# design 1

design_1/layer_met1.png
Bar = 20 microns.
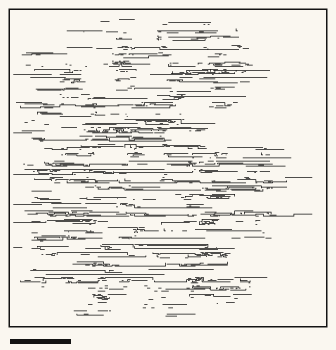
design_1/layer_met2.png
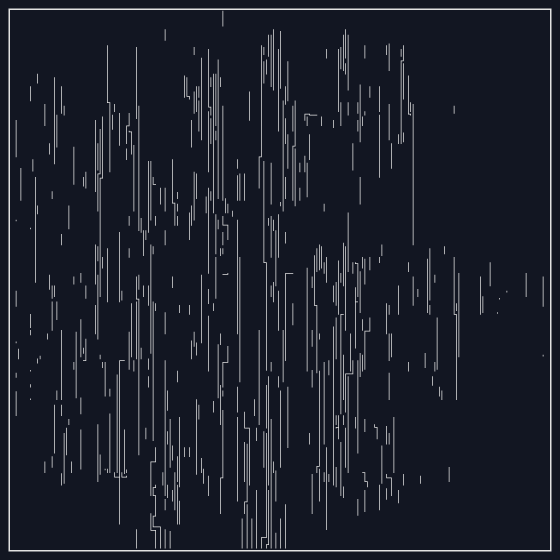
### config.mk
export PLATFORM = sky130hd
export DESIGN_NAME = inlet_dispense_ctrl
export DESIGN_NICKNAME = d
export VERILOG_FILES = /design/src/rtl/inlet_ctrl_pkg.sv /design/src/rtl/inlet_dispense_ctrl_cycle_timer.sv /design/src/rtl/inlet_dispense_ctrl.sv
export SDC_FILE = /design/constraint.sdc
export NUM_CORES = 1
export LEC_CHECK = 0
export CORE_UTILIZATION = 25
export CTS_CLUSTER_DIAMETER = 40
export CTS_CLUSTER_SIZE = 14
export DETAILED_ROUTE_END_ITERATION = 10
export MAX_ROUTING_LAYER = met4
export PLACE_DENSITY = 0.4
export SLEW_MARGIN = 20
export SYNTH_ARGS = -nofsm -noshare
export SYNTH_HDL_FRONTEND = slang
export SYNTH_HIERARCHICAL = 1
export SYNTH_SLANG_ARGS = --single-unit
### constraint.sdc
create_clock -name clk -period 4.9 [get_ports clk]
set_input_delay 0.98 -clock clk [delete_from_list [all_inputs] [get_ports clk]]
set_output_delay 0.98 -clock clk [all_outputs]
set_load 0.05 [all_outputs]
### src/rtl/inlet_ctrl_pkg.sv
// Shared types and defaults for the inlet dispense sequencer.
// Used with the optional DISPENSE_ABORT_EN build of inlet_dispense_ctrl.
package inlet_ctrl_pkg;

    typedef enum logic [2:0] {
        IDLE    = 3'd0,
        SETTLE  = 3'd1,
        PUMP_HI = 3'd2,
        PUMP_LO = 3'd3,
        RESIDE  = 3'd4,
        DONE    = 3'd5
    } inlet_state_t;

    localparam int STEP_W_DEF           = 16;
    localparam int SETTLE_CYCLES_DEF    = 16;
    localparam int STEP_HI_DEF          = 2;
    localparam int STEP_LO_DEF          = 2;
    localparam int RESIDENCE_CYCLES_DEF = 256;

    // Wide enough to hold the longest phase length as a load value.
    function automatic int timer_width(input int a, input int b, input int c, input int d);
        int m;
        m = a;
        if (b > m) m = b;
        if (c > m) m = c;
        if (d > m) m = d;
        return $clog2(m) + 1;
    endfunction

    localparam int TIMER_W_DEF = timer_width(SETTLE_CYCLES_DEF, STEP_HI_DEF,
                                             STEP_LO_DEF, RESIDENCE_CYCLES_DEF);

endpackage

### src/rtl/inlet_dispense_ctrl_cycle_timer.sv
// Loadable down-counter shared by every timed phase of the dispense sequencer.
// A start pulse makes expired rise exactly load cycles later (load >= 1).
module cycle_timer #(
    parameter int W = 8
) (
    input  logic         clk,
    input  logic         rst,
    input  logic         start,
    input  logic [W-1:0] load,
    output logic         expired
);

    logic [W-1:0] count_reg;

    always_ff @(posedge clk) begin
        if (rst) begin
            count_reg <= '0;
        end else if (start) begin
            count_reg <= load - 1'b1;
        end else if (count_reg != '0) begin
            count_reg <= count_reg - 1'b1;
        end
    end

    assign expired = (count_reg == '0);

endmodule

### src/rtl/inlet_dispense_ctrl.sv
// Inlet valve / pump step sequencer feeding the serpentine mixing chain.
// Optional abort input and aborted flag are built when DISPENSE_ABORT_EN is defined.
module inlet_dispense_ctrl
    import inlet_ctrl_pkg::*;
#(
    parameter int STEP_W           = STEP_W_DEF,
    parameter int SETTLE_CYCLES    = SETTLE_CYCLES_DEF,
    parameter int STEP_HI          = STEP_HI_DEF,
    parameter int STEP_LO          = STEP_LO_DEF,
    parameter int RESIDENCE_CYCLES = RESIDENCE_CYCLES_DEF
) (
    input  logic              clk,
    input  logic              rst,
    input  logic              req_valid,
    output logic              req_ready,
    input  logic [STEP_W-1:0] req_steps,
`ifdef DISPENSE_ABORT_EN
    input  logic              abort,
    output logic              aborted,
`endif
    output logic              valve_open,
    output logic              pump_step,
    output logic              busy,
    output logic              done_pulse,
    output logic [STEP_W-1:0] dispensed_steps
);

    localparam int TIMER_W = timer_width(SETTLE_CYCLES, STEP_HI, STEP_LO, RESIDENCE_CYCLES);

    inlet_state_t        state_reg, state_next;
    logic [STEP_W-1:0]   count_reg;
    logic [STEP_W-1:0]   dispensed_reg;
    logic                timer_start;
    logic [TIMER_W-1:0]  timer_load;
    logic                timer_expired;
    logic                accept;
    logic                step_done;
    logic                req_ready_reg, valve_open_reg, pump_step_reg, busy_reg, done_pulse_reg;
`ifdef DISPENSE_ABORT_EN
    logic                abort_take;
    logic                aborted_reg;
`endif

    cycle_timer #(
        .W(TIMER_W)
    ) u_timer (
        .clk     (clk),
        .rst     (rst),
        .start   (timer_start),
        .load    (timer_load),
        .expired (timer_expired)
    );

    assign accept = req_valid && req_ready_reg;

    always_comb begin
        state_next  = state_reg;
        timer_start = 1'b0;
        timer_load  = '0;
`ifdef DISPENSE_ABORT_EN
        abort_take  = 1'b0;
`endif
        case (state_reg)
            IDLE: begin
                if (accept) begin
                    if (req_steps == '0) begin
                        state_next = DONE;
                    end else begin
                        state_next  = SETTLE;
                        timer_start = 1'b1;
                        timer_load  = TIMER_W'(SETTLE_CYCLES);
                    end
                end
            end
            SETTLE: begin
                if (timer_expired) begin
                    state_next  = PUMP_HI;
                    timer_start = 1'b1;
                    timer_load  = TIMER_W'(STEP_HI);
                end
            end
            PUMP_HI: begin
                if (timer_expired) begin
                    state_next  = PUMP_LO;
                    timer_start = 1'b1;
                    timer_load  = TIMER_W'(STEP_LO);
                end
            end
            PUMP_LO: begin
                // dispensed_reg was already bumped on entry to this phase.
                if (timer_expired) begin
                    if (dispensed_reg == count_reg) begin
                        state_next  = RESIDE;
                        timer_start = 1'b1;
                        timer_load  = TIMER_W'(RESIDENCE_CYCLES);
                    end else begin
                        state_next  = PUMP_HI;
                        timer_start = 1'b1;
                        timer_load  = TIMER_W'(STEP_HI);
                    end
                end
            end
            RESIDE: begin
                if (timer_expired) begin
                    state_next = DONE;
                end
            end
            DONE: begin
                state_next = IDLE;
            end
            default: begin
                state_next = IDLE;
            end
        endcase
`ifdef DISPENSE_ABORT_EN
        if (abort && (state_reg == SETTLE || state_reg == PUMP_HI || state_reg == PUMP_LO)) begin
            state_next  = RESIDE;
            timer_start = 1'b1;
            timer_load  = TIMER_W'(RESIDENCE_CYCLES);
            abort_take  = 1'b1;
        end
`endif
    end

    // Any exit from a high phase (normal or aborted) completes one step.
    assign step_done = (state_reg == PUMP_HI) && (state_next != PUMP_HI);

    always_ff @(posedge clk) begin
        if (rst) begin
            state_reg      <= IDLE;
            count_reg      <= '0;
            dispensed_reg  <= '0;
            req_ready_reg  <= 1'b1;
            valve_open_reg <= 1'b0;
            pump_step_reg  <= 1'b0;
            busy_reg       <= 1'b0;
            done_pulse_reg <= 1'b0;
        end else begin
            state_reg      <= state_next;
            req_ready_reg  <= (state_next == IDLE);
            valve_open_reg <= (state_next == SETTLE) || (state_next == PUMP_HI) ||
                              (state_next == PUMP_LO);
            pump_step_reg  <= (state_next == PUMP_HI);
            busy_reg       <= (state_next != IDLE);
            done_pulse_reg <= (state_next == DONE);
            if (accept) begin
                count_reg     <= req_steps;
                dispensed_reg <= '0;
            end else if (step_done) begin
                dispensed_reg <= dispensed_reg + 1'b1;
            end
        end
    end

`ifdef DISPENSE_ABORT_EN
    always_ff @(posedge clk) begin
        if (rst) begin
            aborted_reg <= 1'b0;
        end else if (accept) begin
            aborted_reg <= 1'b0;
        end else if (abort_take) begin
            aborted_reg <= 1'b1;
        end
    end

    assign aborted = aborted_reg;
`endif

    assign req_ready       = req_ready_reg;
    assign valve_open      = valve_open_reg;
    assign pump_step       = pump_step_reg;
    assign busy            = busy_reg;
    assign done_pulse      = done_pulse_reg;
    assign dispensed_steps = dispensed_reg;

endmodule

==> qor.csv <==
stage,metric,value,unit
place,placement.io_buffers,39,
run_status,status,finished clean,
worst_setup_path,capture_point_of_the_worst_reg_to_reg_path,u_timer/count_reg[8],
logic_synthesis,synth_area_per_cell,8.624,sq um
final_layout,final_layout_top_logic_cells,"sky130_fd_sc_hd__dfxtp_1, sky130_fd_sc_hd__nand2_1, sky130_fd_sc_hd__clkdlybuf4s50_1",
floorplanning,fp_util,25.96,%
timing,worst_clock_skew,11.74,ps
final_layout,reg_area,980.9,sq um
logic_synthesis,synth_top_cell_by_area,sky130_fd_sc_hd__dfxtp_1,
place,post_dp_cell_area,3095,sq um
floorplanning,area_of_the_placeable_core,9864,sq um
drt,uppermost_signal_routing_layer_after_detailed_routing,met4,
final_layout,buffers,43,
final_layout,area.share.sequential,30.59,%
final_layout,final_util,32.51,%
drt,detail_route.wl_per_cell,13.15,microns
timing,finalSetupViolations,0,
timing,finalHoldViolCount,0,
clock_tree,clkLatencyLatePin,310,ps
final_layout,mostFrequentLayoutCell,sky130_fd_sc_hd__dfxtp_1,
place,place.gp.congestion,0.7170,
drt,route.met2.wl,2.714,mm
final_layout,area.share.combinational,47.17,%
run,maxCapViolCount,0,
timing,tightestPinTransition,685.8,ps
final_layout,area_growth_syn_to_layout,25.21,%
final_layout,nNonClkInverters,4,
worst_setup_path,critPathLaunch,req_steps[4],
timing,final.min_clock_period,3769,ps
timing,relSlewSlack,54.28,%
clock_tree,numCtsBuffers,5,
worst_setup_path,crit_path_end_kind,flop,
place,place.detailed.hpwl,4.765,mm
run,number_of_openroad_warnings,26,
floorplanning,num_tap_cells,133,
final_layout,drive_above_1_share,5.731,%
place,pre_cts_ws,768.4,ps
grt,grt_first_pass_wirelength,10.70,mm
floorplanning,full_die_area,10650,sq um
clock_tree,post_cts_resized,0,
## Picture notes: design_1/layer_met1.png
wire length on this layer = 3420 microns
main direction = horizontal
share of all routed wire = 54%
longest straight run = 38.6 microns
nets with wire on the layer = 332

## Picture notes: design_1/layer_met2.png
main direction = vertical
wire length on this layer = 2720 microns
nets with wire on the layer = 287
share of all routed wire = 43%
final WL: 6.338 mm
met2 track demand over resource in global routing: 19.69%
Vias: 2137

## power groups by stage
stage,Combinational [mW],Clock (mW),Sequential (mW)
floorplan,0.390,0,0.559
global placement,0.531,0,0.540
detailed placement,0.539,0,0.537
CTS,0.541,0.315,0.529
global route,0.598,0.330,0.539
finish,0.532,0.298,0.528
## logic make-up after synthesis
logic type | synth area share (%)
AND-OR/OR-AND | 12.51
multiplexers | 3.615
flip-flops | 38.30
buffers and inverters | 5.130
XOR/XNOR | 10.26
other | 0.1464
adder cells (fa/ha/maj) | 0.9769
AND/OR/NAND/NOR | 29.07

# design 2

## src/rtl/arbiter_router_top_if.sv

```systemverilog
// Request/grant and serial data lanes between the input ports and the arbiter/router stage.
// master: port side driving requests and data; slave: the arbiter.
interface arbiter_router_top_if #(
   parameter int unsigned NPORTS = 16,
   parameter int unsigned IDW    = 4
);
   logic [NPORTS-1:0] request;
   logic [NPORTS-1:0] frame_n;
   logic [NPORTS-1:0] valid_n;
   logic [NPORTS-1:0] din;
   logic [NPORTS-1:0] grant;
   logic              busy;
   logic [IDW-1:0]    grant_id;
   logic              frame_n_o;
   logic              valid_n_o;
   logic              din_o;

   modport master (
      output request, frame_n, valid_n, din,
      input  grant, busy, grant_id, frame_n_o, valid_n_o, din_o
   );

   modport slave (
      input  request, frame_n, valid_n, din,
      output grant, busy, grant_id, frame_n_o, valid_n_o, din_o
   );
endinterface

```

## src/rtl/arbiter_router_top.sv

```systemverilog
// Input-port arbiter with hold-until-release grant and granted-port data select.
// Define RR_ARB_EN for round-robin arbitration; otherwise lowest index wins.
module arbiter_router_top #(
   parameter int unsigned NPORTS = 16,
   parameter int unsigned IDW    = 4
) (
   input logic                  clock,
   input logic                  reset,
   arbiter_router_top_if.slave  bus
);

   typedef enum logic [0:0] {StIdle, StOwned} state_e;

   state_e            state_q, state_d;
   logic [NPORTS-1:0] grant_q, grant_d;
   logic [IDW-1:0]    gid_q, gid_d;
   logic              win_found;
   logic [IDW-1:0]    win_idx;
`ifdef RR_ARB_EN
   logic [IDW-1:0]    ptr_q, ptr_d;
`endif

   always_ff @(posedge clock) begin
      if (reset) begin
         state_q <= StIdle;
         grant_q <= '0;
         gid_q   <= '0;
`ifdef RR_ARB_EN
         ptr_q   <= IDW'(NPORTS - 1);
`endif
      end else begin
         state_q <= state_d;
         grant_q <= grant_d;
         gid_q   <= gid_d;
`ifdef RR_ARB_EN
         ptr_q   <= ptr_d;
`endif
      end
   end

   // Winner search; index arithmetic wraps naturally since NPORTS is a power of two.
   always_comb begin
      win_found = 1'b0;
      win_idx   = '0;
`ifdef RR_ARB_EN
      for (int unsigned i = 1; i <= NPORTS; i++) begin
         if (!win_found && bus.request[ptr_q + IDW'(i)]) begin
            win_found = 1'b1;
            win_idx   = ptr_q + IDW'(i);
         end
      end
`else
      for (int unsigned i = 0; i < NPORTS; i++) begin
         if (!win_found && bus.request[i]) begin
            win_found = 1'b1;
            win_idx   = IDW'(i);
         end
      end
`endif
   end

   always_comb begin
      state_d = state_q;
      grant_d = grant_q;
      gid_d   = gid_q;
`ifdef RR_ARB_EN
      ptr_d   = ptr_q;
`endif
      unique case (state_q)
         StIdle: begin
            if (win_found) begin
               state_d          = StOwned;
               gid_d            = win_idx;
               grant_d          = '0;
               grant_d[win_idx] = 1'b1;
            end
         end
         StOwned: begin
            if (!bus.request[gid_q]) begin
               state_d = StIdle;
               grant_d = '0;
               gid_d   = '0;
`ifdef RR_ARB_EN
               ptr_d   = gid_q;
`endif
            end
         end
         default: state_d = StIdle;
      endcase
   end

   always_comb begin
      bus.grant    = grant_q;
      bus.busy     = |grant_q;
      bus.grant_id = gid_q;
      if (state_q == StOwned) begin
         bus.frame_n_o = bus.frame_n[gid_q];
         bus.valid_n_o = bus.valid_n[gid_q];
         bus.din_o     = bus.din[gid_q];
      end else begin
         bus.frame_n_o = 1'b1;
         bus.valid_n_o = 1'b1;
         bus.din_o     = 1'b0;
      end
   end

endmodule

```

## src/flat_wrapper.sv

```systemverilog
// flat-port wrapper written by rule: the top's interface ports become plain ports
module arbiter_router_top_flat 
#(
   parameter int unsigned NPORTS = 16,
   parameter int unsigned IDW    = 4
)
  (clock, reset, bus_request, bus_frame_n, bus_valid_n, bus_din, bus_grant, bus_busy, bus_grant_id, bus_frame_n_o, bus_valid_n_o, bus_din_o);
  arbiter_router_top_if #(.NPORTS(NPORTS), .IDW(IDW)) bus_i ();
  input logic clock;
  input logic reset;
  input wire logic [$bits(bus_i.request)-1:0] bus_request;
  input wire logic [$bits(bus_i.frame_n)-1:0] bus_frame_n;
  input wire logic [$bits(bus_i.valid_n)-1:0] bus_valid_n;
  input wire logic [$bits(bus_i.din)-1:0] bus_din;
  output wire logic [$bits(bus_i.grant)-1:0] bus_grant;
  output wire logic [$bits(bus_i.busy)-1:0] bus_busy;
  output wire logic [$bits(bus_i.grant_id)-1:0] bus_grant_id;
  output wire logic [$bits(bus_i.frame_n_o)-1:0] bus_frame_n_o;
  output wire logic [$bits(bus_i.valid_n_o)-1:0] bus_valid_n_o;
  output wire logic [$bits(bus_i.din_o)-1:0] bus_din_o;
  assign bus_i.request = bus_request;
  assign bus_i.frame_n = bus_frame_n;
  assign bus_i.valid_n = bus_valid_n;
  assign bus_i.din = bus_din;
  assign bus_grant = bus_i.grant;
  assign bus_busy = bus_i.busy;
  assign bus_grant_id = bus_i.grant_id;
  assign bus_frame_n_o = bus_i.frame_n_o;
  assign bus_valid_n_o = bus_i.valid_n_o;
  assign bus_din_o = bus_i.din_o;
  arbiter_router_top #(.NPORTS(NPORTS), .IDW(IDW)) u_core (.clock(clock), .reset(reset), .bus(bus_i));
endmodule
```

## config.mk

```make
export PLATFORM = sky130hd
export DESIGN_NAME = arbiter_router_top_flat
export DESIGN_NICKNAME = d
export VERILOG_FILES = /design/src/rtl/arbiter_router_top_if.sv /design/src/rtl/arbiter_router_top.sv /design/src/flat_wrapper.sv
export SDC_FILE = /design/constraint.sdc
export NUM_CORES = 1
export LEC_CHECK = 0
export CORE_MARGIN = 2
export CORE_UTILIZATION = 39
export CTS_BUF_LIST = sky130_fd_sc_hd__clkbuf_16
export CTS_CLUSTER_SIZE = 12
export DETAILED_ROUTE_END_ITERATION = 16
export HOLD_SLACK_MARGIN = 0.02
export PLACE_DENSITY = 0.93
export SETUP_SLACK_MARGIN = 0.02
export SYNTH_ARGS = -nofsm -noshare
export SYNTH_HDL_FRONTEND = slang
export SYNTH_SLANG_ARGS = --single-unit
```

## constraint.sdc

```tcl
create_clock -name clock -period 2.95 [get_ports clock]
set_input_delay 0.59 -clock clock [delete_from_list [all_inputs] [get_ports clock]]
set_output_delay 0.59 -clock clock [all_outputs]
set_load 0.02 [all_outputs]
```

==> qor.csv <==
stage,metric,value,unit
pwr,sequentialPower,0.299,mW
clock_tree,numCtsBuffers,3,
timing,final-max-slew-violation-count,0,
logic_synthesis,synth_area_per_cell,11.00,sq um
drt,dr_total_vias,1672,
run_status,status,finished clean,
floorplanning,area_of_the_placeable_core,3971,sq um
drt,wl,5.071,mm
worst_setup_path,cp_data_required_time,2360,ps
floorplanning,top_level_ports,90,
final_layout,drive_above_1_share,19.67,%
pwr,irDropWorstVdd,0.3643,mV
floorplanning,x_dimension_of_the_die,68.16,microns
final_layout,layoutNonFillerInstCount,289,
logic_synthesis,post_synthesis_net_count,212,
final_layout,finalNetCount,306,
clock_tree,post_cts_resized,12,
drt,avgViaCountPerCell,5.785,
==> worst min-delay path by stage <==
stage                           end  slack, ps  cells past startpoint
2_1_floorplan   u_core.bus.grant[6]        550                      1
3_3_place_gp   u_core.bus.grant[11]        480                      1
3_5_place_dp   u_core.bus.grant[11]        480                      1
4_1_cts        u_core.bus.grant[11]        490                      1
5_1_grt        u_core.bus.grant[15]        500                      1
6_report       u_core.bus.grant[11]        490                      1
==> registers in the layout, summed over array words and instances, names as in the netlist <==
register / flops
u_core.bus.grant_id: 4
u_core.bus.grant: 16
u_core.state_q: 1
design_2/layer_met1.png
Bar = 20 microns.
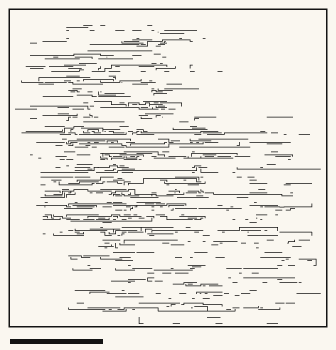
main direction = horizontal
share of all routed wire = 35%
nets with wire on the layer = 260
wire length on this layer = 1800 microns
longest straight run = 17.9 microns


# design 3

design_3/layer_met1.png
Bar = 50 microns.
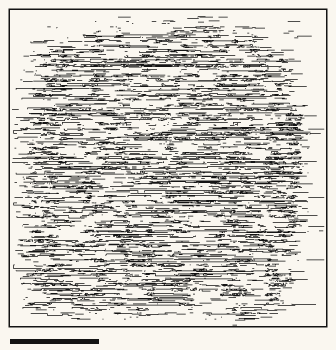
design_3/layer_met2.png
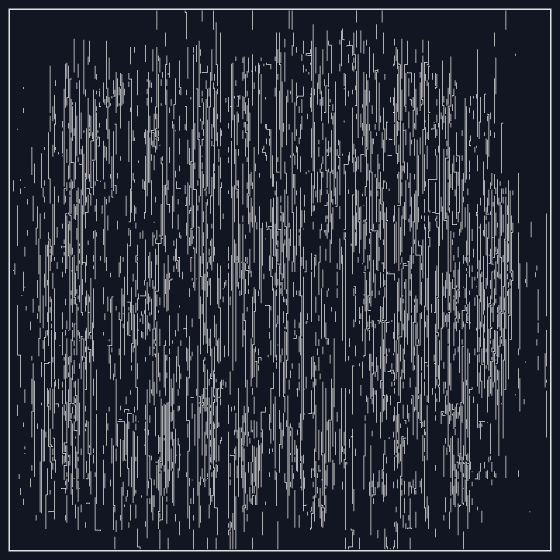
design_3/layer_met3.png
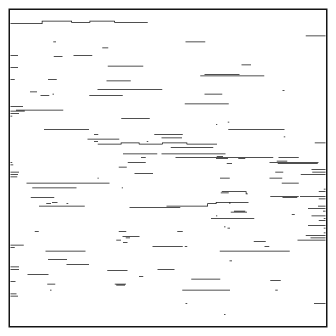
==> config.mk <==
export PLATFORM = sky130hd
export DESIGN_NAME = hermes_buffer
export DESIGN_NICKNAME = d
export VERILOG_FILES = /design/src/rtl/hermes_buffer_pkg.sv /design/src/rtl/hermes_buffer_fifo.sv /design/src/rtl/hermes_buffer.sv
export SDC_FILE = /design/constraint.sdc
export NUM_CORES = 1
export LEC_CHECK = 0
export ABC_AREA = 1
export CAP_MARGIN = 20
export CORE_MARGIN = 2
export CORE_UTILIZATION = 45
export CTS_CLUSTER_DIAMETER = 80
export DETAILED_ROUTE_END_ITERATION = 16
export GPL_TIMING_DRIVEN = 1
export PLACE_DENSITY = 0.6
export SLEW_MARGIN = 5
export SYNTH_ARGS = -nofsm -noshare
export SYNTH_HDL_FRONTEND = slang
export SYNTH_SLANG_ARGS = --single-unit
==> constraint.sdc <==
create_clock -name clk_i -period 4.2 [get_ports clk_i]
set_input_delay 0.84 -clock clk_i [delete_from_list [all_inputs] [get_ports clk_i]]
set_output_delay 0.84 -clock clk_i [all_outputs]
set_load 0.1 [all_outputs]
==> src/rtl/hermes_buffer_pkg.sv <==
// Shared Hermes router types: port ids, input-buffer FSM states, size-field width.
package HermesPkg;
   localparam int NPORT         = 5;
   localparam int HERMES_SIZE_W = 16;

   typedef enum logic [2:0] {EAST, WEST, NORTH, SOUTH, LOCAL} hermes_port_t;

   typedef enum logic [2:0] {
      S_IDLE, S_REQ, S_HEADER, S_SIZE, S_PAYLOAD
   } hermes_buffer_fsm_t;
endpackage

==> src/rtl/hermes_buffer_fifo.sv <==
// Circular flit store for the Hermes input buffer; head flit is always presented on data_o.
module hermes_fifo #(
   parameter int FLIT_SIZE   = 32,
   parameter int BUFFER_SIZE = 8
) (
   input  logic                 clk_i,
   input  logic                 rst_ni,
   input  logic                 wr_i,
   input  logic [FLIT_SIZE-1:0] data_i,
   input  logic                 rd_i,
   output logic [FLIT_SIZE-1:0] data_o,
   output logic                 full_o,
   output logic                 empty_o
);
   localparam int PW = $clog2(BUFFER_SIZE);
   localparam logic [PW:0] DEPTH = (PW+1)'(BUFFER_SIZE);

   logic [FLIT_SIZE-1:0] mem_q [BUFFER_SIZE];
   logic [PW-1:0]        wr_ptr_q, rd_ptr_q;
   logic [PW:0]          cnt_q;
   logic                 wr_en, rd_en;

   assign full_o  = (cnt_q == DEPTH);
   assign empty_o = (cnt_q == '0);
   assign wr_en   = wr_i && !full_o;
   assign rd_en   = rd_i && !empty_o;
   assign data_o  = mem_q[rd_ptr_q];

   // Storage is cleared on reset so data_o reads zero until the first write.
   always_ff @(posedge clk_i or negedge rst_ni) begin
      if (!rst_ni) begin
         for (int i = 0; i < BUFFER_SIZE; i++) mem_q[i] <= '0;
         wr_ptr_q <= '0;
         rd_ptr_q <= '0;
         cnt_q    <= '0;
      end else begin
         if (wr_en) begin
            mem_q[wr_ptr_q] <= data_i;
            wr_ptr_q        <= wr_ptr_q + 1'b1;
         end
         if (rd_en) rd_ptr_q <= rd_ptr_q + 1'b1;
         case ({wr_en, rd_en})
            2'b10:   cnt_q <= cnt_q + 1'b1;
            2'b01:   cnt_q <= cnt_q - 1'b1;
            default: cnt_q <= cnt_q;
         endcase
      end
   end
endmodule

==> src/rtl/hermes_buffer.sv <==
// Hermes router input buffer: FIFO plus packet FSM (request, header, size, payload).
// Optional packet counter port pkt_cnt_o is enabled with HERMES_BUFFER_STATS_EN.
module hermes_buffer
   import HermesPkg::*;
#(
   parameter int FLIT_SIZE   = 32,
   parameter int BUFFER_SIZE = 8
) (
   input  logic                 clk_i,
   input  logic                 rst_ni,
   input  logic                 rx_i,
   input  logic [FLIT_SIZE-1:0] data_i,
   output logic                 credit_o,
   output logic                 tx_o,
   output logic [FLIT_SIZE-1:0] data_o,
   input  logic                 credit_i,
   output logic                 req_o,
   input  logic                 ack_i,
   output logic                 sending_o
`ifdef HERMES_BUFFER_STATS_EN
  ,output logic [31:0]          pkt_cnt_o
`endif
);
   hermes_buffer_fsm_t       state_q;
   logic [HERMES_SIZE_W-1:0] cnt_q;
   logic                     req_q, send_q;
   logic                     full, empty, xfer, pkt_done;

   hermes_fifo #(.FLIT_SIZE(FLIT_SIZE), .BUFFER_SIZE(BUFFER_SIZE)) u_fifo (
      .clk_i   (clk_i),
      .rst_ni  (rst_ni),
      .wr_i    (rx_i),
      .data_i  (data_i),
      .rd_i    (xfer),
      .data_o  (data_o),
      .full_o  (full),
      .empty_o (empty)
   );

   assign credit_o  = !full;
   assign req_o     = req_q;
   assign sending_o = send_q;
   assign tx_o      = send_q && !empty;
   assign xfer      = tx_o && credit_i;
   // Last flit of a packet: a zero-length size flit or the final payload flit.
   assign pkt_done  = xfer && ((state_q == S_SIZE && data_o[HERMES_SIZE_W-1:0] == '0) ||
                               (state_q == S_PAYLOAD && cnt_q == HERMES_SIZE_W'(1)));

   always_ff @(posedge clk_i or negedge rst_ni) begin
      if (!rst_ni) begin
         state_q <= S_IDLE;
         cnt_q   <= '0;
         req_q   <= 1'b0;
         send_q  <= 1'b0;
      end else begin
         case (state_q)
            S_IDLE: if (!empty) begin
               state_q <= S_REQ;
               req_q   <= 1'b1;
            end
            S_REQ: if (ack_i) begin
               state_q <= S_HEADER;
               req_q   <= 1'b0;
               send_q  <= 1'b1;
            end
            S_HEADER: if (xfer) state_q <= S_SIZE;
            S_SIZE: if (xfer) begin
               cnt_q <= data_o[HERMES_SIZE_W-1:0];
               if (pkt_done) begin
                  state_q <= S_IDLE;
                  send_q  <= 1'b0;
               end else begin
                  state_q <= S_PAYLOAD;
               end
            end
            S_PAYLOAD: if (xfer) begin
               cnt_q <= cnt_q - 1'b1;
               if (pkt_done) begin
                  state_q <= S_IDLE;
                  send_q  <= 1'b0;
               end
            end
            default: begin
               state_q <= S_IDLE;
               req_q   <= 1'b0;
               send_q  <= 1'b0;
            end
         endcase
      end
   end

`ifdef HERMES_BUFFER_STATS_EN
   logic [31:0] pkt_cnt_q, pkt_cnt_d;

   assign pkt_cnt_d = pkt_done ? pkt_cnt_q + 32'd1 : pkt_cnt_q;
   assign pkt_cnt_o = pkt_cnt_q;

   always_ff @(posedge clk_i or negedge rst_ni) begin
      if (!rst_ni) pkt_cnt_q <= '0;
      else         pkt_cnt_q <= pkt_cnt_d;
   end
`endif
endmodule
==> qor.csv <==
stage,metric,value,unit
pwr,power.combinational.fraction,2.2,%
final_layout,multi_input_comb_area,5388,sq um
logic_synthesis,post_synth_main_logic_family,simple AND/OR/NAND/NOR gates,
hold_path,worstHoldPathType,in2async,
worst_setup_path,capture_point_of_the_worst_reg_to_reg_path,sending_o,
worst_setup_path,worst_r2r_startpoint,u_fifo.rd_ptr_q[0],
logic_synthesis,ys_warn_count,0,
floorplanning,area_of_the_placeable_core,29480,sq um
logic_synthesis,yosys_chip_area,13400,sq um
final_layout,area.share.sequential,44.72,%
logic_synthesis,ys_sh_simple,20.50,%
place,placement.io_buffers,72,
logic_synthesis,synth.cellmix.compoundShare,17.46,%
place,place_inst,2048,
run_status,status,finished clean,
clock_tree,cts_max_level,2,
logic_synthesis,xor_xnor_portion_of_the_synthesized_cell_area,0.9801,%
floorplanning,die.size.y,176.6,microns
logic_synthesis,synth_cell_type_count,32,
Notes on design_3/layer_met1.png above:
wire length on this layer = 16400 microns
nets with wire on the layer = 1598
longest straight run = 67.6 microns
share of all routed wire = 47%
Vias: 11090
GR met1 Demand/Resource: 33.00%

Notes on design_3/layer_met2.png above:
longest straight run = 60.2 microns
wire length on this layer = 16700 microns
main direction = vertical
met2 track demand over resource in global routing: 38.43%
final WL: 35.15 mm

Notes on design_3/layer_met3.png above:
longest straight run = 54.3 microns
nets with wire on the layer = 101
routing usage on met3: 3.101%

layer usage:
metal	GRT usage, %	vias to the layer above	share of wire (%)
met5	0	-	0
met4	4.855	0	1.5
met3	3.101	44	4.3
met2	38.43	237	48
met1	33.00	5336	47
li1	-	5473	-
cells by family after synthesis:
logic type,after synthesis
fa+ha+maj,8
flops,287
simple gates,697
compound gates,453
xor+xnor,15
buf+inv,209

# design 4

### src/rtl/row_group_skew.sv
// row_group_skew: per-row operand FIFOs feeding the systolic array with a
// programmable diagonal skew. Lane i starts and stops i cycles after lane 0
// when skew is enabled, or all active lanes run aligned when it is not.
module row_group_skew #(
  parameter int LANES      = 4,
  parameter int DATA_WIDTH = 8,
  parameter int DEPTH      = 16,
  parameter int LEN_WIDTH  = 8
) (
  input  logic                          i_clk,
  input  logic                          i_nrst,
  input  logic                          i_reg_clear,
  input  logic                          i_wr_en,
  input  logic [$clog2(LANES)-1:0]      i_wr_lane,
  input  logic [DATA_WIDTH-1:0]         i_wr_data,
  input  logic                          i_start,
  input  logic [LEN_WIDTH-1:0]          i_len,
  input  logic [$clog2(LANES):0]        i_active_lanes,
  input  logic                          i_skew_en,
  output logic [LANES*DATA_WIDTH-1:0]   o_data,
  output logic [LANES-1:0]              o_valid,
  output logic [LANES-1:0]              o_empty,
  output logic [LANES-1:0]              o_full,
  output logic                          o_busy,
  output logic                          o_done,
  output logic                          o_overflow,
  output logic                          o_underrun
);

  localparam int LW = $clog2(LANES);
  localparam int NW = LW + 1;
  localparam int AW = $clog2(DEPTH);
  localparam int CW = AW + 1;
  localparam int TW = LEN_WIDTH + LW + 1;

  localparam logic [1:0] ST_IDLE   = 2'd0;
  localparam logic [1:0] ST_STREAM = 2'd1;
  localparam logic [1:0] ST_DONE   = 2'd2;

  logic [1:0]           state;
  logic [LEN_WIDTH-1:0] len_q;
  logic [NW-1:0]        act_q;
  logic                 skew_q;
  logic [TW-1:0]        t;

  logic [NW-1:0]        act_clamp;
  logic [TW-1:0]        span;
  logic [TW-1:0]        last_t;

  logic [LANES-1:0]     sched;
  logic [LANES-1:0]     pop;
  logic [LANES-1:0]     wr_sel;
  logic [LANES-1:0]     wr_acc;
  logic [LANES-1:0]     empty;
  logic [LANES-1:0]     full;

  logic                 overflow_q;
  logic                 underrun_q;

  // Clamp the requested lane count into 1..LANES and find the last stream cycle.
  always_comb begin
    act_clamp = i_active_lanes;
    if (i_active_lanes == '0)
      act_clamp = NW'(1);
    else if (i_active_lanes > NW'(LANES))
      act_clamp = NW'(LANES);
    span   = skew_q ? (TW'(act_q) - TW'(1)) : '0;
    last_t = TW'(len_q) + span - TW'(1);
  end

  for (genvar g = 0; g < LANES; g++) begin : g_lane
    logic [DATA_WIDTH-1:0] mem [DEPTH];
    logic [AW-1:0]         rd_ptr;
    logic [AW-1:0]         wr_ptr;
    logic [CW-1:0]         count;
    logic [TW-1:0]         lane_start;
    logic [DATA_WIDTH-1:0] data_q;
    logic                  valid_q;

    // A full lane can still take a write when it pops in the same cycle.
    assign lane_start = skew_q ? TW'(g) : '0;
    assign empty[g]   = (count == '0);
    assign full[g]    = (count == CW'(DEPTH));
    assign sched[g]   = (state == ST_STREAM) && (NW'(g) < act_q) &&
                        (t >= lane_start) && (t < TW'(len_q) + lane_start);
    assign pop[g]     = sched[g] && !empty[g];
    assign wr_sel[g]  = i_wr_en && (i_wr_lane == LW'(g));
    assign wr_acc[g]  = wr_sel[g] && (!full[g] || pop[g]);

    // Element storage; contents are don't-care once the pointers are cleared.
    always_ff @(posedge i_clk) begin
      if (wr_acc[g] && !i_reg_clear)
        mem[wr_ptr] <= i_wr_data;
    end

    // Pointer and occupancy tracking for this lane.
    always_ff @(posedge i_clk or negedge i_nrst) begin
      if (!i_nrst) begin
        rd_ptr <= '0;
        wr_ptr <= '0;
        count  <= '0;
      end else if (i_reg_clear) begin
        rd_ptr <= '0;
        wr_ptr <= '0;
        count  <= '0;
      end else begin
        if (wr_acc[g])
          wr_ptr <= wr_ptr + AW'(1);
        if (pop[g])
          rd_ptr <= rd_ptr + AW'(1);
        count <= count + CW'(wr_acc[g]) - CW'(pop[g]);
      end
    end

    // Registered output: the popped head, or zero when this lane is not popping.
    always_ff @(posedge i_clk or negedge i_nrst) begin
      if (!i_nrst) begin
        data_q  <= '0;
        valid_q <= 1'b0;
      end else if (i_reg_clear) begin
        data_q  <= '0;
        valid_q <= 1'b0;
      end else begin
        data_q  <= pop[g] ? mem[rd_ptr] : '0;
        valid_q <= pop[g];
      end
    end

    assign o_data[g*DATA_WIDTH +: DATA_WIDTH] = data_q;
    assign o_valid[g] = valid_q;
  end

  // Stream sequencer: IDLE latches the configuration, STREAM walks t, DONE pulses.
  always_ff @(posedge i_clk or negedge i_nrst) begin
    if (!i_nrst) begin
      state  <= ST_IDLE;
      len_q  <= '0;
      act_q  <= '0;
      skew_q <= 1'b0;
      t      <= '0;
    end else if (i_reg_clear) begin
      state  <= ST_IDLE;
      len_q  <= '0;
      act_q  <= '0;
      skew_q <= 1'b0;
      t      <= '0;
    end else begin
      case (state)
        ST_IDLE: begin
          if (i_start) begin
            len_q  <= i_len;
            act_q  <= act_clamp;
            skew_q <= i_skew_en;
            t      <= '0;
            state  <= (i_len == '0) ? ST_DONE : ST_STREAM;
          end
        end
        ST_STREAM: begin
          t <= t + TW'(1);
          if (t == last_t)
            state <= ST_DONE;
        end
        ST_DONE:  state <= ST_IDLE;
        default:  state <= ST_IDLE;
      endcase
    end
  end

  // Sticky error flags, only cleared by reset or clear.
  always_ff @(posedge i_clk or negedge i_nrst) begin
    if (!i_nrst) begin
      overflow_q <= 1'b0;
      underrun_q <= 1'b0;
    end else if (i_reg_clear) begin
      overflow_q <= 1'b0;
      underrun_q <= 1'b0;
    end else begin
      overflow_q <= overflow_q | (|(wr_sel & full & ~pop));
      underrun_q <= underrun_q | (|(sched & empty));
    end
  end

  assign o_empty    = empty;
  assign o_full     = full;
  assign o_busy     = (state != ST_IDLE);
  assign o_done     = (state == ST_DONE);
  assign o_overflow = overflow_q;
  assign o_underrun = underrun_q;

endmodule

### config.mk
export PLATFORM = sky130hd
export DESIGN_NAME = row_group_skew
export DESIGN_NICKNAME = d
export VERILOG_FILES = /design/src/rtl/row_group_skew.sv
export SDC_FILE = /design/constraint.sdc
export NUM_CORES = 1
export LEC_CHECK = 0
export CAP_MARGIN = 25
export CORE_MARGIN = 2
export CORE_UTILIZATION = 69
export CTS_BUF_LIST = sky130_fd_sc_hd__clkbuf_8
export DETAILED_ROUTE_END_ITERATION = 7
export PLACE_DENSITY = 0.88
export SETUP_SLACK_MARGIN = 0.2
export SLEW_MARGIN = 10
export SYNTH_ARGS = -nofsm -noshare
export SYNTH_HDL_FRONTEND = slang
export SYNTH_SLANG_ARGS = --single-unit
export TNS_END_PERCENT = 5
### constraint.sdc
create_clock -name i_clk -period 9.8 [get_ports i_clk]
set_input_delay 2.94 -clock i_clk [delete_from_list [all_inputs] [get_ports i_clk]]
set_output_delay 2.94 -clock i_clk [all_outputs]
set_load 0.1 [all_outputs]
design_4/layer_met1.png
Bar = 50 microns.
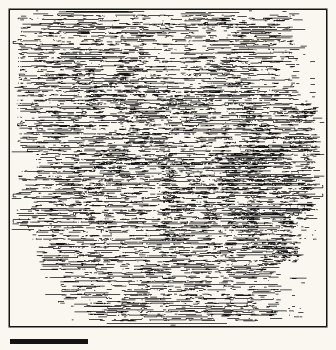
main direction = horizontal
wire length on this layer = 23.2 mm
share of all routed wire = 39%
final WL: 59.87 mm
GR met1 Demand/Resource: 41.84%

==> qor.csv <==
stage,metric,value,unit
final_layout,mostFrequentLayoutCell,sky130_fd_sc_hd__edfxtp_1,
logic_synthesis,fa_ha_area_share,5.212,%
grt,groute.layer.met3.usage,5.625,%
drt,remaining_drc_errors,0,
logic_synthesis,synth.cellmix.compoundShare,3.501,%
drt,met1Wirelength,23.18,mm
grt,antenna_violations_before_repair,0,
place,place.detailed.hpwl,37.88,mm
place,place_inst,2163,
place,post_dp_cell_area,28640,sq um
timing,layout_worst_path_cycle_share,64.10,%
logic_synthesis,synth_top_cell_by_area,sky130_fd_sc_hd__edfxtp_1,
final_layout,largest_register,g_lane.mem,
drt,route.met2.wl,29.58,mm
floorplanning,fp_util,69.48,%
hold_path,hold_depth,2,
worst_setup_path,reg2reg_setup_slack,4940,ps
logic_synthesis,synth_area_per_cell,16.93,sq um
final_layout,layoutNonFillerInstCount,2344,
hold_path,min_to,act_q[1],
place,placement.io_buffers,74,
clock_tree,buffers_from_clock_root_to_sink_at_most,3,
timing,final.setup.tns,0,ps
logic_synthesis,synth.top_cells.by_count,"sky130_fd_sc_hd__edfxtp_1, sky130_fd_sc_hd__mux4_2, sky130_fd_sc_hd__dfrtp_1",
logic_synthesis,ys_warn_count,0,
pwr,p_clk,2.14,mW
clock_tree,ctsHoldBuffers,0,
worst_setup_path,setup.worst_path.end,o_empty[1],
clock_tree,cts_tree,built,
timing,finalHoldViolCount,0,
run_status,status,finished clean,
logic_synthesis,synth_cell_type_count,72,
design_4/layer_met2.png
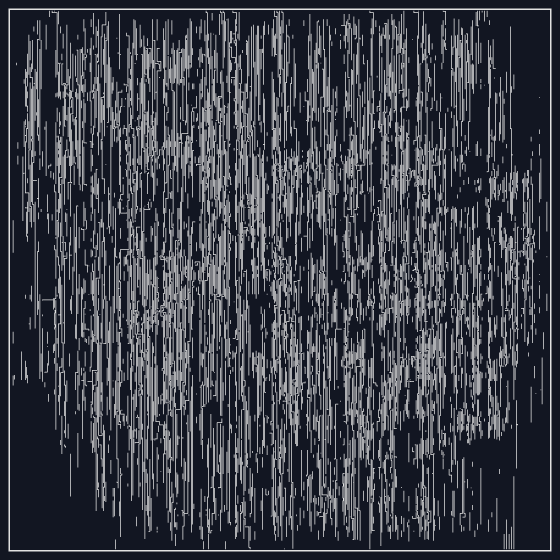
nets with wire on the layer = 1691
share of all routed wire = 49%
met2 track demand over resource in global routing: 48.22%
Vias: 15310

## worst register-to-register path: cells and delay by family (launching register included)
| family | cells | cell delay, ps |
|---|---|---|
| AOI/OAI and AO/OA | 5 | 1100 |
| xor gates and xnor gates | 1 | 140 |
| adders and majority gates | 6 | 1710 |
| buffers and inverters | 4 | 350 |
| DFF | 1 | 620 |
| and+or+nand+nor | 5 | 900 |
## layout make-up
cell class / count / area share, %
sequential: 627 / 59.56
multi-input combinational: 836 / 27.84
clock buffer: 112 / 5.028
timing repair buffer: 95 / 3.122
tap: 525 / 2.143
clock inverter: 65 / 1.281
inverter: 84 / 1.028

# design 5

## src/rtl/uart_pkg.sv

```systemverilog
// Shared UART definitions: receiver state encoding, frame shape and the
// clock-divider arithmetic used by both the transmitter and the receiver.
package uart_pkg;

    typedef enum logic [2:0] {
        IDLE  = 3'd0,
        START = 3'd1,
        DATA  = 3'd2,
        STOP  = 3'd3,
        BREAK = 3'd4
    } uart_state_t;

    localparam int DATA_BITS = 8;
    localparam int STOP_BITS = 1;

    // Clock cycles per serial bit, truncating so both ends agree exactly.
    function automatic int calc_divider(input int hz, input int baudrate);
        return hz / baudrate;
    endfunction

endpackage

```

## src/rtl/uart_sync.sv

```systemverilog
// Two-flop synchronizer for an asynchronous single-bit input. The reset value
// is a parameter so an idle-high line does not look like an edge after reset.
module uart_sync #(
    parameter logic RESET_VALUE = 1'b1
) (
    input  logic i_clock,
    input  logic i_reset_n,
    input  logic i_async,
    output logic o_sync
);

    logic meta_q;
    logic meta_d;
    logic sync_q;
    logic sync_d;

    // Each stage simply takes the value of the stage before it.
    always_comb begin
        meta_d = i_async;
        sync_d = meta_q;
    end

    // Synchronizer chain, forced to the line's idle level on reset.
    always_ff @(posedge i_clock or negedge i_reset_n) begin
        if (!i_reset_n) begin
            meta_q <= RESET_VALUE;
            sync_q <= RESET_VALUE;
        end else begin
            meta_q <= meta_d;
            sync_q <= sync_d;
        end
    end

    assign o_sync = sync_q;

endmodule

```

## src/rtl/uart_rx.sv

```systemverilog
// 8N1 UART receiver, LSB first. Qualifies the start bit at its centre, samples
// every data bit at its centre, checks the stop bit and reports either a
// one-cycle valid strobe with the byte or a one-cycle framing-error strobe.
module uart_rx
    import uart_pkg::*;
#(
    parameter int BAUDRATE = 56600,
    parameter int HZ       = 100_000_000
) (
    input  logic       i_clock,
    input  logic       i_reset_n,
    input  logic       i_signal,
    output logic [7:0] o_data,
    output logic       o_valid,
    output logic       o_frame_error,
    output logic       o_busy
);

    localparam int DIVIDER       = calc_divider(HZ, BAUDRATE);
    localparam int HALF          = DIVIDER / 2;
    localparam int COUNTER_WIDTH = $clog2(DIVIDER);
    localparam int CNT_W         = COUNTER_WIDTH + 1;
    // Index is sized to span every data and stop slot of a frame.
    localparam int IDX_W         = $clog2(DATA_BITS + STOP_BITS);

    localparam logic [CNT_W-1:0] HALF_LAST     = CNT_W'(HALF - 1);
    localparam logic [CNT_W-1:0] BIT_LAST      = CNT_W'(DIVIDER - 1);
    localparam logic [IDX_W-1:0] LAST_DATA_IDX = IDX_W'(DATA_BITS - 1);

    logic                 rx_s;
    logic                 rx_d_q;
    logic                 rx_d_d;
    uart_state_t          state_q;
    uart_state_t          state_d;
    logic [CNT_W-1:0]     cnt_q;
    logic [CNT_W-1:0]     cnt_d;
    logic [IDX_W-1:0]     idx_q;
    logic [IDX_W-1:0]     idx_d;
    logic [DATA_BITS-1:0] shift_q;
    logic [DATA_BITS-1:0] shift_d;
    logic [DATA_BITS-1:0] data_q;
    logic [DATA_BITS-1:0] data_d;
    logic                 valid_q;
    logic                 valid_d;
    logic                 ferr_q;
    logic                 ferr_d;
    logic                 busy_q;
    logic                 busy_d;

    uart_sync #(
        .RESET_VALUE (1'b1)
    ) u_sync (
        .i_clock   (i_clock),
        .i_reset_n (i_reset_n),
        .i_async   (i_signal),
        .o_sync    (rx_s)
    );

    // Next-state logic: bit timing, sampling, shifting and the output strobes.
    always_comb begin
        state_d = state_q;
        cnt_d   = cnt_q;
        idx_d   = idx_q;
        shift_d = shift_q;
        data_d  = data_q;
        valid_d = 1'b0;
        ferr_d  = 1'b0;
        rx_d_d  = rx_s;

        case (state_q)
            IDLE: begin
                cnt_d = '0;
                if (rx_d_q && !rx_s) begin
                    state_d = START;
                end
            end
            START: begin
                if (cnt_q == HALF_LAST) begin
                    cnt_d = '0;
                    if (!rx_s) begin
                        state_d = DATA;
                        idx_d   = '0;
                    end else begin
                        state_d = IDLE;
                    end
                end else begin
                    cnt_d = cnt_q + CNT_W'(1);
                end
            end
            DATA: begin
                if (cnt_q == BIT_LAST) begin
                    cnt_d   = '0;
                    shift_d = {rx_s, shift_q[DATA_BITS-1:1]};
                    if (idx_q == LAST_DATA_IDX) begin
                        idx_d   = '0;
                        state_d = STOP;
                    end else begin
                        idx_d = idx_q + IDX_W'(1);
                    end
                end else begin
                    cnt_d = cnt_q + CNT_W'(1);
                end
            end
            STOP: begin
                if (cnt_q == BIT_LAST) begin
                    cnt_d = '0;
                    if (rx_s) begin
                        data_d  = shift_q;
                        valid_d = 1'b1;
                        state_d = IDLE;
                    end else begin
                        ferr_d  = 1'b1;
                        state_d = BREAK;
                    end
                end else begin
                    cnt_d = cnt_q + CNT_W'(1);
                end
            end
            BREAK: begin
                cnt_d = '0;
                if (rx_s) begin
                    state_d = IDLE;
                end
            end
            default: begin
                state_d = IDLE;
                cnt_d   = '0;
                idx_d   = '0;
            end
        endcase

        busy_d = (state_d != IDLE);
    end

    // State and datapath registers, all cleared to an idle receiver on reset.
    always_ff @(posedge i_clock or negedge i_reset_n) begin
        if (!i_reset_n) begin
            rx_d_q  <= 1'b1;
            state_q <= IDLE;
            cnt_q   <= '0;
            idx_q   <= '0;
            shift_q <= '0;
            data_q  <= '0;
            valid_q <= 1'b0;
            ferr_q  <= 1'b0;
            busy_q  <= 1'b0;
        end else begin
            rx_d_q  <= rx_d_d;
            state_q <= state_d;
            cnt_q   <= cnt_d;
            idx_q   <= idx_d;
            shift_q <= shift_d;
            data_q  <= data_d;
            valid_q <= valid_d;
            ferr_q  <= ferr_d;
            busy_q  <= busy_d;
        end
    end

    assign o_data        = data_q;
    assign o_valid       = valid_q;
    assign o_frame_error = ferr_q;
    assign o_busy        = busy_q;

endmodule

```

## config.mk

```make
export PLATFORM = sky130hd
export DESIGN_NAME = uart_rx
export DESIGN_NICKNAME = d
export VERILOG_FILES = /design/src/rtl/uart_pkg.sv /design/src/rtl/uart_sync.sv /design/src/rtl/uart_rx.sv
export SDC_FILE = /design/constraint.sdc
export NUM_CORES = 1
export LEC_CHECK = 0
export ABC_AREA = 1
export CORE_UTILIZATION = 52
export CTS_CLUSTER_DIAMETER = 100
export DETAILED_ROUTE_END_ITERATION = 6
export PLACE_DENSITY = 0.74
export REMOVE_ABC_BUFFERS = 1
export SYNTH_ARGS = -nofsm -noshare
export SYNTH_HDL_FRONTEND = slang
export SYNTH_SLANG_ARGS = --single-unit
```

## constraint.sdc

```tcl
create_clock -name i_clock -period 1.5 [get_ports i_clock]
set_clock_uncertainty 0.05 [all_clocks]
set_input_delay 0.375 -clock i_clock [delete_from_list [all_inputs] [get_ports i_clock]]
set_output_delay 0.375 -clock i_clock [all_outputs]
set_load 0.005 [all_outputs]
```

design_5/layer_met1.png
Bar = 20 microns.
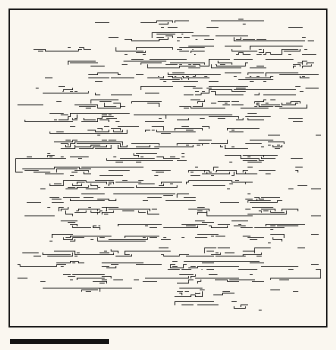
share of all routed wire = 40%
wire length on this layer = 1840 microns

==> qor.csv <==
stage,metric,value,unit
run_status,status,"finished, violations left",
run_status,failing_checks,negative setup slack,
final_layout,multi_input_comb_area,1001,sq um
timing,finalHoldViolCount,0,
grt,grt_first_pass_wirelength,7.438,mm
timing,relSlewSlack,78.99,%
timing,final-max-slew-violation-count,0,
logic_synthesis,postSynthCellCount,236,
timing,final.setup.worst_slack,-128.3,ps
place,pre_cts_ws,-176.7,ps
drt,drt-pass1-iter-count,4,
pwr,p_clk,1.05,mW
logic_synthesis,synth_area_per_cell,8.440,sq um
worst_setup_path,crit_top_cell,sky130_fd_sc_hd__buf_4,
final_layout,largest_cell_class,flip-flops and latches,
drt,ant_nets,0,
logic_synthesis,yosys_chip_area,1992,sq um
timing,finalSetupViolations,26,
pwr,internal_power,2.230,mW
final_layout,largest_register,cnt_q,
timing,final.setup.tns,-1089,ps
hold_path,worstHoldPathType,reg2reg,
drt,dr_total_vias,1735,
timing,layout_worst_path_cycle_share,108.6,%
run,number_of_openroad_warnings,29,
floorplanning,num_tap_cells,48,
final_layout,nNonClkInverters,33,
worst_setup_path,worstSetupPathType,reg2reg,
pwr,comb_cell_power,0.822,mW
-- synthesized netlist by cell type, drive strengths merged --
cell type	n
nor2	38
xnor2	2
dfstp	3
buf	3
o21ai	13
a21oi	4
inv	32
nor3	6
ha	4
nand3	17
dfrtp	38
nand4	11
nand2	63
xor2	2
-- cell families after synthesis --
group,after synthesis,synth area share (%)
and+or+nand+nor,135,31.28
DFF,41,51.70
buffers and inverters,35,7.537
AOI/OAI and AO/OA,17,5.214
xor gates and xnor gates,4,1.759
adders and majority gates,4,2.513

# design 6

`src/rtl/tff_bank_toggle_arbiter_pkg.sv`:
```
// rtl/tff_bank_toggle_arbiter_pkg.sv - shared definitions for the TFF bank toggle arbiter
//   Contents: arbiter FSM state encoding and a width helper for pointer/counter sizing.
package tff_arb_defs;

  typedef enum logic [1:0] {
    IDLE  = 2'd0,
    APPLY = 2'd1,
    COOL  = 2'd2
  } arb_state_t;

  // Bits needed to hold values 0..value-1, never less than one bit.
  function automatic int clog2_min1(input int value);
    return (value <= 2) ? 1 : $clog2(value);
  endfunction

endpackage

```
`src/rtl/tff_bank_toggle_arbiter_cell.sv`:
```
// rtl/tff_bank_toggle_arbiter_cell.sv - single T flip-flop of the shared bank
//   Ports: clk   rising-edge clock
//          reset synchronous active-high clear to 0
//          t     toggle enable for this cycle
//          q     stored bit
module tff_cell (
  input  logic clk,
  input  logic reset,
  input  logic t,
  output logic q
);

  always_ff @(posedge clk) begin
    if (reset) begin
      q <= 1'b0;
    end else begin
      q <= q ^ t;
    end
  end

endmodule

```
`src/rtl/tff_bank_toggle_arbiter.sv`:
```
// rtl/tff_bank_toggle_arbiter.sv - round-robin arbiter applying one toggle mask per grant to a TFF bank
//   Ports: clk   rising-edge clock
//          reset synchronous active-high, overrides everything
//          req   per-requester level request, held until granted
//          mask  requester i toggle mask at mask[i*WIDTH +: WIDTH]
//          gnt   one-hot grant, high only during the single apply cycle
//          busy  high whenever the arbiter is not idle
//          q     current TFF bank state
module tff_bank_toggle_arbiter
  import tff_arb_defs::*;
#(
  parameter int NREQ     = 4,
  parameter int WIDTH    = 8,
  parameter int COOLDOWN = 1
) (
  input  logic                  clk,
  input  logic                  reset,
  input  logic [NREQ-1:0]       req,
  input  logic [NREQ*WIDTH-1:0] mask,
  output logic [NREQ-1:0]       gnt,
  output logic                  busy,
  output logic [WIDTH-1:0]      q
);

  localparam int PTR_W = clog2_min1(NREQ);
  localparam int CNT_W = clog2_min1(COOLDOWN + 1);
  localparam logic [CNT_W-1:0] CNT_LOAD = (COOLDOWN > 0) ? CNT_W'(COOLDOWN - 1) : '0;

  arb_state_t        state_q;
  arb_state_t        state_d;
  logic [PTR_W-1:0]  ptr_q;
  logic [PTR_W-1:0]  ptr_next;
  logic [PTR_W-1:0]  sel_q;
  logic [PTR_W-1:0]  pick_idx;
  logic [PTR_W-1:0]  cand;
  logic [PTR_W:0]    cand_sum;
  logic              pick_valid;
  logic [WIDTH-1:0]  mask_lat_q;
  logic [WIDTH-1:0]  t_vec;
  logic [CNT_W-1:0]  cnt_q;

  // Round-robin search: first asserted request at or after ptr_q, wrapping.
  // The sum is one bit wider so the wrap is a single conditional subtract.
  always_comb begin
    pick_valid = 1'b0;
    pick_idx   = '0;
    cand_sum   = '0;
    cand       = '0;
    for (int k = 0; k < NREQ; k++) begin
      cand_sum = {1'b0, ptr_q} + (PTR_W + 1)'(k);
      if (cand_sum >= (PTR_W + 1)'(NREQ)) begin
        cand_sum = cand_sum - (PTR_W + 1)'(NREQ);
      end
      cand = cand_sum[PTR_W-1:0];
      if (!pick_valid && req[cand]) begin
        pick_valid = 1'b1;
        pick_idx   = cand;
      end
    end
  end

  assign ptr_next = (sel_q == PTR_W'(NREQ - 1)) ? '0 : sel_q + 1'b1;

  // State register plus the datapath registers that move with it.
  always_ff @(posedge clk) begin
    if (reset) begin
      state_q    <= IDLE;
      ptr_q      <= '0;
      sel_q      <= '0;
      mask_lat_q <= '0;
      cnt_q      <= '0;
    end else begin
      state_q <= state_d;
      case (state_q)
        IDLE: begin
          if (pick_valid) begin
            sel_q      <= pick_idx;
            mask_lat_q <= mask[int'(pick_idx)*WIDTH +: WIDTH];
          end
        end
        APPLY: begin
          ptr_q <= ptr_next;
          cnt_q <= CNT_LOAD;
        end
        COOL: begin
          if (cnt_q != '0) begin
            cnt_q <= cnt_q - 1'b1;
          end
        end
        default: begin
        end
      endcase
    end
  end

  // Next-state logic.
  always_comb begin
    state_d = state_q;
    case (state_q)
      IDLE:    if (pick_valid) state_d = APPLY;
      APPLY:   state_d = (COOLDOWN > 0) ? COOL : IDLE;
      COOL:    if (cnt_q == '0) state_d = IDLE;
      default: state_d = IDLE;
    endcase
  end

  // Outputs decode purely from registered state, so gnt and the T inputs
  // never react combinationally to req/mask.
  always_comb begin
    gnt   = '0;
    t_vec = '0;
    busy  = (state_q != IDLE);
    if (state_q == APPLY) begin
      gnt   = {{(NREQ-1){1'b0}}, 1'b1} << sel_q;
      t_vec = mask_lat_q;
    end
  end

  for (genvar i = 0; i < WIDTH; i++) begin : g_bank
    tff_cell u_cell (
      .clk   (clk),
      .reset (reset),
      .t     (t_vec[i]),
      .q     (q[i])
    );
  end

endmodule

```
`config.mk`:
```
export PLATFORM = sky130hd
export DESIGN_NAME = tff_bank_toggle_arbiter
export DESIGN_NICKNAME = d
export VERILOG_FILES = /design/src/rtl/tff_bank_toggle_arbiter_pkg.sv /design/src/rtl/tff_bank_toggle_arbiter_cell.sv /design/src/rtl/tff_bank_toggle_arbiter.sv
export SDC_FILE = /design/constraint.sdc
export NUM_CORES = 1
export LEC_CHECK = 0
export CORE_MARGIN = 2
export CORE_UTILIZATION = 38
export CTS_BUF_LIST = sky130_fd_sc_hd__clkbuf_8
export DETAILED_ROUTE_END_ITERATION = 7
export GPL_ROUTABILITY_DRIVEN = 0
export PLACE_DENSITY_LB_ADDON = 0.08
export SYNTH_ARGS = -nofsm -noshare
export SYNTH_HDL_FRONTEND = slang
export SYNTH_SLANG_ARGS = --single-unit
```
`constraint.sdc`:
```
create_clock -name clk -period 4.8 [get_ports clk]
set_input_delay 0.96 -clock clk [delete_from_list [all_inputs] [get_ports clk]]
set_output_delay 0.96 -clock clk [all_outputs]
set_load 0.1 [all_outputs]
```
design_6/layer_met1.png
Bar = 20 microns.
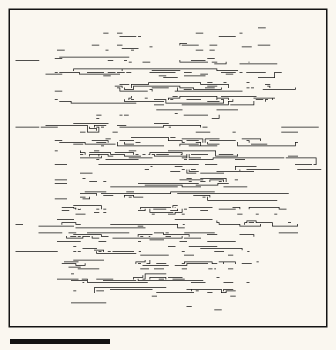
wire length on this layer = 1350 microns
share of all routed wire = 45%
nets with wire on the layer = 199
longest straight run = 28.5 microns
main direction = horizontal

design_6/layer_met2.png
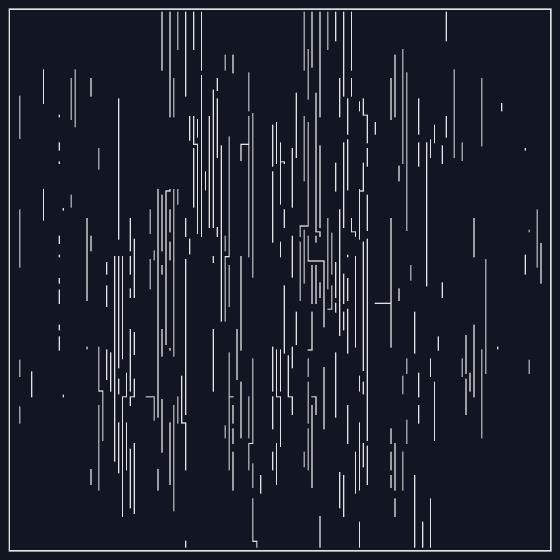
nets with wire on the layer = 197
main direction = vertical
share of all routed wire = 48%
longest straight run = 26.5 microns
met2 track demand over resource in global routing: 25.53%
Vias: 1186
final WL: 3.000 mm

-- Yosys cell counts (all sizes together) --
master  count  share of area (%)
inv         5                1.4
nand3       8                3.0
o21ai       4                1.5
o21a        1               0.57
nor4        1               0.47
a22oi       1               0.57
nor3        3                2.0
o221ai      8                5.3
o22a        1               0.76
a21oi       6                2.6
nor2       16                4.7
nand2b      4                1.9
a21o        1               0.57
ha          4                3.8
o221a       1               0.85
nor2b       1               0.47
buf        12                7.1
xor2        8                5.3
mux2i      13                 11
or2         2               0.95
and2        4                1.9
and4        4                2.7
dfxtp      22                 33
clkbuf      3               0.85
o31a        4                3.0
nand2      12                3.4
==> qor.csv <==
stage,metric,value,unit
run_status,status,finished clean,
clock_tree,clk_pin_slew,80,ps
final_layout,reg_area,440.4,sq um
hold_path,worstHoldPathType,reg2reg,
final_layout,diodes,0,
grt,grt-ovfl-total,0,
clock_tree,clkLatencyLatePin,260,ps
drt,ant_nets,0,
clock_tree,buffers_from_clock_root_to_sink_at_most,2,
worst_setup_path,reg2regPathDepth,5,
final_layout,area.share.sequential,24.11,%
place,place_inst,230,
floorplanning,full_die_area,3958,sq um
grt,via_count_of_the_first_global_routing_pass,1106,
pwr,switching_power_share_of_the_total,33.76,%
pwr,irDropWorstVdd,0.1045,mV
clock_tree,post_cts_setup_repair_bufs,0,
drt,uppermost_signal_routing_layer_after_detailed_routing,met4,
logic_synthesis,yosys_chip_area,1319,sq um
final_layout,mostFrequentLayoutCell,sky130_fd_sc_hd__clkdlybuf4s50_1,
pwr,total_power,0.5245,mW
grt,grt.total_usage,14.81,%
place,post_dp_cell_area,1772,sq um
floorplanning,fp_util,39.52,%
clock_tree,post_cts_resized,0,
worst_setup_path,slowest_stage,sky130_fd_sc_hd__clkdlybuf4s50_1,
grt,antenna_violations_before_repair,0,
pwr,internal_power,0.3474,mW
final_layout,largest_cell_class,logic gates,
pwr,power.combinational.fraction,34.4,%
logic_synthesis,postSynthCellCount,149,
final_layout,flop-count,22,
worst_setup_path,reg2reg_setup_slack,2620,ps
logic_synthesis,synth_cell_type_count,33,
final_layout,final_layout_top_logic_cells,"sky130_fd_sc_hd__clkdlybuf4s50_1, sky130_fd_sc_hd__dfxtp_1, sky130_fd_sc_hd__nor2_1",
hold_path,min_to,mask_lat_q[5],
timing,finalSetupViolations,0,
worst_setup_path,worst_r2r_startpoint,ptr_q[1],
worst_setup_path,setup.worst_path.end,gnt[3],

# design 7

design_7/layer_met1.png
Bar = 50 microns.
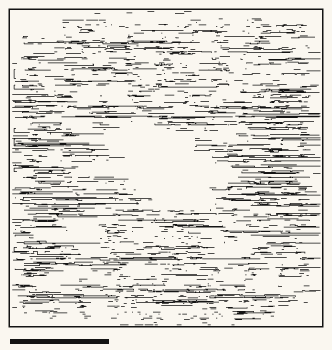
design_7/layer_met2.png
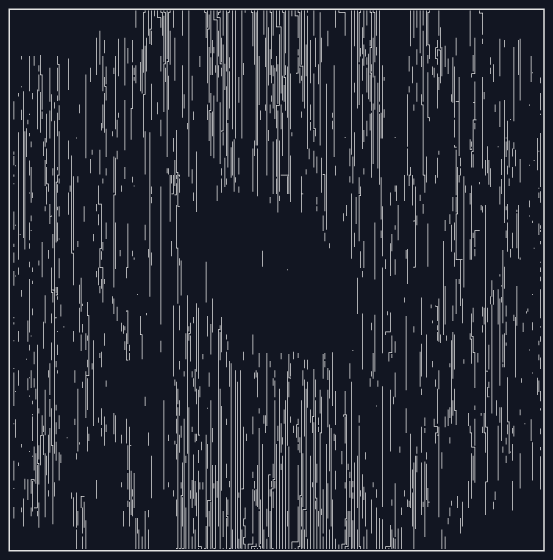
design_7/layer_met3.png
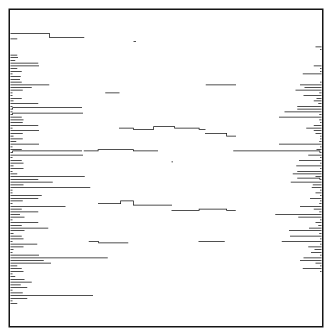
===== src/rtl/id_ex_operand_stage.sv =====
// id_ex_operand_stage
// ID/EX pipeline register with EX-stage operand forwarding for the RV32I core.
// Captures decoded operands/control every edge (reset > flush > stall > load)
// and resolves rs1/rs2 against the in-flight EX/MEM and MEM/WB results.
// Build option: define ID_EX_FWD_EN to enable the forwarding muxes. Without it,
// operands come straight from the registered regfile data, fwd selects read 00,
// and the hazard unit is expected to stall instead.
module id_ex_operand_stage (
    input  logic        clk_i,
    input  logic        rst_i,
    input  logic        stall_i,
    input  logic        flush_i,
    input  logic        valid_i,
    input  logic [31:0] pc_i,
    input  logic [31:0] rs1_data_i,
    input  logic [31:0] rs2_data_i,
    input  logic [31:0] imm_i,
    input  logic [4:0]  rs1_addr_i,
    input  logic [4:0]  rs2_addr_i,
    input  logic [4:0]  rd_addr_i,
    input  logic [3:0]  alu_op_i,
    input  logic        use_imm_i,
    input  logic        use_pc_i,
    input  logic        reg_wen_i,
    input  logic [4:0]  exm_rd_i,
    input  logic        exm_wen_i,
    input  logic [31:0] exm_data_i,
    input  logic [4:0]  mwb_rd_i,
    input  logic        mwb_wen_i,
    input  logic [31:0] mwb_data_i,
    output logic [31:0] operand_a_o,
    output logic [31:0] operand_b_o,
    output logic [31:0] store_data_o,
    output logic [31:0] pc_o,
    output logic [31:0] imm_o,
    output logic [4:0]  rd_addr_o,
    output logic [3:0]  alu_op_o,
    output logic        reg_wen_o,
    output logic        valid_o,
    output logic [1:0]  fwd_a_o,
    output logic [1:0]  fwd_b_o
);

    localparam logic [1:0] FWD_NONE = 2'b00;
    localparam logic [1:0] FWD_MWB  = 2'b01;
    localparam logic [1:0] FWD_EXM  = 2'b10;

    // Stage registers and their next-state values
    logic [31:0] pc_q, pc_d;
    logic [31:0] rs1_data_q, rs1_data_d;
    logic [31:0] rs2_data_q, rs2_data_d;
    logic [31:0] imm_q, imm_d;
    logic [4:0]  rs1_addr_q, rs1_addr_d;
    logic [4:0]  rs2_addr_q, rs2_addr_d;
    logic [4:0]  rd_addr_q, rd_addr_d;
    logic [3:0]  alu_op_q, alu_op_d;
    logic        use_imm_q, use_imm_d;
    logic        use_pc_q, use_pc_d;
    logic        reg_wen_q, reg_wen_d;
    logic        valid_q, valid_d;

    // Resolved sources
    logic [31:0] fwd_rs1_s;
    logic [31:0] fwd_rs2_s;
    logic [1:0]  fwd_a_s;
    logic [1:0]  fwd_b_s;

    // Next-state selection: flush loads a bubble, stall holds, otherwise load ID
    always_comb begin
        pc_d       = pc_q;
        rs1_data_d = rs1_data_q;
        rs2_data_d = rs2_data_q;
        imm_d      = imm_q;
        rs1_addr_d = rs1_addr_q;
        rs2_addr_d = rs2_addr_q;
        rd_addr_d  = rd_addr_q;
        alu_op_d   = alu_op_q;
        use_imm_d  = use_imm_q;
        use_pc_d   = use_pc_q;
        reg_wen_d  = reg_wen_q;
        valid_d    = valid_q;
        if (flush_i) begin
            pc_d       = 32'd0;
            rs1_data_d = 32'd0;
            rs2_data_d = 32'd0;
            imm_d      = 32'd0;
            rs1_addr_d = 5'd0;
            rs2_addr_d = 5'd0;
            rd_addr_d  = 5'd0;
            alu_op_d   = 4'd0;
            use_imm_d  = 1'b0;
            use_pc_d   = 1'b0;
            reg_wen_d  = 1'b0;
            valid_d    = 1'b0;
        end else if (stall_i) begin
            // hold: defaults already carry the current contents
            valid_d    = valid_q;
        end else begin
            pc_d       = pc_i;
            rs1_data_d = rs1_data_i;
            rs2_data_d = rs2_data_i;
            imm_d      = imm_i;
            rs1_addr_d = rs1_addr_i;
            rs2_addr_d = rs2_addr_i;
            rd_addr_d  = rd_addr_i;
            alu_op_d   = alu_op_i;
            use_imm_d  = use_imm_i;
            use_pc_d   = use_pc_i;
            reg_wen_d  = reg_wen_i;
            valid_d    = valid_i;
        end
    end

    // Stage register bank with asynchronous clear
    always_ff @(posedge clk_i or posedge rst_i) begin
        if (rst_i) begin
            pc_q       <= 32'd0;
            rs1_data_q <= 32'd0;
            rs2_data_q <= 32'd0;
            imm_q      <= 32'd0;
            rs1_addr_q <= 5'd0;
            rs2_addr_q <= 5'd0;
            rd_addr_q  <= 5'd0;
            alu_op_q   <= 4'd0;
            use_imm_q  <= 1'b0;
            use_pc_q   <= 1'b0;
            reg_wen_q  <= 1'b0;
            valid_q    <= 1'b0;
        end else begin
            pc_q       <= pc_d;
            rs1_data_q <= rs1_data_d;
            rs2_data_q <= rs2_data_d;
            imm_q      <= imm_d;
            rs1_addr_q <= rs1_addr_d;
            rs2_addr_q <= rs2_addr_d;
            rd_addr_q  <= rd_addr_d;
            alu_op_q   <= alu_op_d;
            use_imm_q  <= use_imm_d;
            use_pc_q   <= use_pc_d;
            reg_wen_q  <= reg_wen_d;
            valid_q    <= valid_d;
        end
    end

`ifdef ID_EX_FWD_EN
    logic exm_hit_a_s, mwb_hit_a_s, exm_hit_b_s, mwb_hit_b_s;

    // x0 never matches, so a zero source always reads the registered (zero) data
    assign exm_hit_a_s = exm_wen_i && (exm_rd_i != 5'd0) && (exm_rd_i == rs1_addr_q);
    assign mwb_hit_a_s = mwb_wen_i && (mwb_rd_i != 5'd0) && (mwb_rd_i == rs1_addr_q);
    assign exm_hit_b_s = exm_wen_i && (exm_rd_i != 5'd0) && (exm_rd_i == rs2_addr_q);
    assign mwb_hit_b_s = mwb_wen_i && (mwb_rd_i != 5'd0) && (mwb_rd_i == rs2_addr_q);

    // rs1 forwarding: youngest producer (EX/MEM) wins over MEM/WB
    always_comb begin
        fwd_rs1_s = rs1_data_q;
        fwd_a_s   = FWD_NONE;
        if (exm_hit_a_s) begin
            fwd_rs1_s = exm_data_i;
            fwd_a_s   = FWD_EXM;
        end else if (mwb_hit_a_s) begin
            fwd_rs1_s = mwb_data_i;
            fwd_a_s   = FWD_MWB;
        end else begin
            fwd_rs1_s = rs1_data_q;
            fwd_a_s   = FWD_NONE;
        end
    end

    // rs2 forwarding: same rule as rs1
    always_comb begin
        fwd_rs2_s = rs2_data_q;
        fwd_b_s   = FWD_NONE;
        if (exm_hit_b_s) begin
            fwd_rs2_s = exm_data_i;
            fwd_b_s   = FWD_EXM;
        end else if (mwb_hit_b_s) begin
            fwd_rs2_s = mwb_data_i;
            fwd_b_s   = FWD_MWB;
        end else begin
            fwd_rs2_s = rs2_data_q;
            fwd_b_s   = FWD_NONE;
        end
    end
`else
    logic unused_fwd_inputs_s;

    // Forwarding disabled: sources come straight from the stage registers
    always_comb begin
        fwd_rs1_s = rs1_data_q;
        fwd_rs2_s = rs2_data_q;
        fwd_a_s   = FWD_NONE;
        fwd_b_s   = FWD_NONE;
    end

    // Forwarding inputs and source addresses have no consumer in this build
    assign unused_fwd_inputs_s = ^{exm_rd_i, exm_wen_i, exm_data_i,
                                   mwb_rd_i, mwb_wen_i, mwb_data_i,
                                   rs1_addr_q, rs2_addr_q, FWD_MWB, FWD_EXM};
`endif

    // ALU operand selection; store data always takes the forwarded rs2
    always_comb begin
        operand_a_o  = fwd_rs1_s;
        operand_b_o  = fwd_rs2_s;
        store_data_o = fwd_rs2_s;
        if (use_pc_q) begin
            operand_a_o = pc_q;
        end else begin
            operand_a_o = fwd_rs1_s;
        end
        if (use_imm_q) begin
            operand_b_o = imm_q;
        end else begin
            operand_b_o = fwd_rs2_s;
        end
    end

    assign pc_o      = pc_q;
    assign imm_o     = imm_q;
    assign rd_addr_o = rd_addr_q;
    assign alu_op_o  = alu_op_q;
    assign reg_wen_o = reg_wen_q & valid_q;
    assign valid_o   = valid_q;
    assign fwd_a_o   = fwd_a_s;
    assign fwd_b_o   = fwd_b_s;

endmodule


===== config.mk =====
export PLATFORM = sky130hd
export DESIGN_NAME = id_ex_operand_stage
export DESIGN_NICKNAME = d
export VERILOG_FILES = /design/src/rtl/id_ex_operand_stage.sv
export SDC_FILE = /design/constraint.sdc
export NUM_CORES = 1
export LEC_CHECK = 0
export CORE_AREA = 2 2 155 157
export DETAILED_ROUTE_END_ITERATION = 8
export DIE_AREA = 0 0 157 159
export PLACE_DENSITY_LB_ADDON = 0.05
export SYNTH_ARGS = -nofsm -noshare
export SYNTH_HDL_FRONTEND = slang
export SYNTH_SLANG_ARGS = --single-unit

===== constraint.sdc =====
create_clock -name clk_i -period 13.9 [get_ports clk_i]
set_clock_uncertainty 0.05 [all_clocks]
set_input_delay 2.78 -clock clk_i [delete_from_list [all_inputs] [get_ports clk_i]]
set_output_delay 2.78 -clock clk_i [all_outputs]
set_load 0.03 [all_outputs]

==> qor.csv <==
stage,metric,value,unit
run_status,status,finished clean,
hold_path,hold_depth,2,
logic_synthesis,ys_seq_share,54.02,%
grt,groute.layer.met3.usage,6.233,%
logic_synthesis,synth.cellmix.compoundShare,0,%
worst_setup_path,cp_data_required_time,11070,ps
pwr,power.combinational.fraction,21.5,%
worst_setup_path,timing.critical_path.fanout_max,26,
clock_tree,cts_tree,built,
clock_tree,post_cts_setup_repair_bufs,0,
worst_setup_path,critical_path_arrival,2440,ps
clock_tree,clk_pin_slew,60,ps
timing,worst_hold_slack,468.0,ps
logic_synthesis,xor_xnor_portion_of_the_synthesized_cell_area,0,%
final_layout,area_growth_syn_to_layout,59.90,%
final_layout,drive_above_1_share,12.07,%
final_layout,n_fill_cell,2172,
timing,finalHoldViolCount,0,
pwr,sequentialPower,0.451,mW
logic_synthesis,synth_cell_type_count,12,
About design_7/layer_met1.png:
longest straight run = 38.2 microns
wire length on this layer = 8600 microns
share of all routed wire = 43%
main direction = horizontal

About design_7/layer_met2.png:
longest straight run = 97.9 microns
wire length on this layer = 9700 microns
main direction = vertical
nets with wire on the layer = 824
met2 track demand over resource in global routing: 26.73%
Vias: 5029
final WL: 20.07 mm

About design_7/layer_met3.png:
nets with wire on the layer = 174
wire length on this layer = 1620 microns
main direction = horizontal
share of all routed wire = 8.1%
longest straight run = 48.5 microns

==> state kept, by name (all words and copies together), names as in the netlist <==
name          count
alu_op_o          4
fwd_rs1_s        32
imm_o            32
pc_o             32
rd_addr_o         5
reg_wen_q         1
store_data_o     32
use_imm_q         1
use_pc_q          1
valid_o           1
==> area by class of cell <==
type | count | area share, %
Clock buffer | 20 | 4.277
Clock inverter | 12 | 1.785
Inverter | 1 | 0.08386
Multi-Input combinational cell | 351 | 25.69
Sequential cell | 141 | 33.78
Tap cell | 319 | 3.822
Timing Repair Buffer | 320 | 30.56

# design 8

design_8/layer_met1.png
Bar = 20 microns.
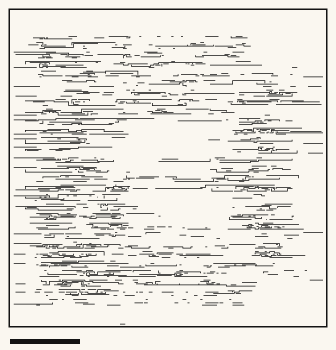
design_8/layer_met2.png
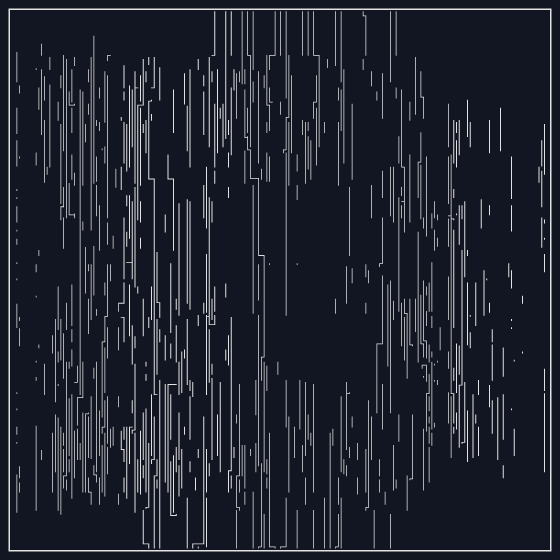
## src/rtl/imem_port_arbiter.sv

```systemverilog
// Two-port arbiter in front of a single asynchronous instruction RAM.
// The fetch unit (F, read-only) and the loader/debug port (L, read/write) share the RAM.
// Grants are round-robin, with one transaction in flight at a time.
// Each transaction passes through three states: IDLE (accept), ACCESS (RAM cycle) and RESP (handshake).
// The RAM control pins are driven straight from flops, so the write strobe cannot glitch.
module imem_port_arbiter #(
  parameter int AW    = 3,
  parameter int DW    = 20,
  parameter int DEPTH = 5
) (
  input  logic          clk,
  input  logic          rst_n,
  input  logic          f_req_valid,
  output logic          f_req_ready,
  input  logic [AW-1:0] f_req_addr,
  output logic          f_rsp_valid,
  input  logic          f_rsp_ready,
  output logic [DW-1:0] f_rsp_data,
  output logic          f_rsp_err,
  input  logic          l_req_valid,
  output logic          l_req_ready,
  input  logic          l_req_we,
  input  logic [AW-1:0] l_req_addr,
  input  logic [DW-1:0] l_req_wdata,
  output logic          l_rsp_valid,
  input  logic          l_rsp_ready,
  output logic [DW-1:0] l_rsp_data,
  output logic          l_rsp_err,
  output logic [AW-1:0] mem_addr,
  output logic [DW-1:0] mem_wdata,
  output logic          mem_we,
  input  logic [DW-1:0] mem_rdata
);

  typedef enum logic [1:0] {
    S_IDLE   = 2'd0,
    S_ACCESS = 2'd1,
    S_RESP   = 2'd2
  } state_t;

  state_t state, state_nxt;

  // prio / owner encoding: 0 = fetch port, 1 = loader port
  logic prio;
  logic owner;
  logic grant_f;
  logic grant_l;
  logic accept;
  logic rsp_done;
  logic [AW-1:0] sel_addr;

  // Unsigned range check on the full AW-bit address
  function automatic logic in_range(input logic [AW-1:0] a);
    return (32'(a) < 32'(DEPTH));
  endfunction

  // Round-robin winner selection; prio only matters when both ports request
  always_comb begin
    grant_f  = f_req_valid & (~l_req_valid | ~prio);
    grant_l  = l_req_valid & (~f_req_valid | prio);
    accept   = (state == S_IDLE) & (f_req_valid | l_req_valid);
    sel_addr = grant_l ? l_req_addr : f_req_addr;
    rsp_done = (state == S_RESP) & (owner ? l_rsp_ready : f_rsp_ready);
  end

  // State register
  always_ff @(posedge clk or negedge rst_n) begin
    if (!rst_n) state <= S_IDLE;
    else        state <= state_nxt;
  end

  // Next-state logic: one RAM cycle, then hold the response until it is consumed
  always_comb begin
    state_nxt = state;
    case (state)
      S_IDLE:   if (accept)   state_nxt = S_ACCESS;
      S_ACCESS:               state_nxt = S_RESP;
      S_RESP:   if (rsp_done) state_nxt = S_IDLE;
      default:                state_nxt = S_IDLE;
    endcase
  end

  // Request-ready outputs; forced low while in reset so nothing looks accepted
  always_comb begin
    f_req_ready = rst_n & (state == S_IDLE) & grant_f;
    l_req_ready = rst_n & (state == S_IDLE) & grant_l;
  end

  // --- accept stage: latch the winner and launch the RAM controls ---
  // The fetch port never writes. The strobe is suppressed for out-of-range addresses.
  always_ff @(posedge clk or negedge rst_n) begin
    if (!rst_n) begin
      prio      <= 1'b0;
      owner     <= 1'b0;
      mem_addr  <= '0;
      mem_wdata <= '0;
      mem_we    <= 1'b0;
    end else begin
      if (accept) begin
        owner     <= grant_l;
        prio      <= ~grant_l;
        mem_addr  <= sel_addr;
        mem_wdata <= grant_l ? l_req_wdata : '0;
        mem_we    <= grant_l & l_req_we & in_range(sel_addr);
      end else if (state == S_ACCESS) begin
        mem_we <= 1'b0;
      end
    end
  end

  // --- access/response stage: capture RAM output and run the response handshake ---
  // For a write, the RAM already shows the newly written word by the end of ACCESS.
  always_ff @(posedge clk or negedge rst_n) begin
    if (!rst_n) begin
      f_rsp_valid <= 1'b0;
      f_rsp_data  <= '0;
      f_rsp_err   <= 1'b0;
      l_rsp_valid <= 1'b0;
      l_rsp_data  <= '0;
      l_rsp_err   <= 1'b0;
    end else begin
      if (state == S_ACCESS) begin
        if (owner) begin
          l_rsp_valid <= 1'b1;
          l_rsp_data  <= in_range(mem_addr) ? mem_rdata : '0;
          l_rsp_err   <= ~in_range(mem_addr);
        end else begin
          f_rsp_valid <= 1'b1;
          f_rsp_data  <= in_range(mem_addr) ? mem_rdata : '0;
          f_rsp_err   <= ~in_range(mem_addr);
        end
      end else if (rsp_done) begin
        if (owner) l_rsp_valid <= 1'b0;
        else       f_rsp_valid <= 1'b0;
      end
    end
  end

endmodule

```

## config.mk

```make
export PLATFORM = sky130hd
export DESIGN_NAME = imem_port_arbiter
export DESIGN_NICKNAME = d
export VERILOG_FILES = /design/src/rtl/imem_port_arbiter.sv
export SDC_FILE = /design/constraint.sdc
export NUM_CORES = 1
export LEC_CHECK = 0
export CAP_MARGIN = 20
export CORE_MARGIN = 4
export CORE_UTILIZATION = 42
export CTS_CLUSTER_DIAMETER = 30
export DETAILED_ROUTE_END_ITERATION = 16
export HOLD_SLACK_MARGIN = 0.05
export PLACE_DENSITY = 0.87
export REMOVE_ABC_BUFFERS = 1
export SLEW_MARGIN = 20
export SYNTH_ARGS = -nofsm -noshare
export SYNTH_HDL_FRONTEND = slang
export SYNTH_SLANG_ARGS = --single-unit
```

## constraint.sdc

```tcl
create_clock -name clk -period 2 [get_ports clk]
set_input_delay 0.4 -clock clk [delete_from_list [all_inputs] [get_ports clk]]
set_output_delay 0.4 -clock clk [all_outputs]
set_load 0.03 [all_outputs]
```

==> qor.csv <==
stage,metric,value,unit
grt,groute.layer.met3.usage,7.583,%
logic_synthesis,synth_largest_type_area_fraction,63.19,%
logic_synthesis,synth_top_cell_by_count,sky130_fd_sc_hd__dfrtp_1,
final_layout,area.share.sequential,40.88,%
clock_tree,cts_max_level,3,
logic_synthesis,synth_area_per_cell,11.10,sq um
logic_synthesis,ff_type,sky130_fd_sc_hd__dfrtp_1,
floorplanning,area_of_the_placeable_core,6459,sq um
pwr,total_power,7.724,mW
drt,route.met2.wl,3.657,mm
timing,timing.fmax,516.3,MHz
final_layout,multi_input_comb_area,929.6,sq um
clock_tree,post_cts_resized,2,
worst_setup_path,critical_path_arrival,1540,ps
clock_tree,cts_root_buffer,sky130_fd_sc_hd__clkbuf_8,
run_status,status,finished clean,
logic_synthesis,yosys_cells,257,
clock_tree,buffers_from_clock_root_to_sink_at_most,2,
worst_setup_path,capture_point_of_the_worst_reg_to_reg_path,f_rsp_data[7],
place,pre_cts_ws,31.48,ps
place,place.detailed.hpwl,5.595,mm
worst_setup_path,worstSetupPathType,in2out,
clock_tree,cts_tree,built,
final_layout,largest_cell_class,flip-flops and latches,
place,placement.io_buffers,122,
final_layout,multi_input_comb_cells,165,
pwr,sequentialPower,2.48,mW
drt,ant_nets,0,
grt,grt_max_degree,43,
pwr,clock_power_share,17.7,%
worst_setup_path,crit_chain,"dlygate4sd3_1, buf_2, nand3_1, a21oi_1, buf_4",
drt,met1Wirelength,3.161,mm
final_layout,clkCellAreaFrac,5.529,%
floorplanning,full_die_area,8171,sq um
pwr,p_clk,1.36,mW
worst_setup_path,cp_data_required_time,1600,ps
timing,final-max-slew-violation-count,0,
grt,grt.total_usage,19.07,%
worst_setup_path,crit_path_max_incr_delay,510,ps
final_layout,clock_buffer_count_in_the_final_layout,9,
grt,grt-ovfl-total,0,
About design_8/layer_met1.png:
main direction = horizontal
wire length on this layer = 3160 microns
nets with wire on the layer = 373
longest straight run = 23.5 microns
share of all routed wire = 42%
Vias: 2387
final WL: 7.607 mm
GR met1 Demand/Resource: 22.16%

About design_8/layer_met2.png:
wire length on this layer = 3660 microns
share of all routed wire = 48%
met2 track demand over resource in global routing: 31.43%

[flip-flops by register name, indices dropped and copies added, names as in the netlist]
register / cells
f_rsp_data: 20
l_rsp_data: 20
mem_wdata: 20
mem_addr: 3
state: 2
f_rsp_err: 1
f_rsp_valid: 1
l_rsp_err: 1
l_rsp_valid: 1
mem_we: 1
owner: 1
prio: 1
[cells by family after synthesis]
kind of cell / count (synthesis) / synth area share (%)
flops: 72 / 63.19
simple gates: 80 / 11.72
compound gates: 85 / 20.40
buf+inv: 20 / 4.695

# design 9

design_9/layer_met1.png
Bar = 20 microns.
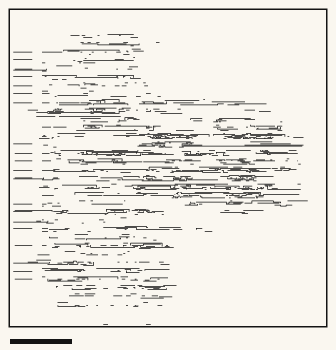
## config.mk

```make
export PLATFORM = sky130hd
export DESIGN_NAME = alarm_ring_ctrl
export DESIGN_NICKNAME = d
export VERILOG_FILES = /design/src/rtl/alarm_ring_ctrl_pkg.sv /design/src/rtl/alarm_ring_ctrl_match.sv /design/src/rtl/alarm_ring_ctrl.sv
export SDC_FILE = /design/constraint.sdc
export NUM_CORES = 1
export LEC_CHECK = 0
export ABC_CLOCK_PERIOD_IN_PS = 2300
export CAP_MARGIN = 15
export CORE_MARGIN = 5
export CORE_UTILIZATION = 25
export CTS_CLUSTER_DIAMETER = 150
export DETAILED_ROUTE_END_ITERATION = 8
export SYNTH_ARGS = -nofsm -noshare
export SYNTH_HDL_FRONTEND = slang
export SYNTH_HIERARCHICAL = 1
export SYNTH_SLANG_ARGS = --single-unit
```

## constraint.sdc

```tcl
create_clock -name sysclk -period 2.3 [get_ports sysclk]
set_clock_uncertainty 0.05 [all_clocks]
set_input_delay 0.46 -clock sysclk [delete_from_list [all_inputs] [get_ports sysclk]]
set_output_delay 0.46 -clock sysclk [all_outputs]
set_load 0.03 [all_outputs]
```

## src/rtl/alarm_ring_ctrl_pkg.sv

```systemverilog
// Shared constants, state encoding and counter widths for alarm_ring_ctrl.
package alarm_ring_ctrl_pkg;

    localparam int unsigned MSC_N        = 5;
    localparam logic [9:0]  VOL_DEFAULT  = 10'b0000_1_0000_0;

    localparam int unsigned RING_CNT_W   = 8;
    localparam int unsigned SN_CNT_W     = 10;
    localparam int unsigned SNOOZE_CNT_W = 3;

    typedef enum logic [1:0] {
        ST_IDLE   = 2'd0,
        ST_RING   = 2'd1,
        ST_SNOOZE = 2'd2
    } state_e;

endpackage

```

## src/rtl/alarm_ring_ctrl_match.sv

```systemverilog
// Per-channel HH:MM:00 comparator; emits a single-cycle pulse on the first cycle of a match.
module alarm_match (
    input  logic        sysclk,
    input  logic        rst,
    input  logic [23:0] time_bcd,
    input  logic [15:0] alarm_bcd,
    input  logic        alarm_en,
    output logic        match_pulse
);

    logic match_now;
    logic match_prev;

    assign match_now = alarm_en && (time_bcd[23:8] == alarm_bcd) && (time_bcd[7:0] == 8'h00);

    always_ff @(posedge sysclk or posedge rst) begin
        if (rst) begin
            match_prev <= 1'b0;
        end else begin
            match_prev <= match_now;
        end
    end

    assign match_pulse = match_now && !match_prev;

endmodule

```

## src/rtl/alarm_ring_ctrl.sv

```systemverilog
// Multi-channel alarm controller: match detection, pending arbitration, ring/snooze FSM.
// Snooze support is built only when ALARM_SNOOZE_EN is defined.
module alarm_ring_ctrl
    import alarm_ring_ctrl_pkg::*;
#(
    parameter int unsigned N_ALARM    = 4,
    parameter int unsigned RING_SEC   = 60,
    parameter int unsigned SNOOZE_SEC = 300,
    parameter int unsigned MAX_SNOOZE = 3
) (
    input  logic                   sysclk,
    input  logic                   rst,
    input  logic                   tick_1hz,
    input  logic [23:0]            time_bcd,
    input  logic [16*N_ALARM-1:0]  alarm_bcd,
    input  logic [N_ALARM-1:0]     alarm_en,
    input  logic                   stop,
    input  logic                   snooze,
    input  logic                   beep_on,
    output logic                   ringing,
    output logic [2:0]             ring_ch,
    output logic [N_ALARM-1:0]     led,
    output logic [MSC_N-1:0]       start,
    output logic [9:0]             volume
);

    logic [N_ALARM-1:0]    match_pulse;
    logic [N_ALARM-1:0]    pend;
    logic [N_ALARM-1:0]    active_mask;
    logic [N_ALARM-1:0]    grant_mask;
    logic [2:0]            grant_idx;
    logic                  ch_en;
    state_e                state;
    logic [RING_CNT_W-1:0] ring_cnt;
`ifdef ALARM_SNOOZE_EN
    logic [SN_CNT_W-1:0]     sn_cnt;
    logic [SNOOZE_CNT_W-1:0] snooze_cnt;
`else
    logic unused_snooze;
    assign unused_snooze = snooze ^ ((SNOOZE_SEC + MAX_SNOOZE) == 0);
`endif

    for (genvar k = 0; k < N_ALARM; k++) begin : g_match
        alarm_match u_match (
            .sysclk      (sysclk),
            .rst         (rst),
            .time_bcd    (time_bcd),
            .alarm_bcd   (alarm_bcd[16*k +: 16]),
            .alarm_en    (alarm_en[k]),
            .match_pulse (match_pulse[k])
        );
    end

    // Lowest set index wins.
    always_comb begin
        grant_idx = '0;
        for (int k = N_ALARM - 1; k >= 0; k--) begin
            if (pend[k]) grant_idx = 3'(k);
        end
    end

    always_comb begin
        active_mask = '0;
        grant_mask  = '0;
        for (int k = 0; k < N_ALARM; k++) begin
            active_mask[k] = (state != ST_IDLE) && (ring_ch == 3'(k));
            grant_mask[k]  = (state == ST_IDLE) && (grant_idx == 3'(k)) && pend[k];
        end
    end

    assign ch_en = |(alarm_en & active_mask);

    // Matches on the channel being serviced (or just granted) are dropped.
    always_ff @(posedge sysclk or posedge rst) begin
        if (rst) begin
            pend <= '0;
        end else begin
            pend <= ((pend & ~grant_mask) | (match_pulse & ~active_mask & ~grant_mask)) & alarm_en;
        end
    end

    always_ff @(posedge sysclk or posedge rst) begin
        if (rst) begin
            state      <= ST_IDLE;
            ringing    <= 1'b0;
            ring_ch    <= '0;
            ring_cnt   <= '0;
`ifdef ALARM_SNOOZE_EN
            sn_cnt     <= '0;
            snooze_cnt <= '0;
`endif
        end else begin
            unique case (state)
                ST_IDLE: begin
                    if (|pend) begin
                        state      <= ST_RING;
                        ringing    <= 1'b1;
                        ring_ch    <= grant_idx;
                        ring_cnt   <= RING_CNT_W'(RING_SEC);
`ifdef ALARM_SNOOZE_EN
                        snooze_cnt <= '0;
`endif
                    end
                end
                ST_RING: begin
                    if (stop || !ch_en) begin
                        state    <= ST_IDLE;
                        ringing  <= 1'b0;
                        ring_cnt <= '0;
`ifdef ALARM_SNOOZE_EN
                    end else if (snooze && (snooze_cnt < SNOOZE_CNT_W'(MAX_SNOOZE))) begin
                        state      <= ST_SNOOZE;
                        ringing    <= 1'b0;
                        sn_cnt     <= SN_CNT_W'(SNOOZE_SEC);
                        snooze_cnt <= snooze_cnt + SNOOZE_CNT_W'(1);
`endif
                    end else if (tick_1hz) begin
                        if (ring_cnt <= RING_CNT_W'(1)) begin
                            state    <= ST_IDLE;
                            ringing  <= 1'b0;
                            ring_cnt <= '0;
                        end else begin
                            ring_cnt <= ring_cnt - RING_CNT_W'(1);
                        end
                    end
                end
`ifdef ALARM_SNOOZE_EN
                ST_SNOOZE: begin
                    if (stop || !ch_en) begin
                        state  <= ST_IDLE;
                        sn_cnt <= '0;
                    end else if (tick_1hz) begin
                        if (sn_cnt <= SN_CNT_W'(1)) begin
                            state    <= ST_RING;
                            ringing  <= 1'b1;
                            sn_cnt   <= '0;
                            ring_cnt <= RING_CNT_W'(RING_SEC);
                        end else begin
                            sn_cnt <= sn_cnt - SN_CNT_W'(1);
                        end
                    end
                end
`endif
                default: begin
                    state   <= ST_IDLE;
                    ringing <= 1'b0;
                end
            endcase
        end
    end

    assign led    = pend | active_mask;
    assign volume = VOL_DEFAULT;

    always_comb begin
        start = '0;
        for (int unsigned j = 0; j < MSC_N; j++) begin
            start[j] = ringing && beep_on && ((32'(ring_ch) % MSC_N) == j);
        end
    end

endmodule

```

==> qor.csv <==
stage,metric,value,unit
clock_tree,clock_sink_count,19,
place,pre_cts_ws,-148.0,ps
logic_synthesis,synth-async-reset-ratio,100.0,%
pwr,irDropWorstVdd,0.2008,mV
drt,drt_first_iter_violations,98,
worst_setup_path,critical_path_arrival,1650,ps
worst_setup_path,crit_family,buffers and inverters,
grt,grt_first_pass_wirelength,10.60,mm
pwr,internal_power,0.8010,mW
drt,wl,6.440,mm
run,number_of_openroad_warnings,28,
logic_synthesis,synthesis.area,2108,sq um
floorplanning,top_level_ports,121,
run_status,status,finished clean,
logic_synthesis,yosys_chip_area,2108,sq um
final_layout,multi_input_comb_cells,211,
pwr,total_power,1.258,mW
logic_synthesis,synth_area_per_cell,8.399,sq um
final_layout,clkCellAreaFrac,1.399,%
final_layout,area_share_nonclk_buffers,33.28,%
drt,ant_nets,0,
grt,grt-ovfl-total,0,
floorplanning,full_die_area,10370,sq um
clock_tree,buffers_from_clock_root_to_sink_at_most,2,
final_layout,clock_buffer_count_in_the_final_layout,3,
grt,met2_usage,22.13,%
logic_synthesis,synth_largest_type_area_fraction,22.55,%
worst_setup_path,slowest_stage,sky130_fd_sc_hd__clkdlybuf4s50_1,
pwr,switching_power_share_of_the_total,36.35,%
floorplanning,area_of_the_placeable_core,8217,sq um
grt,globalRouteMet1Util,15.43,%
drt,remaining_drc_errors,0,
clock_tree,post_cts_setup_repair_bufs,0,
logic_synthesis,synth.top_cells.by_count,"sky130_fd_sc_hd__xor2_1, sky130_fd_sc_hd__dfrtp_1, sky130_fd_sc_hd__nor4_1",
worst_setup_path,path_buffers,2,
final_layout,area.share.combinational,45.23,%
grt,grt.total_usage,12.76,%
final_layout,n_fill_cell,839,
About design_9/layer_met1.png:
main direction = horizontal
wire length on this layer = 2650 microns
longest straight run = 38.6 microns
share of all routed wire = 41%

path summary, 6_finish.rpt:
check / from / to / slack [ps]
max in group asynchronous: rst / ring_ch[0] / 1110
max reg2reg: pend[0] / ring_cnt[1] / 400
max: ringing / ringing / 140
min in group sysclk: ring_cnt[7] / ring_cnt[7] / 440
min: rst / g_match[3].u_match/match_prev / 400
min reg2reg: ring_cnt[7] / ring_cnt[7] / 440
registers in the layout, summed over array words and instances, names as in the netlist:
signal and count:
g_match.u_match/match_prev 4, pend 4, ring_ch 2, ring_cnt 8
ringing 1

# design 10

design_10/layer_met1.png
Bar = 20 microns.
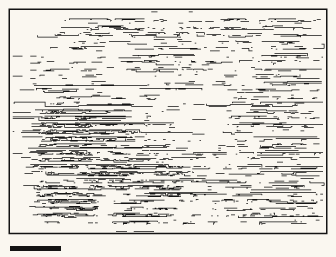
<file path="src/rtl/hazard_tag_pkg.sv">
// Shared result-source codes, opcode/funct constants and tag bundle
// for the decode-stage forwarding producer.
package hazard_tag_pkg;

  typedef enum logic [2:0] {
    RES_NW  = 3'b000,
    RES_ALU = 3'b001,
    RES_DM  = 3'b010,
    RES_PC  = 3'b011,
    RES_MD  = 3'b100
  } res_t;

  typedef enum logic [1:0] {
    TUSE_0    = 2'd0,
    TUSE_1    = 2'd1,
    TUSE_2    = 2'd2,
    TUSE_NONE = 2'd3
  } tuse_t;

  localparam logic [5:0] OP_RTYPE = 6'h00;
  localparam logic [5:0] OP_J     = 6'h02;
  localparam logic [5:0] OP_JAL   = 6'h03;
  localparam logic [5:0] OP_BEQ   = 6'h04;
  localparam logic [5:0] OP_BNE   = 6'h05;
  localparam logic [5:0] OP_ADDIU = 6'h09;
  localparam logic [5:0] OP_ORI   = 6'h0d;
  localparam logic [5:0] OP_LUI   = 6'h0f;
  localparam logic [5:0] OP_LW    = 6'h23;
  localparam logic [5:0] OP_SW    = 6'h2b;

  localparam logic [5:0] FN_SLL  = 6'h00;
  localparam logic [5:0] FN_JR   = 6'h08;
  localparam logic [5:0] FN_JALR = 6'h09;
  localparam logic [5:0] FN_MFHI = 6'h10;
  localparam logic [5:0] FN_MTHI = 6'h11;
  localparam logic [5:0] FN_MFLO = 6'h12;
  localparam logic [5:0] FN_MTLO = 6'h13;
  localparam logic [5:0] FN_MULT = 6'h18;
  localparam logic [5:0] FN_DIV  = 6'h1a;
  localparam logic [5:0] FN_ADDU = 6'h21;
  localparam logic [5:0] FN_SUBU = 6'h23;
  localparam logic [5:0] FN_AND  = 6'h24;
  localparam logic [5:0] FN_OR   = 6'h25;
  localparam logic [5:0] FN_SLT  = 6'h2a;

  typedef struct packed {
    logic [4:0]  a3;
    res_t        res;
    logic [31:0] pc8;
  } tag_t;

  localparam tag_t TAG_NONE = '{
    a3:  5'd0,
    res: RES_NW,
    pc8: 32'd0
  };

  // A used source stalls when its producer cannot deliver in time:
  // ALU/MD in E need one more cycle, DM in E two, DM in M one.
  // PC in E forwards at once, so it never stalls.
  function automatic logic src_stall(
    input logic [4:0] s,
    input tuse_t      tu,
    input tag_t       e,
    input tag_t       m
  );
    logic hit_e;
    logic hit_m;
    logic e_alu;
    hit_e = (s != 5'd0) && (s == e.a3);
    hit_m = (s != 5'd0) && (s == m.a3);
    e_alu = (e.res == RES_ALU) || (e.res == RES_MD);
    src_stall = 1'b0;
    if (tu != TUSE_NONE) begin
      src_stall =
        (hit_e && e_alu && (tu == TUSE_0)) ||
        (hit_e && (e.res == RES_DM) &&
         ((tu == TUSE_0) || (tu == TUSE_1))) ||
        (hit_m && (m.res == RES_DM) && (tu == TUSE_0));
    end
  endfunction

endpackage

</file>
<file path="src/rtl/hazard_tag_pipe_decode.sv">
// Combinational decode of the D-stage instruction into its
// destination tag, per-source Tuse and mult/div membership.
module hazard_tag_decode
  import hazard_tag_pkg::*;
#(
  parameter logic [4:0] RA_IDX = 5'd31
) (
  input  logic [31:0] ir,
  output logic [4:0]  a3,
  output res_t        res,
  output tuse_t       tuse_rs,
  output tuse_t       tuse_rt,
  output logic        md_op
);

  logic [5:0] op;
  logic [5:0] fn;
  logic [4:0] f_rs;
  logic [4:0] f_rt;
  logic [4:0] f_rd;
  logic       unused_shamt;

  assign op   = ir[31:26];
  assign fn   = ir[5:0];
  assign f_rs = ir[25:21];
  assign f_rt = ir[20:16];
  assign f_rd = ir[15:11];

  assign unused_shamt = ^ir[10:6];

  logic is_r;
  logic r_alu;
  logic r_sll;
  logic i_alu;
  logic i_lui;
  logic ld;
  logic st;
  logic br;
  logic jl;
  logic jr_i;
  logic jalr_i;
  logic mf;
  logic mt;
  logic muldiv;

  // Instruction class flags; at most one is set for any encoding.
  always_comb begin
    is_r   = (op == OP_RTYPE);
    r_alu  = is_r && ((fn == FN_ADDU) ||
                      (fn == FN_SUBU) ||
                      (fn == FN_AND)  ||
                      (fn == FN_OR)   ||
                      (fn == FN_SLT));
    r_sll  = is_r && (fn == FN_SLL);
    jr_i   = is_r && (fn == FN_JR);
    jalr_i = is_r && (fn == FN_JALR);
    mf     = is_r && ((fn == FN_MFHI) ||
                      (fn == FN_MFLO));
    mt     = is_r && ((fn == FN_MTHI) ||
                      (fn == FN_MTLO));
    muldiv = is_r && ((fn == FN_MULT) ||
                      (fn == FN_DIV));
    i_alu  = (op == OP_ORI) || (op == OP_ADDIU);
    i_lui  = (op == OP_LUI);
    ld     = (op == OP_LW);
    st     = (op == OP_SW);
    br     = (op == OP_BEQ) || (op == OP_BNE);
    jl     = (op == OP_JAL);
  end

  logic [4:0] a3_raw;
  res_t       res_raw;

  // Destination, result source and operand timing per class.
  always_comb begin
    a3_raw  = 5'd0;
    res_raw = RES_NW;
    tuse_rs = TUSE_NONE;
    tuse_rt = TUSE_NONE;
    unique case (1'b1)
      r_alu: begin
        a3_raw  = f_rd;
        res_raw = RES_ALU;
        tuse_rs = TUSE_1;
        tuse_rt = TUSE_1;
      end
      r_sll: begin
        a3_raw  = f_rd;
        res_raw = RES_ALU;
        tuse_rt = TUSE_1;
      end
      i_alu: begin
        a3_raw  = f_rt;
        res_raw = RES_ALU;
        tuse_rs = TUSE_1;
      end
      i_lui: begin
        a3_raw  = f_rt;
        res_raw = RES_ALU;
      end
      ld: begin
        a3_raw  = f_rt;
        res_raw = RES_DM;
        tuse_rs = TUSE_1;
      end
      st: begin
        tuse_rs = TUSE_1;
        tuse_rt = TUSE_2;
      end
      br: begin
        tuse_rs = TUSE_0;
        tuse_rt = TUSE_0;
      end
      jl: begin
        a3_raw  = RA_IDX;
        res_raw = RES_PC;
      end
      jr_i: begin
        tuse_rs = TUSE_0;
      end
      jalr_i: begin
        a3_raw  = f_rd;
        res_raw = RES_PC;
        tuse_rs = TUSE_0;
      end
      mf: begin
        a3_raw  = f_rd;
        res_raw = RES_MD;
      end
      mt: begin
        tuse_rs = TUSE_1;
      end
      muldiv: begin
        tuse_rs = TUSE_1;
        tuse_rt = TUSE_1;
      end
      default: begin
      end
    endcase
  end

  // Writes to $0 are discarded, so they carry no result.
  always_comb begin
    a3    = a3_raw;
    res   = (a3_raw == 5'd0) ? RES_NW : res_raw;
    md_op = mf || mt || muldiv;
  end

endmodule

</file>
<file path="src/rtl/hazard_tag_pipe.sv">
// Destination-tag pipeline E/M/W plus the stall for hazards the
// forwarding network cannot cover.
module hazard_tag_pipe
  import hazard_tag_pkg::*;
#(
  parameter logic [4:0] RA_IDX = 5'd31
) (
  input  logic        clk,
  input  logic        reset,
  input  logic [31:0] IR_D,
  input  logic [31:0] PC8_D,
  input  logic        md_busy,
  output logic        stall,
  output logic [4:0]  A3_E,
  output logic [4:0]  A3_M,
  output logic [4:0]  A3_W,
  output logic [2:0]  Res_E,
  output logic [2:0]  Res_M,
  output logic [2:0]  Res_W,
  output logic [31:0] PC8_E,
  output logic [31:0] PC8_M,
  output logic [31:0] PC8_W
);

  logic [4:0] dec_a3;
  res_t       dec_res;
  tuse_t      tuse_rs;
  tuse_t      tuse_rt;
  logic       md_op;

  hazard_tag_decode #(
    .RA_IDX (RA_IDX)
  ) u_dec (
    .ir      (IR_D),
    .a3      (dec_a3),
    .res     (dec_res),
    .tuse_rs (tuse_rs),
    .tuse_rt (tuse_rt),
    .md_op   (md_op)
  );

  tag_t e_q;
  tag_t m_q;
  tag_t w_q;
  tag_t e_d;
  tag_t m_d;
  tag_t w_d;

  logic hz_rs;
  logic hz_rt;
  logic hz_md;

  // Stall is the OR of both source hazards and the busy MD unit.
  always_comb begin
    hz_rs = src_stall(IR_D[25:21], tuse_rs, e_q, m_q);
    hz_rt = src_stall(IR_D[20:16], tuse_rt, e_q, m_q);
    hz_md = md_busy && md_op;
    stall = hz_rs || hz_rt || hz_md;
  end

  // A stall inserts a bubble into E; M and W always advance.
  always_comb begin
    e_d = stall ? TAG_NONE : '{
      a3:  dec_a3,
      res: dec_res,
      pc8: PC8_D
    };
    m_d = e_q;
    w_d = m_q;
  end

  // Tag pipeline registers, cleared at once on reset.
  always_ff @(posedge clk or negedge reset) begin
    if (!reset) begin
      e_q <= TAG_NONE;
      m_q <= TAG_NONE;
      w_q <= TAG_NONE;
    end else begin
      e_q <= e_d;
      m_q <= m_d;
      w_q <= w_d;
    end
  end

  assign A3_E  = e_q.a3;
  assign A3_M  = m_q.a3;
  assign A3_W  = w_q.a3;
  assign Res_E = e_q.res;
  assign Res_M = m_q.res;
  assign Res_W = w_q.res;
  assign PC8_E = e_q.pc8;
  assign PC8_M = m_q.pc8;
  assign PC8_W = w_q.pc8;

endmodule

</file>
<file path="config.mk">
export PLATFORM = sky130hd
export DESIGN_NAME = hazard_tag_pipe
export DESIGN_NICKNAME = d
export VERILOG_FILES = /design/src/rtl/hazard_tag_pkg.sv /design/src/rtl/hazard_tag_pipe_decode.sv /design/src/rtl/hazard_tag_pipe.sv
export SDC_FILE = /design/constraint.sdc
export NUM_CORES = 1
export LEC_CHECK = 0
export CAP_MARGIN = 20
export CORE_ASPECT_RATIO = 0.7
export CORE_MARGIN = 1
export CORE_UTILIZATION = 42
export CTS_CLUSTER_SIZE = 12
export DETAILED_ROUTE_END_ITERATION = 7
export PLACE_DENSITY = 0.8
export SLEW_MARGIN = 20
export SYNTH_ARGS = -nofsm -noshare
export SYNTH_HDL_FRONTEND = slang
export SYNTH_SLANG_ARGS = --single-unit
</file>
<file path="constraint.sdc">
create_clock -name clk -period 2.3 [get_ports clk]
set_clock_uncertainty 0.05 [all_clocks]
set_input_delay 0.345 -clock clk [delete_from_list [all_inputs] [get_ports clk]]
set_output_delay 0.345 -clock clk [all_outputs]
set_load 0.1 [all_outputs]
</file>
==> qor.csv <==
stage,metric,value,unit
run_status,status,"finished, violations left",
run_status,failing_checks,negative setup slack,
floorplanning,x_dimension_of_the_die,123.8,microns
timing,finalSetupViolations,20,
timing,timing.fmax,385.4,MHz
worst_setup_path,crit_family,buffers and inverters,
worst_setup_path,worst_r2r_startpoint,A3_E[1],
final_layout,nNonClkInverters,2,
drt,avgViaCountPerCell,4.859,
drt,detail_route.wl_per_cell,16.83,microns
final_layout,diodes,0,
timing,finalHoldViolCount,0,
timing,final-max-slew-violation-count,0,
final_layout,final_design_area_no_fill,7254,sq um
hold_path,worstHoldPathType,reg2reg,
place,placement.io_buffers,182,
drt,ant_nets,0,
floorplanning,num_tap_cells,128,
clock_tree,clkLatencyLatePin,400,ps
hold_path,hold_depth,0,
worst_setup_path,timing.critical_path.fanout_max,3,
final_layout,flop-count,120,
final_layout,multi_input_comb_area,1408,sq um
worst_setup_path,reg2regPathDepth,10,
logic_synthesis,synth_top_cell_by_area,sky130_fd_sc_hd__dfrtp_1,
logic_synthesis,ys_seq_share,68.83,%
floorplanning,core.rowCount,30,
final_layout,area.share.sequential,41.74,%
drt,drt_first_iter_violations,123,
pwr,pwr_density_cell,846.2,nW/um^2
logic_synthesis,synth.top_cells.by_area,"sky130_fd_sc_hd__dfrtp_1, sky130_fd_sc_hd__and2_4, sky130_fd_sc_hd__xnor2_1",
drt,remaining_drc_errors,0,
timing,final.setup.tns,-475.1,ps
pwr,total_power,6.139,mW
logic_synthesis,ys_warn_count,0,
final_layout,largest_cell_class,flip-flops and latches,
hold_path,min_to,PC8_W[6],
grt,grt-busiest-layer,met2,
grt,antenna_violations_before_repair,0,
timing,final.setup.worst_slack,-294.7,ps
logic_synthesis,post_synthesis_net_count,366,
timing,layout_worst_path_cycle_share,112.8,%
logic_synthesis,postSynthCellCount,299,
final_layout,drive_above_1_share,50.26,%
## Picture notes: design_10/layer_met1.png
main direction = horizontal
wire length on this layer = 4880 microns
nets with wire on the layer = 521
share of all routed wire = 42%
GR met1 Demand/Resource: 26.83%
final WL: 11.70 mm
Vias: 3377

## state kept, by name, summed over array words and instances (netlist names)
name,count
Res_E,3
A3_E,5
Res_M,3
A3_M,5
Res_W,3
PC8_W,32
PC8_E,32
PC8_M,32
A3_W,5
## cells by family after synthesis
family	count (synthesis)	share of synthesized area [%]
multiplexers	1	0.2581
buffers and inverters	13	2.179
AND-OR/OR-AND	34	7.112
AND/OR/NAND/NOR	109	17.21
flip-flops	120	68.83
XOR/XNOR	22	4.416
## report_power, final
group	total, mW	switching (mW)	internal (mW)
combinational	1.26	0.923	0.333
sequential	2.26	0.0509	2.21
clock	2.62	0.973	1.65

# design 11

===== src/rtl/merge_sync_fifo5b.sv =====
// Synchronising sink for the 5-input mutex merge: event -> FIFO push -> one-cycle o_free ack.
// Latency: push and o_free on the 3rd edge after i_drive is first sampled; pushed entry visible at once.
// Backpressure: when full the event parks in a hold register; it is pushed and acked on the next pop.
module merge_sync_fifo5b #(
    parameter int WIDTH = 5,
    parameter int DEPTH = 4
) (
    input  logic                       clk,
    input  logic                       rst,
    input  logic                       i_drive,
    input  logic [WIDTH-1:0]           i_data,
    output logic                       o_free,
    output logic                       o_valid,
    output logic [WIDTH-1:0]           o_data,
    input  logic                       i_ready,
    output logic [$clog2(DEPTH+1)-1:0] o_count,
    output logic                       o_err
);
    localparam int PW = $clog2(DEPTH);
    localparam int CW = $clog2(DEPTH + 1);

    typedef enum logic [1:0] {IDLE, HOLD, ACK} state_t;

    state_t           state, state_nxt;
    logic             s1, s2, s3;
    logic             evt;
    logic [WIDTH-1:0] mem [DEPTH];
    logic [PW-1:0]    rptr, wptr;
    logic [CW-1:0]    count;
    logic [WIDTH-1:0] hold_dat;
    logic [WIDTH-1:0] push_dat;
    logic             push, pop, space, hold_ld;

    assign evt     = s2 & ~s3;
    assign o_valid = (count != '0);
    assign pop     = o_valid & i_ready;
    // A pop in the same cycle frees the slot the push is about to use.
    assign space   = (count < CW'(DEPTH)) | pop;
    assign o_data  = o_valid ? mem[rptr] : '0;
    assign o_count = count;

    always_ff @(posedge clk or negedge rst) begin
        if (!rst) begin
            s1 <= 1'b0;
            s2 <= 1'b0;
            s3 <= 1'b0;
        end else begin
            s1 <= i_drive;
            s2 <= s1;
            s3 <= s2;
        end
    end

    always_comb begin
        state_nxt = state;
        push      = 1'b0;
        hold_ld   = 1'b0;
        push_dat  = i_data;
        case (state)
            IDLE: begin
                if (evt) begin
                    if (space) begin
                        push      = 1'b1;
                        state_nxt = ACK;
                    end else begin
                        hold_ld   = 1'b1;
                        state_nxt = HOLD;
                    end
                end
            end
            HOLD: begin
                push_dat = hold_dat;
                if (space) begin
                    push      = 1'b1;
                    state_nxt = ACK;
                end
            end
            ACK:     state_nxt = IDLE;
            default: state_nxt = IDLE;
        endcase
    end

    // o_free is registered from the next state so it tracks ACK exactly and cannot glitch.
    always_ff @(posedge clk or negedge rst) begin
        if (!rst) begin
            state    <= IDLE;
            o_free   <= 1'b0;
            o_err    <= 1'b0;
            hold_dat <= '0;
        end else begin
            state  <= state_nxt;
            o_free <= (state_nxt == ACK);
            if (evt && (state != IDLE))
                o_err <= 1'b1;
            if (hold_ld)
                hold_dat <= i_data;
        end
    end

    always_ff @(posedge clk or negedge rst) begin
        if (!rst) begin
            rptr  <= '0;
            wptr  <= '0;
            count <= '0;
        end else begin
            if (push)
                wptr <= wptr + PW'(1);
            if (pop)
                rptr <= rptr + PW'(1);
            case ({push, pop})
                2'b10:   count <= count + CW'(1);
                2'b01:   count <= count - CW'(1);
                default: count <= count;
            endcase
        end
    end

    // Storage needs no reset: o_data is masked whenever the FIFO is empty.
    always_ff @(posedge clk) begin
        if (push)
            mem[wptr] <= push_dat;
    end
endmodule


===== config.mk =====
export PLATFORM = sky130hd
export DESIGN_NAME = merge_sync_fifo5b
export DESIGN_NICKNAME = d
export VERILOG_FILES = /design/src/rtl/merge_sync_fifo5b.sv
export SDC_FILE = /design/constraint.sdc
export NUM_CORES = 1
export LEC_CHECK = 0
export CORE_AREA = 2 2 57 59
export CTS_BUF_LIST = sky130_fd_sc_hd__clkbuf_8
export CTS_CLUSTER_DIAMETER = 60
export DETAILED_ROUTE_END_ITERATION = 16
export DIE_AREA = 0 0 59 61
export GPL_TIMING_DRIVEN = 1
export HOLD_SLACK_MARGIN = 0.03
export PLACE_DENSITY = 0.88
export RECOVER_POWER = 50
export SLEW_MARGIN = 10
export SYNTH_ARGS = -nofsm -noshare
export SYNTH_HDL_FRONTEND = slang
export SYNTH_SLANG_ARGS = --single-unit

===== constraint.sdc =====
create_clock -name clk -period 4 [get_ports clk]
set_input_delay 0.8 -clock clk [delete_from_list [all_inputs] [get_ports clk]]
set_output_delay 0.8 -clock clk [all_outputs]
set_load 0.1 [all_outputs]

design_11/layer_met1.png
Bar = 20 microns.
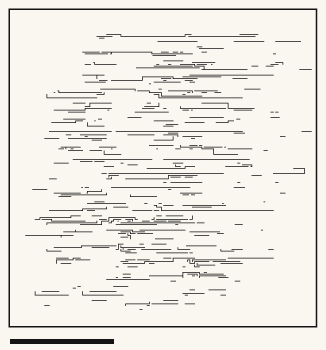
wire length on this layer = 1150 microns
share of all routed wire = 40%

==> qor.csv <==
stage,metric,value,unit
clock_tree,cts_max_level,2,
timing,final-max-slew-violation-count,0,
logic_synthesis,synth.cellmix.compoundShare,2.169,%
drt,wl_met3,103,microns
floorplanning,fp_util,56.65,%
hold_path,worstHoldPathType,reg2reg,
grt,via_count_of_the_first_global_routing_pass,952,
final_layout,area_growth_syn_to_layout,17.50,%
run,number_of_openroad_warnings,29,
logic_synthesis,synthesis.area,1673,sq um
logic_synthesis,synth.top_cells.by_area,"sky130_fd_sc_hd__edfxtp_1, sky130_fd_sc_hd__dfrtp_1, sky130_fd_sc_hd__mux4_2",
drt,ant_nets,0,
run,maxCapViolCount,0,
drt,remaining_drc_errors,0,
grt,globalRouteMet1Util,21.22,%
timing,grt_setup_unrepaired,false,
logic_synthesis,synth_largest_type_area_fraction,35.90,%
worst_setup_path,crit_path_max_incr_delay,960,ps
final_layout,area.share.sequential,54.74,%
final_layout,area.share.combinational,27.69,%
logic_synthesis,synth_top_cell_by_area,sky130_fd_sc_hd__edfxtp_1,
timing,relSlewSlack,35.27,%
run_status,status,finished clean,
clock_tree,buffers_from_clock_root_to_sink_at_most,2,
place,pre_cts_ws,922.9,ps
design_11/layer_met2.png
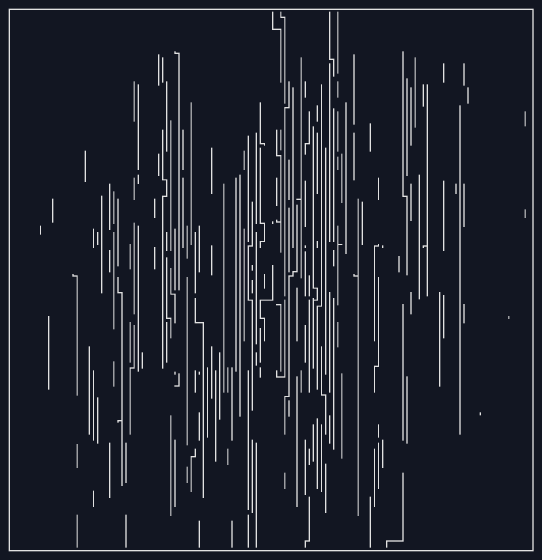
share of all routed wire = 54%
wire length on this layer = 1550 microns
nets with wire on the layer = 123
longest straight run = 37.1 microns
met2 track demand over resource in global routing: 31.75%
Vias: 886
final WL: 2.853 mm

==> flip-flops by register name, summed over array words and instances (netlist names) <==
register / cells
hold_dat: 5
mem: 20
o_count: 3
o_err: 1
o_free: 1
rptr: 2
s1: 1
s2: 1
s3: 1
state: 2
wptr: 2
==> final timing paths <==
path / from / end / slack (ps) / cells past startpoint
max: rptr[0] / o_data[4] / 610 / 3
min: s1 / s2 / 350 / 0
max reg2reg: o_count[2] / o_count[2] / 1720 / 8
min reg2reg: s1 / s2 / 350 / 0
max in group asynchronous: rst / state[0] / 2430 / 1
min in group asynchronous: rst / s3 / 1050 / 1

# design 12

--- config.mk ---
export PLATFORM = sky130hd
export DESIGN_NAME = fifo_tx
export DESIGN_NICKNAME = d
export VERILOG_FILES = /design/src/rtl/zigbee_tx_pkg.sv /design/src/rtl/sync_fifo.sv /design/src/rtl/fifo_tx.sv
export SDC_FILE = /design/constraint.sdc
export NUM_CORES = 1
export LEC_CHECK = 0
export CORE_MARGIN = 2
export CORE_UTILIZATION = 25
export DETAILED_ROUTE_END_ITERATION = 7
export HOLD_SLACK_MARGIN = 0.12
export SLEW_MARGIN = 0
export SYNTH_ARGS = -nofsm -noshare
export SYNTH_HDL_FRONTEND = slang
export SYNTH_SLANG_ARGS = --single-unit
export TNS_END_PERCENT = 100
--- constraint.sdc ---
create_clock -name clk -period 3.15 [get_ports clk]
set_input_delay 0.315 -clock clk [delete_from_list [all_inputs] [get_ports clk]]
set_output_delay 0.315 -clock clk [all_outputs]
set_load 0.03 [all_outputs]
--- src/rtl/zigbee_tx_pkg.sv ---
// Shared constants and types for the Zigbee transmit byte buffer:
// APB register map, CTRL bit positions, FSM states and default symbol period.
package zigbee_tx_pkg;

  localparam logic [7:0] ADDR_DATA   = 8'h00;
  localparam logic [7:0] ADDR_CTRL   = 8'h04;
  localparam logic [7:0] ADDR_STATUS = 8'h08;

  localparam int CTRL_START = 0;
  localparam int CTRL_ABORT = 1;

  // 50 MHz clock / 62.5 ksym/s O-QPSK symbol rate
  localparam int SYM_DIV_DEFAULT = 800;

  typedef enum logic [1:0] {
    IDLE,
    LOAD,
    SEND_LO,
    SEND_HI
  } tx_state_t;

endpackage

--- src/rtl/sync_fifo.sv ---
// Single-clock FIFO with extra-MSB pointers; head word is presented
// combinationally so a pop and its data land in the same cycle.
module sync_fifo #(
  parameter int WIDTH = 8,
  parameter int DEPTH = 64,
  localparam int PTR_W = $clog2(DEPTH)
) (
  input  logic             clk,
  input  logic             reset_n,
  input  logic             push,
  input  logic             pop,
  input  logic             flush,
  input  logic [WIDTH-1:0] wr_data,
  output logic [WIDTH-1:0] rd_data,
  output logic             empty,
  output logic             full,
  output logic [PTR_W:0]   count
);

  localparam logic [PTR_W:0] PTR_ONE = 1;

  logic [WIDTH-1:0] mem [DEPTH];
  logic [PTR_W:0]   wr_ptr_reg;
  logic [PTR_W:0]   rd_ptr_reg;
  logic             push_ok;
  logic             pop_ok;

  assign empty = (wr_ptr_reg == rd_ptr_reg);
  assign full  = (wr_ptr_reg[PTR_W-1:0] == rd_ptr_reg[PTR_W-1:0]) &&
                 (wr_ptr_reg[PTR_W] != rd_ptr_reg[PTR_W]);
  assign count = wr_ptr_reg - rd_ptr_reg;

  // full/empty come from the registered pointers, i.e. before this cycle's pop
  assign push_ok = push && !full;
  assign pop_ok  = pop && !empty;

  assign rd_data = mem[rd_ptr_reg[PTR_W-1:0]];

  always_ff @(posedge clk) begin
    if (push_ok) begin
      mem[wr_ptr_reg[PTR_W-1:0]] <= wr_data;
    end
  end

  always_ff @(posedge clk or negedge reset_n) begin
    if (!reset_n) begin
      wr_ptr_reg <= '0;
      rd_ptr_reg <= '0;
    end else begin
      if (push_ok) begin
        wr_ptr_reg <= wr_ptr_reg + PTR_ONE;
      end
      if (flush) begin
        rd_ptr_reg <= wr_ptr_reg;
      end else if (pop_ok) begin
        rd_ptr_reg <= rd_ptr_reg + PTR_ONE;
      end
    end
  end

endmodule

--- src/rtl/fifo_tx.sv ---
// Zigbee transmit buffer: APB-loaded byte FIFO serialised into 4-bit O-QPSK
// symbols, low nibble first, one symbol every SYM_DIV clocks.
module fifo_tx
  import zigbee_tx_pkg::*;
#(
  parameter int WIDTH   = 8,
  parameter int DEPTH   = 64,
  parameter int SYM_DIV = SYM_DIV_DEFAULT
) (
  input  logic        clk,
  input  logic        reset_n,
  input  logic        psel,
  input  logic        penable,
  input  logic        pwrite,
  input  logic [7:0]  paddr,
  input  logic [31:0] pwdata,
  output logic [31:0] prdata,
  output logic        pready,
  output logic        pslverr,
  output logic [3:0]  sym_out,
  output logic        sym_strobe,
  output logic        tx_busy,
  output logic        tx_done,
  output logic        fifo_empty
);

  localparam int PTR_W = $clog2(DEPTH);
  localparam int NIB   = WIDTH / 2;
  localparam int CNT_W = (SYM_DIV > 1) ? $clog2(SYM_DIV) : 1;
  localparam logic [CNT_W-1:0] SYM_LAST = CNT_W'(SYM_DIV - 1);
  localparam logic [CNT_W-1:0] CNT_ONE  = 1;

  tx_state_t        state_reg, state_next;
  logic [CNT_W-1:0] cnt_reg, cnt_next;
  logic [WIDTH-1:0] shift_reg, shift_next;
  logic [3:0]       sym_reg, sym_next;
  logic             strobe_reg, strobe_next;
  logic             done_reg, done_next;

  logic             access;
  logic             push;
  logic             pop;
  logic             flush;
  logic             start;
  logic             abort;
  logic             sym_term;
  logic [WIDTH-1:0] rd_data;
  logic             empty;
  logic             full;
  logic [PTR_W:0]   count;
  logic [31:0]      status;
  logic             unused_pwdata;

  assign unused_pwdata = ^pwdata[31:WIDTH];

  sync_fifo #(
    .WIDTH (WIDTH),
    .DEPTH (DEPTH)
  ) u_fifo (
    .clk     (clk),
    .reset_n (reset_n),
    .push    (push),
    .pop     (pop),
    .flush   (flush),
    .wr_data (pwdata[WIDTH-1:0]),
    .rd_data (rd_data),
    .empty   (empty),
    .full    (full),
    .count   (count)
  );

  assign access = psel && penable;
  assign push   = access && pwrite && (paddr == ADDR_DATA) && !full;
  assign start  = access && pwrite && (paddr == ADDR_CTRL) && pwdata[CTRL_START];
  assign abort  = access && pwrite && (paddr == ADDR_CTRL) && pwdata[CTRL_ABORT];

  always_comb begin
    status              = '0;
    status[0]           = empty;
    status[1]           = full;
    status[2]           = tx_busy;
    status[8+PTR_W:8]   = count;
  end

  assign pready = 1'b1;

  always_comb begin
    pslverr = 1'b0;
    prdata  = '0;
    if (access) begin
      case (paddr)
        ADDR_DATA:   pslverr = !pwrite || full;
        ADDR_CTRL:   pslverr = !pwrite;
        ADDR_STATUS: begin
          pslverr = pwrite;
          if (!pwrite) prdata = status;
        end
        default:     pslverr = 1'b1;
      endcase
    end
  end

  assign sym_term = (cnt_reg == SYM_LAST);

  always_comb begin
    state_next  = state_reg;
    cnt_next    = cnt_reg;
    shift_next  = shift_reg;
    sym_next    = sym_reg;
    strobe_next = 1'b0;
    done_next   = 1'b0;
    pop         = 1'b0;
    flush       = 1'b0;
    if (abort) begin
      state_next = IDLE;
      flush      = 1'b1;
      sym_next   = '0;
      cnt_next   = '0;
    end else begin
      case (state_reg)
        IDLE: begin
          cnt_next = '0;
          if (start && !empty) state_next = LOAD;
        end
        LOAD: begin
          pop         = 1'b1;
          shift_next  = rd_data;
          sym_next    = rd_data[NIB-1:0];
          strobe_next = 1'b1;
          cnt_next    = '0;
          state_next  = SEND_LO;
        end
        SEND_LO: begin
          if (sym_term) begin
            sym_next    = shift_reg[WIDTH-1:NIB];
            strobe_next = 1'b1;
            cnt_next    = '0;
            state_next  = SEND_HI;
          end else begin
            cnt_next = cnt_reg + CNT_ONE;
          end
        end
        SEND_HI: begin
          if (sym_term) begin
            cnt_next = '0;
            // chain straight into the next byte so the air interface sees no gap
            if (!empty) begin
              pop         = 1'b1;
              shift_next  = rd_data;
              sym_next    = rd_data[NIB-1:0];
              strobe_next = 1'b1;
              state_next  = SEND_LO;
            end else begin
              sym_next   = '0;
              done_next  = 1'b1;
              state_next = IDLE;
            end
          end else begin
            cnt_next = cnt_reg + CNT_ONE;
          end
        end
        default: state_next = IDLE;
      endcase
    end
  end

  always_ff @(posedge clk or negedge reset_n) begin
    if (!reset_n) begin
      state_reg  <= IDLE;
      cnt_reg    <= '0;
      shift_reg  <= '0;
      sym_reg    <= '0;
      strobe_reg <= 1'b0;
      done_reg   <= 1'b0;
    end else begin
      state_reg  <= state_next;
      cnt_reg    <= cnt_next;
      shift_reg  <= shift_next;
      sym_reg    <= sym_next;
      strobe_reg <= strobe_next;
      done_reg   <= done_next;
    end
  end

  assign sym_out    = sym_reg;
  assign sym_strobe = strobe_reg;
  assign tx_done    = done_reg;
  assign tx_busy    = (state_reg != IDLE);
  assign fifo_empty = empty;

endmodule

design_12/layer_met4.png
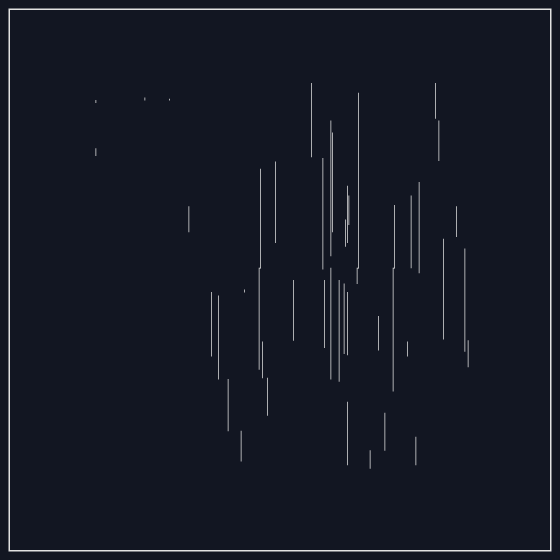
wire length on this layer = 1520 microns
main direction = vertical
share of all routed wire = 2.7%
longest straight run = 98.7 microns
nets with wire on the layer = 25

[per-stage QoR]
| step | worst slack (ps) | total power, mW | cells | util, % | cell area (sq um) |
|---|---|---|---|---|---|
| after detailed placement | 11.81 | 8.679 | 2615 | 27.65 | 24770 |
| after global placement | 8.817 | 8.664 | 2615 | 27.65 | 24770 |
| after global routing | 1.813 | 15.72 | 2725 | 29.83 | 26730 |
| final | 136.3 | 15.29 | 2725 | 29.83 | 26730 |
| after CTS | 26.78 | 15.41 | 2724 | 29.81 | 26710 |
| after floorplan | 9.378 | 8.421 | 1382 | - | 22600 |
==> qor.csv <==
stage,metric,value,unit
worst_setup_path,crit_top_cell,sky130_fd_sc_hd__o21ai_1,
pwr,power.static_leakage,9.746,nW
grt,via_count_of_the_first_global_routing_pass,12630,
run,number_of_openroad_warnings,50,
logic_synthesis,synth_cell_type_count,63,
final_layout,n_fill_cell,8756,
drt,uppermost_signal_routing_layer_after_detailed_routing,met5,
clock_tree,ctsHoldBuffers,2,
grt,antenna_violations_before_repair,4,
drt,wl,56.22,mm
pwr,comb_cell_power,0.534,mW
logic_synthesis,synth_flops,548,
timing,worst_hold_slack,206.7,ps
logic_synthesis,synth_top_cell_by_count,sky130_fd_sc_hd__edfxtp_1,
logic_synthesis,synth_top_cell_by_area,sky130_fd_sc_hd__edfxtp_1,
final_layout,finalNetCount,1559,
final_layout,diodes,0,
timing,relSlewSlack,16.33,%
drt,drt-pass1-iter-count,5,
worst_setup_path,reg2regPathDepth,9,
pwr,sequentialPower,8.00,mW
final_layout,area_growth_syn_to_layout,18.66,%
logic_synthesis,ys_seq_share,72.26,%
pwr,internal_power,12.14,mW
run_status,status,finished clean,
pwr,part_of_the_power_in_registers,52.3,%
final_layout,largest_cell_class,flip-flops and latches,
clock_tree,post_cts_resized,4,
drt,avgViaCountPerCell,4.631,
clock_tree,numCtsBuffers,56,
worst_setup_path,cp_data_required_time,2830,ps
drt,route.met2.wl,26.35,mm
worst_setup_path,path_buffers,1,
logic_synthesis,synth.cellmix.compoundShare,4.550,%
logic_synthesis,synth_area_per_cell,16.55,sq um
final_layout,area_share_nonclk_buffers,4.925,%
floorplanning,x_dimension_of_the_die,304.2,microns
worst_setup_path,critical_path_arrival,2700,ps
timing,final.setup.tns,0,ps
floorplanning,core.rowCount,110,
logic_synthesis,synth-async-reset-ratio,6.569,%
worst_setup_path,critPathLaunch,u_fifo.rd_ptr_reg[0],
final_layout,multi_input_comb_area,5705,sq um


## Gallery

Congestion heat map.
shot_01.png
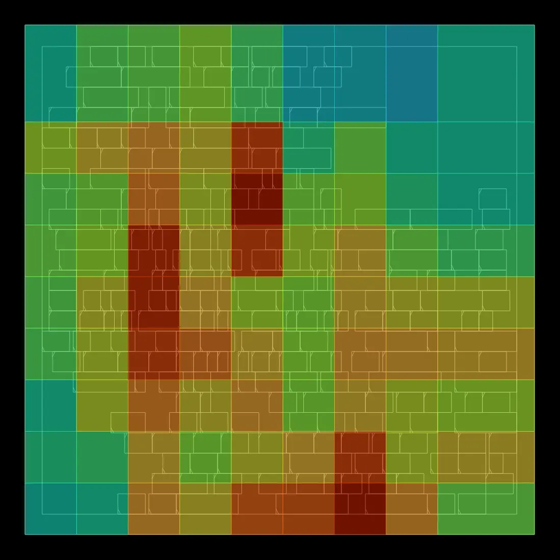
shot_02.png
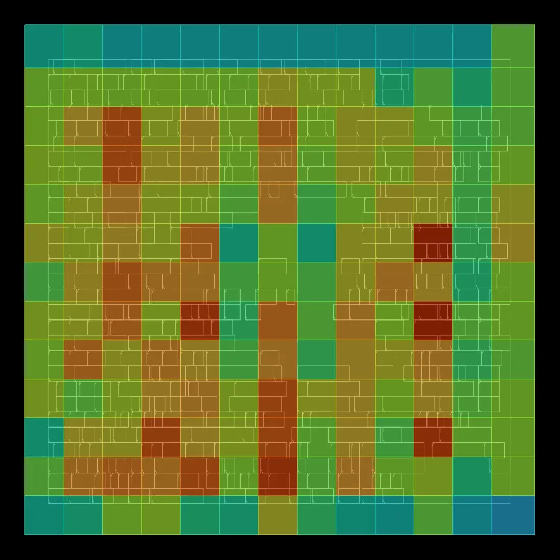
shot_03.png
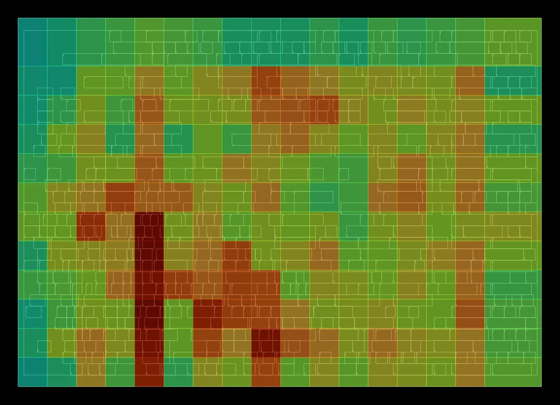
shot_04.png
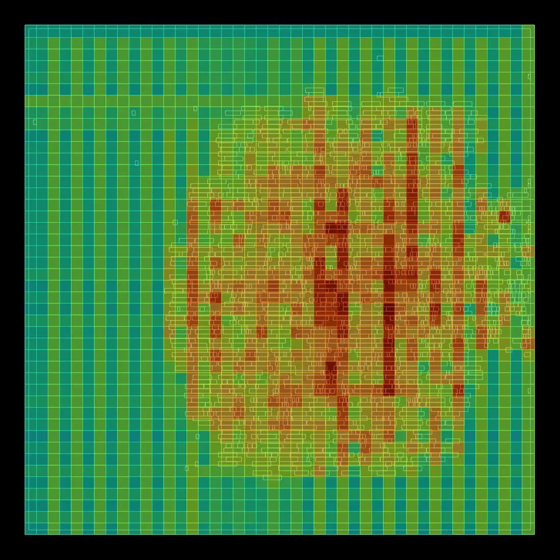
shot_05.png
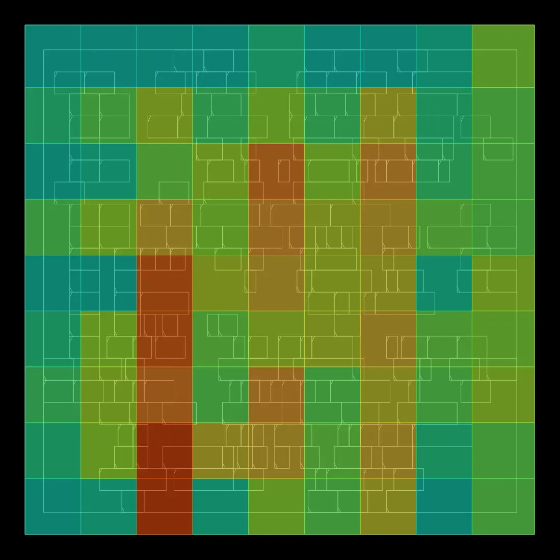
shot_06.png
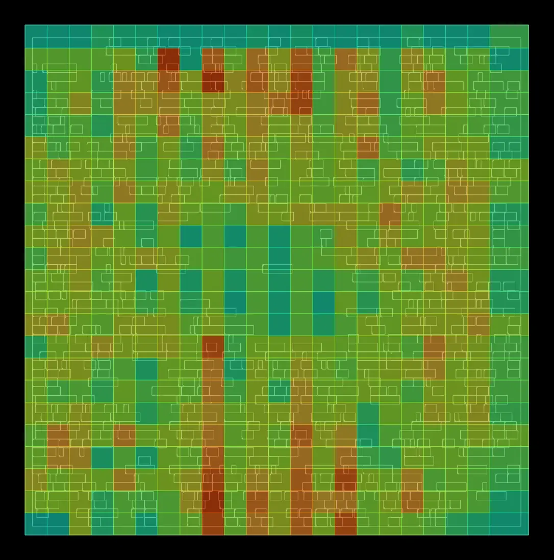
- most wire per cell: shot_04.png
shot_03.png: design 10
shot_01.png: design 2
shot_05.png: design 6
shot_06.png: design 7
shot_02.png: design 8
shot_04.png: design 12


==> gallery <==
Port wiring.
Plate I
Bar = 20 microns.
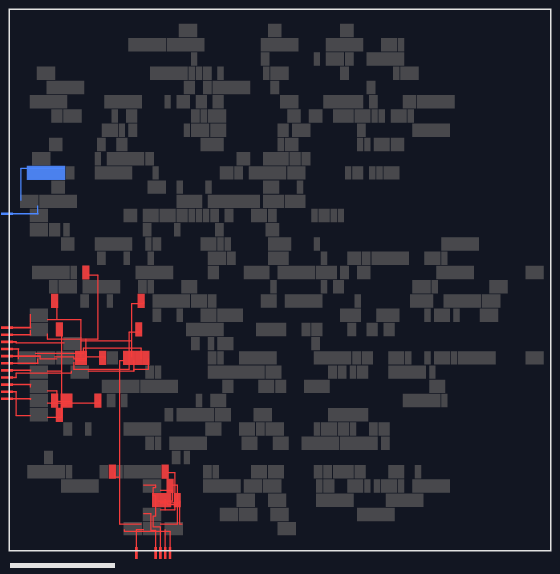
Plate II
Bar = 20 microns.
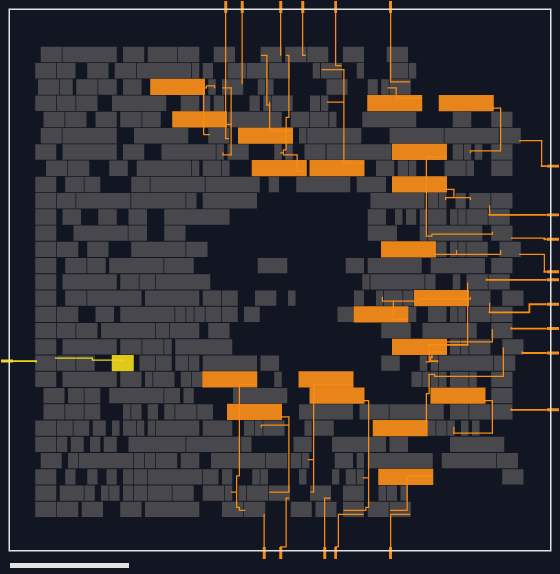
Plate III
Bar = 20 microns.
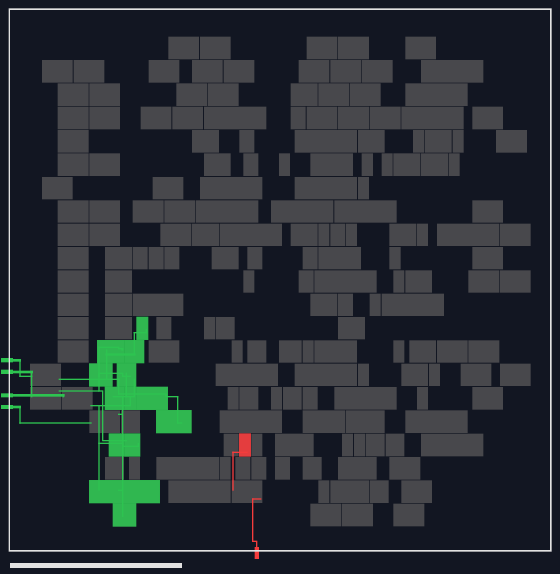
Plate IV
Bar = 20 microns.
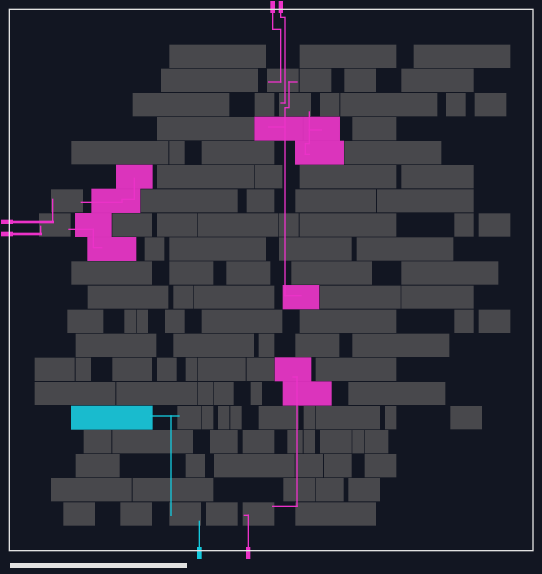
Of these, largest die: Plate I
Of these, fewest cells: Plate IV
| from | picture |
|---|---|
| design 1 | Plate I |
| design 6 | Plate III |
| design 8 | Plate II |
| design 11 | Plate IV |

Key to Plate III:
green -> req  # bits 4, direction input, edge left, end cells 13, wire 125 microns
red -> busy  # bits 1, direction output, edge bottom, end cells 1, wire 13.0 microns

Power figures rest on the tool's default switching activity, not on a simulated workload.
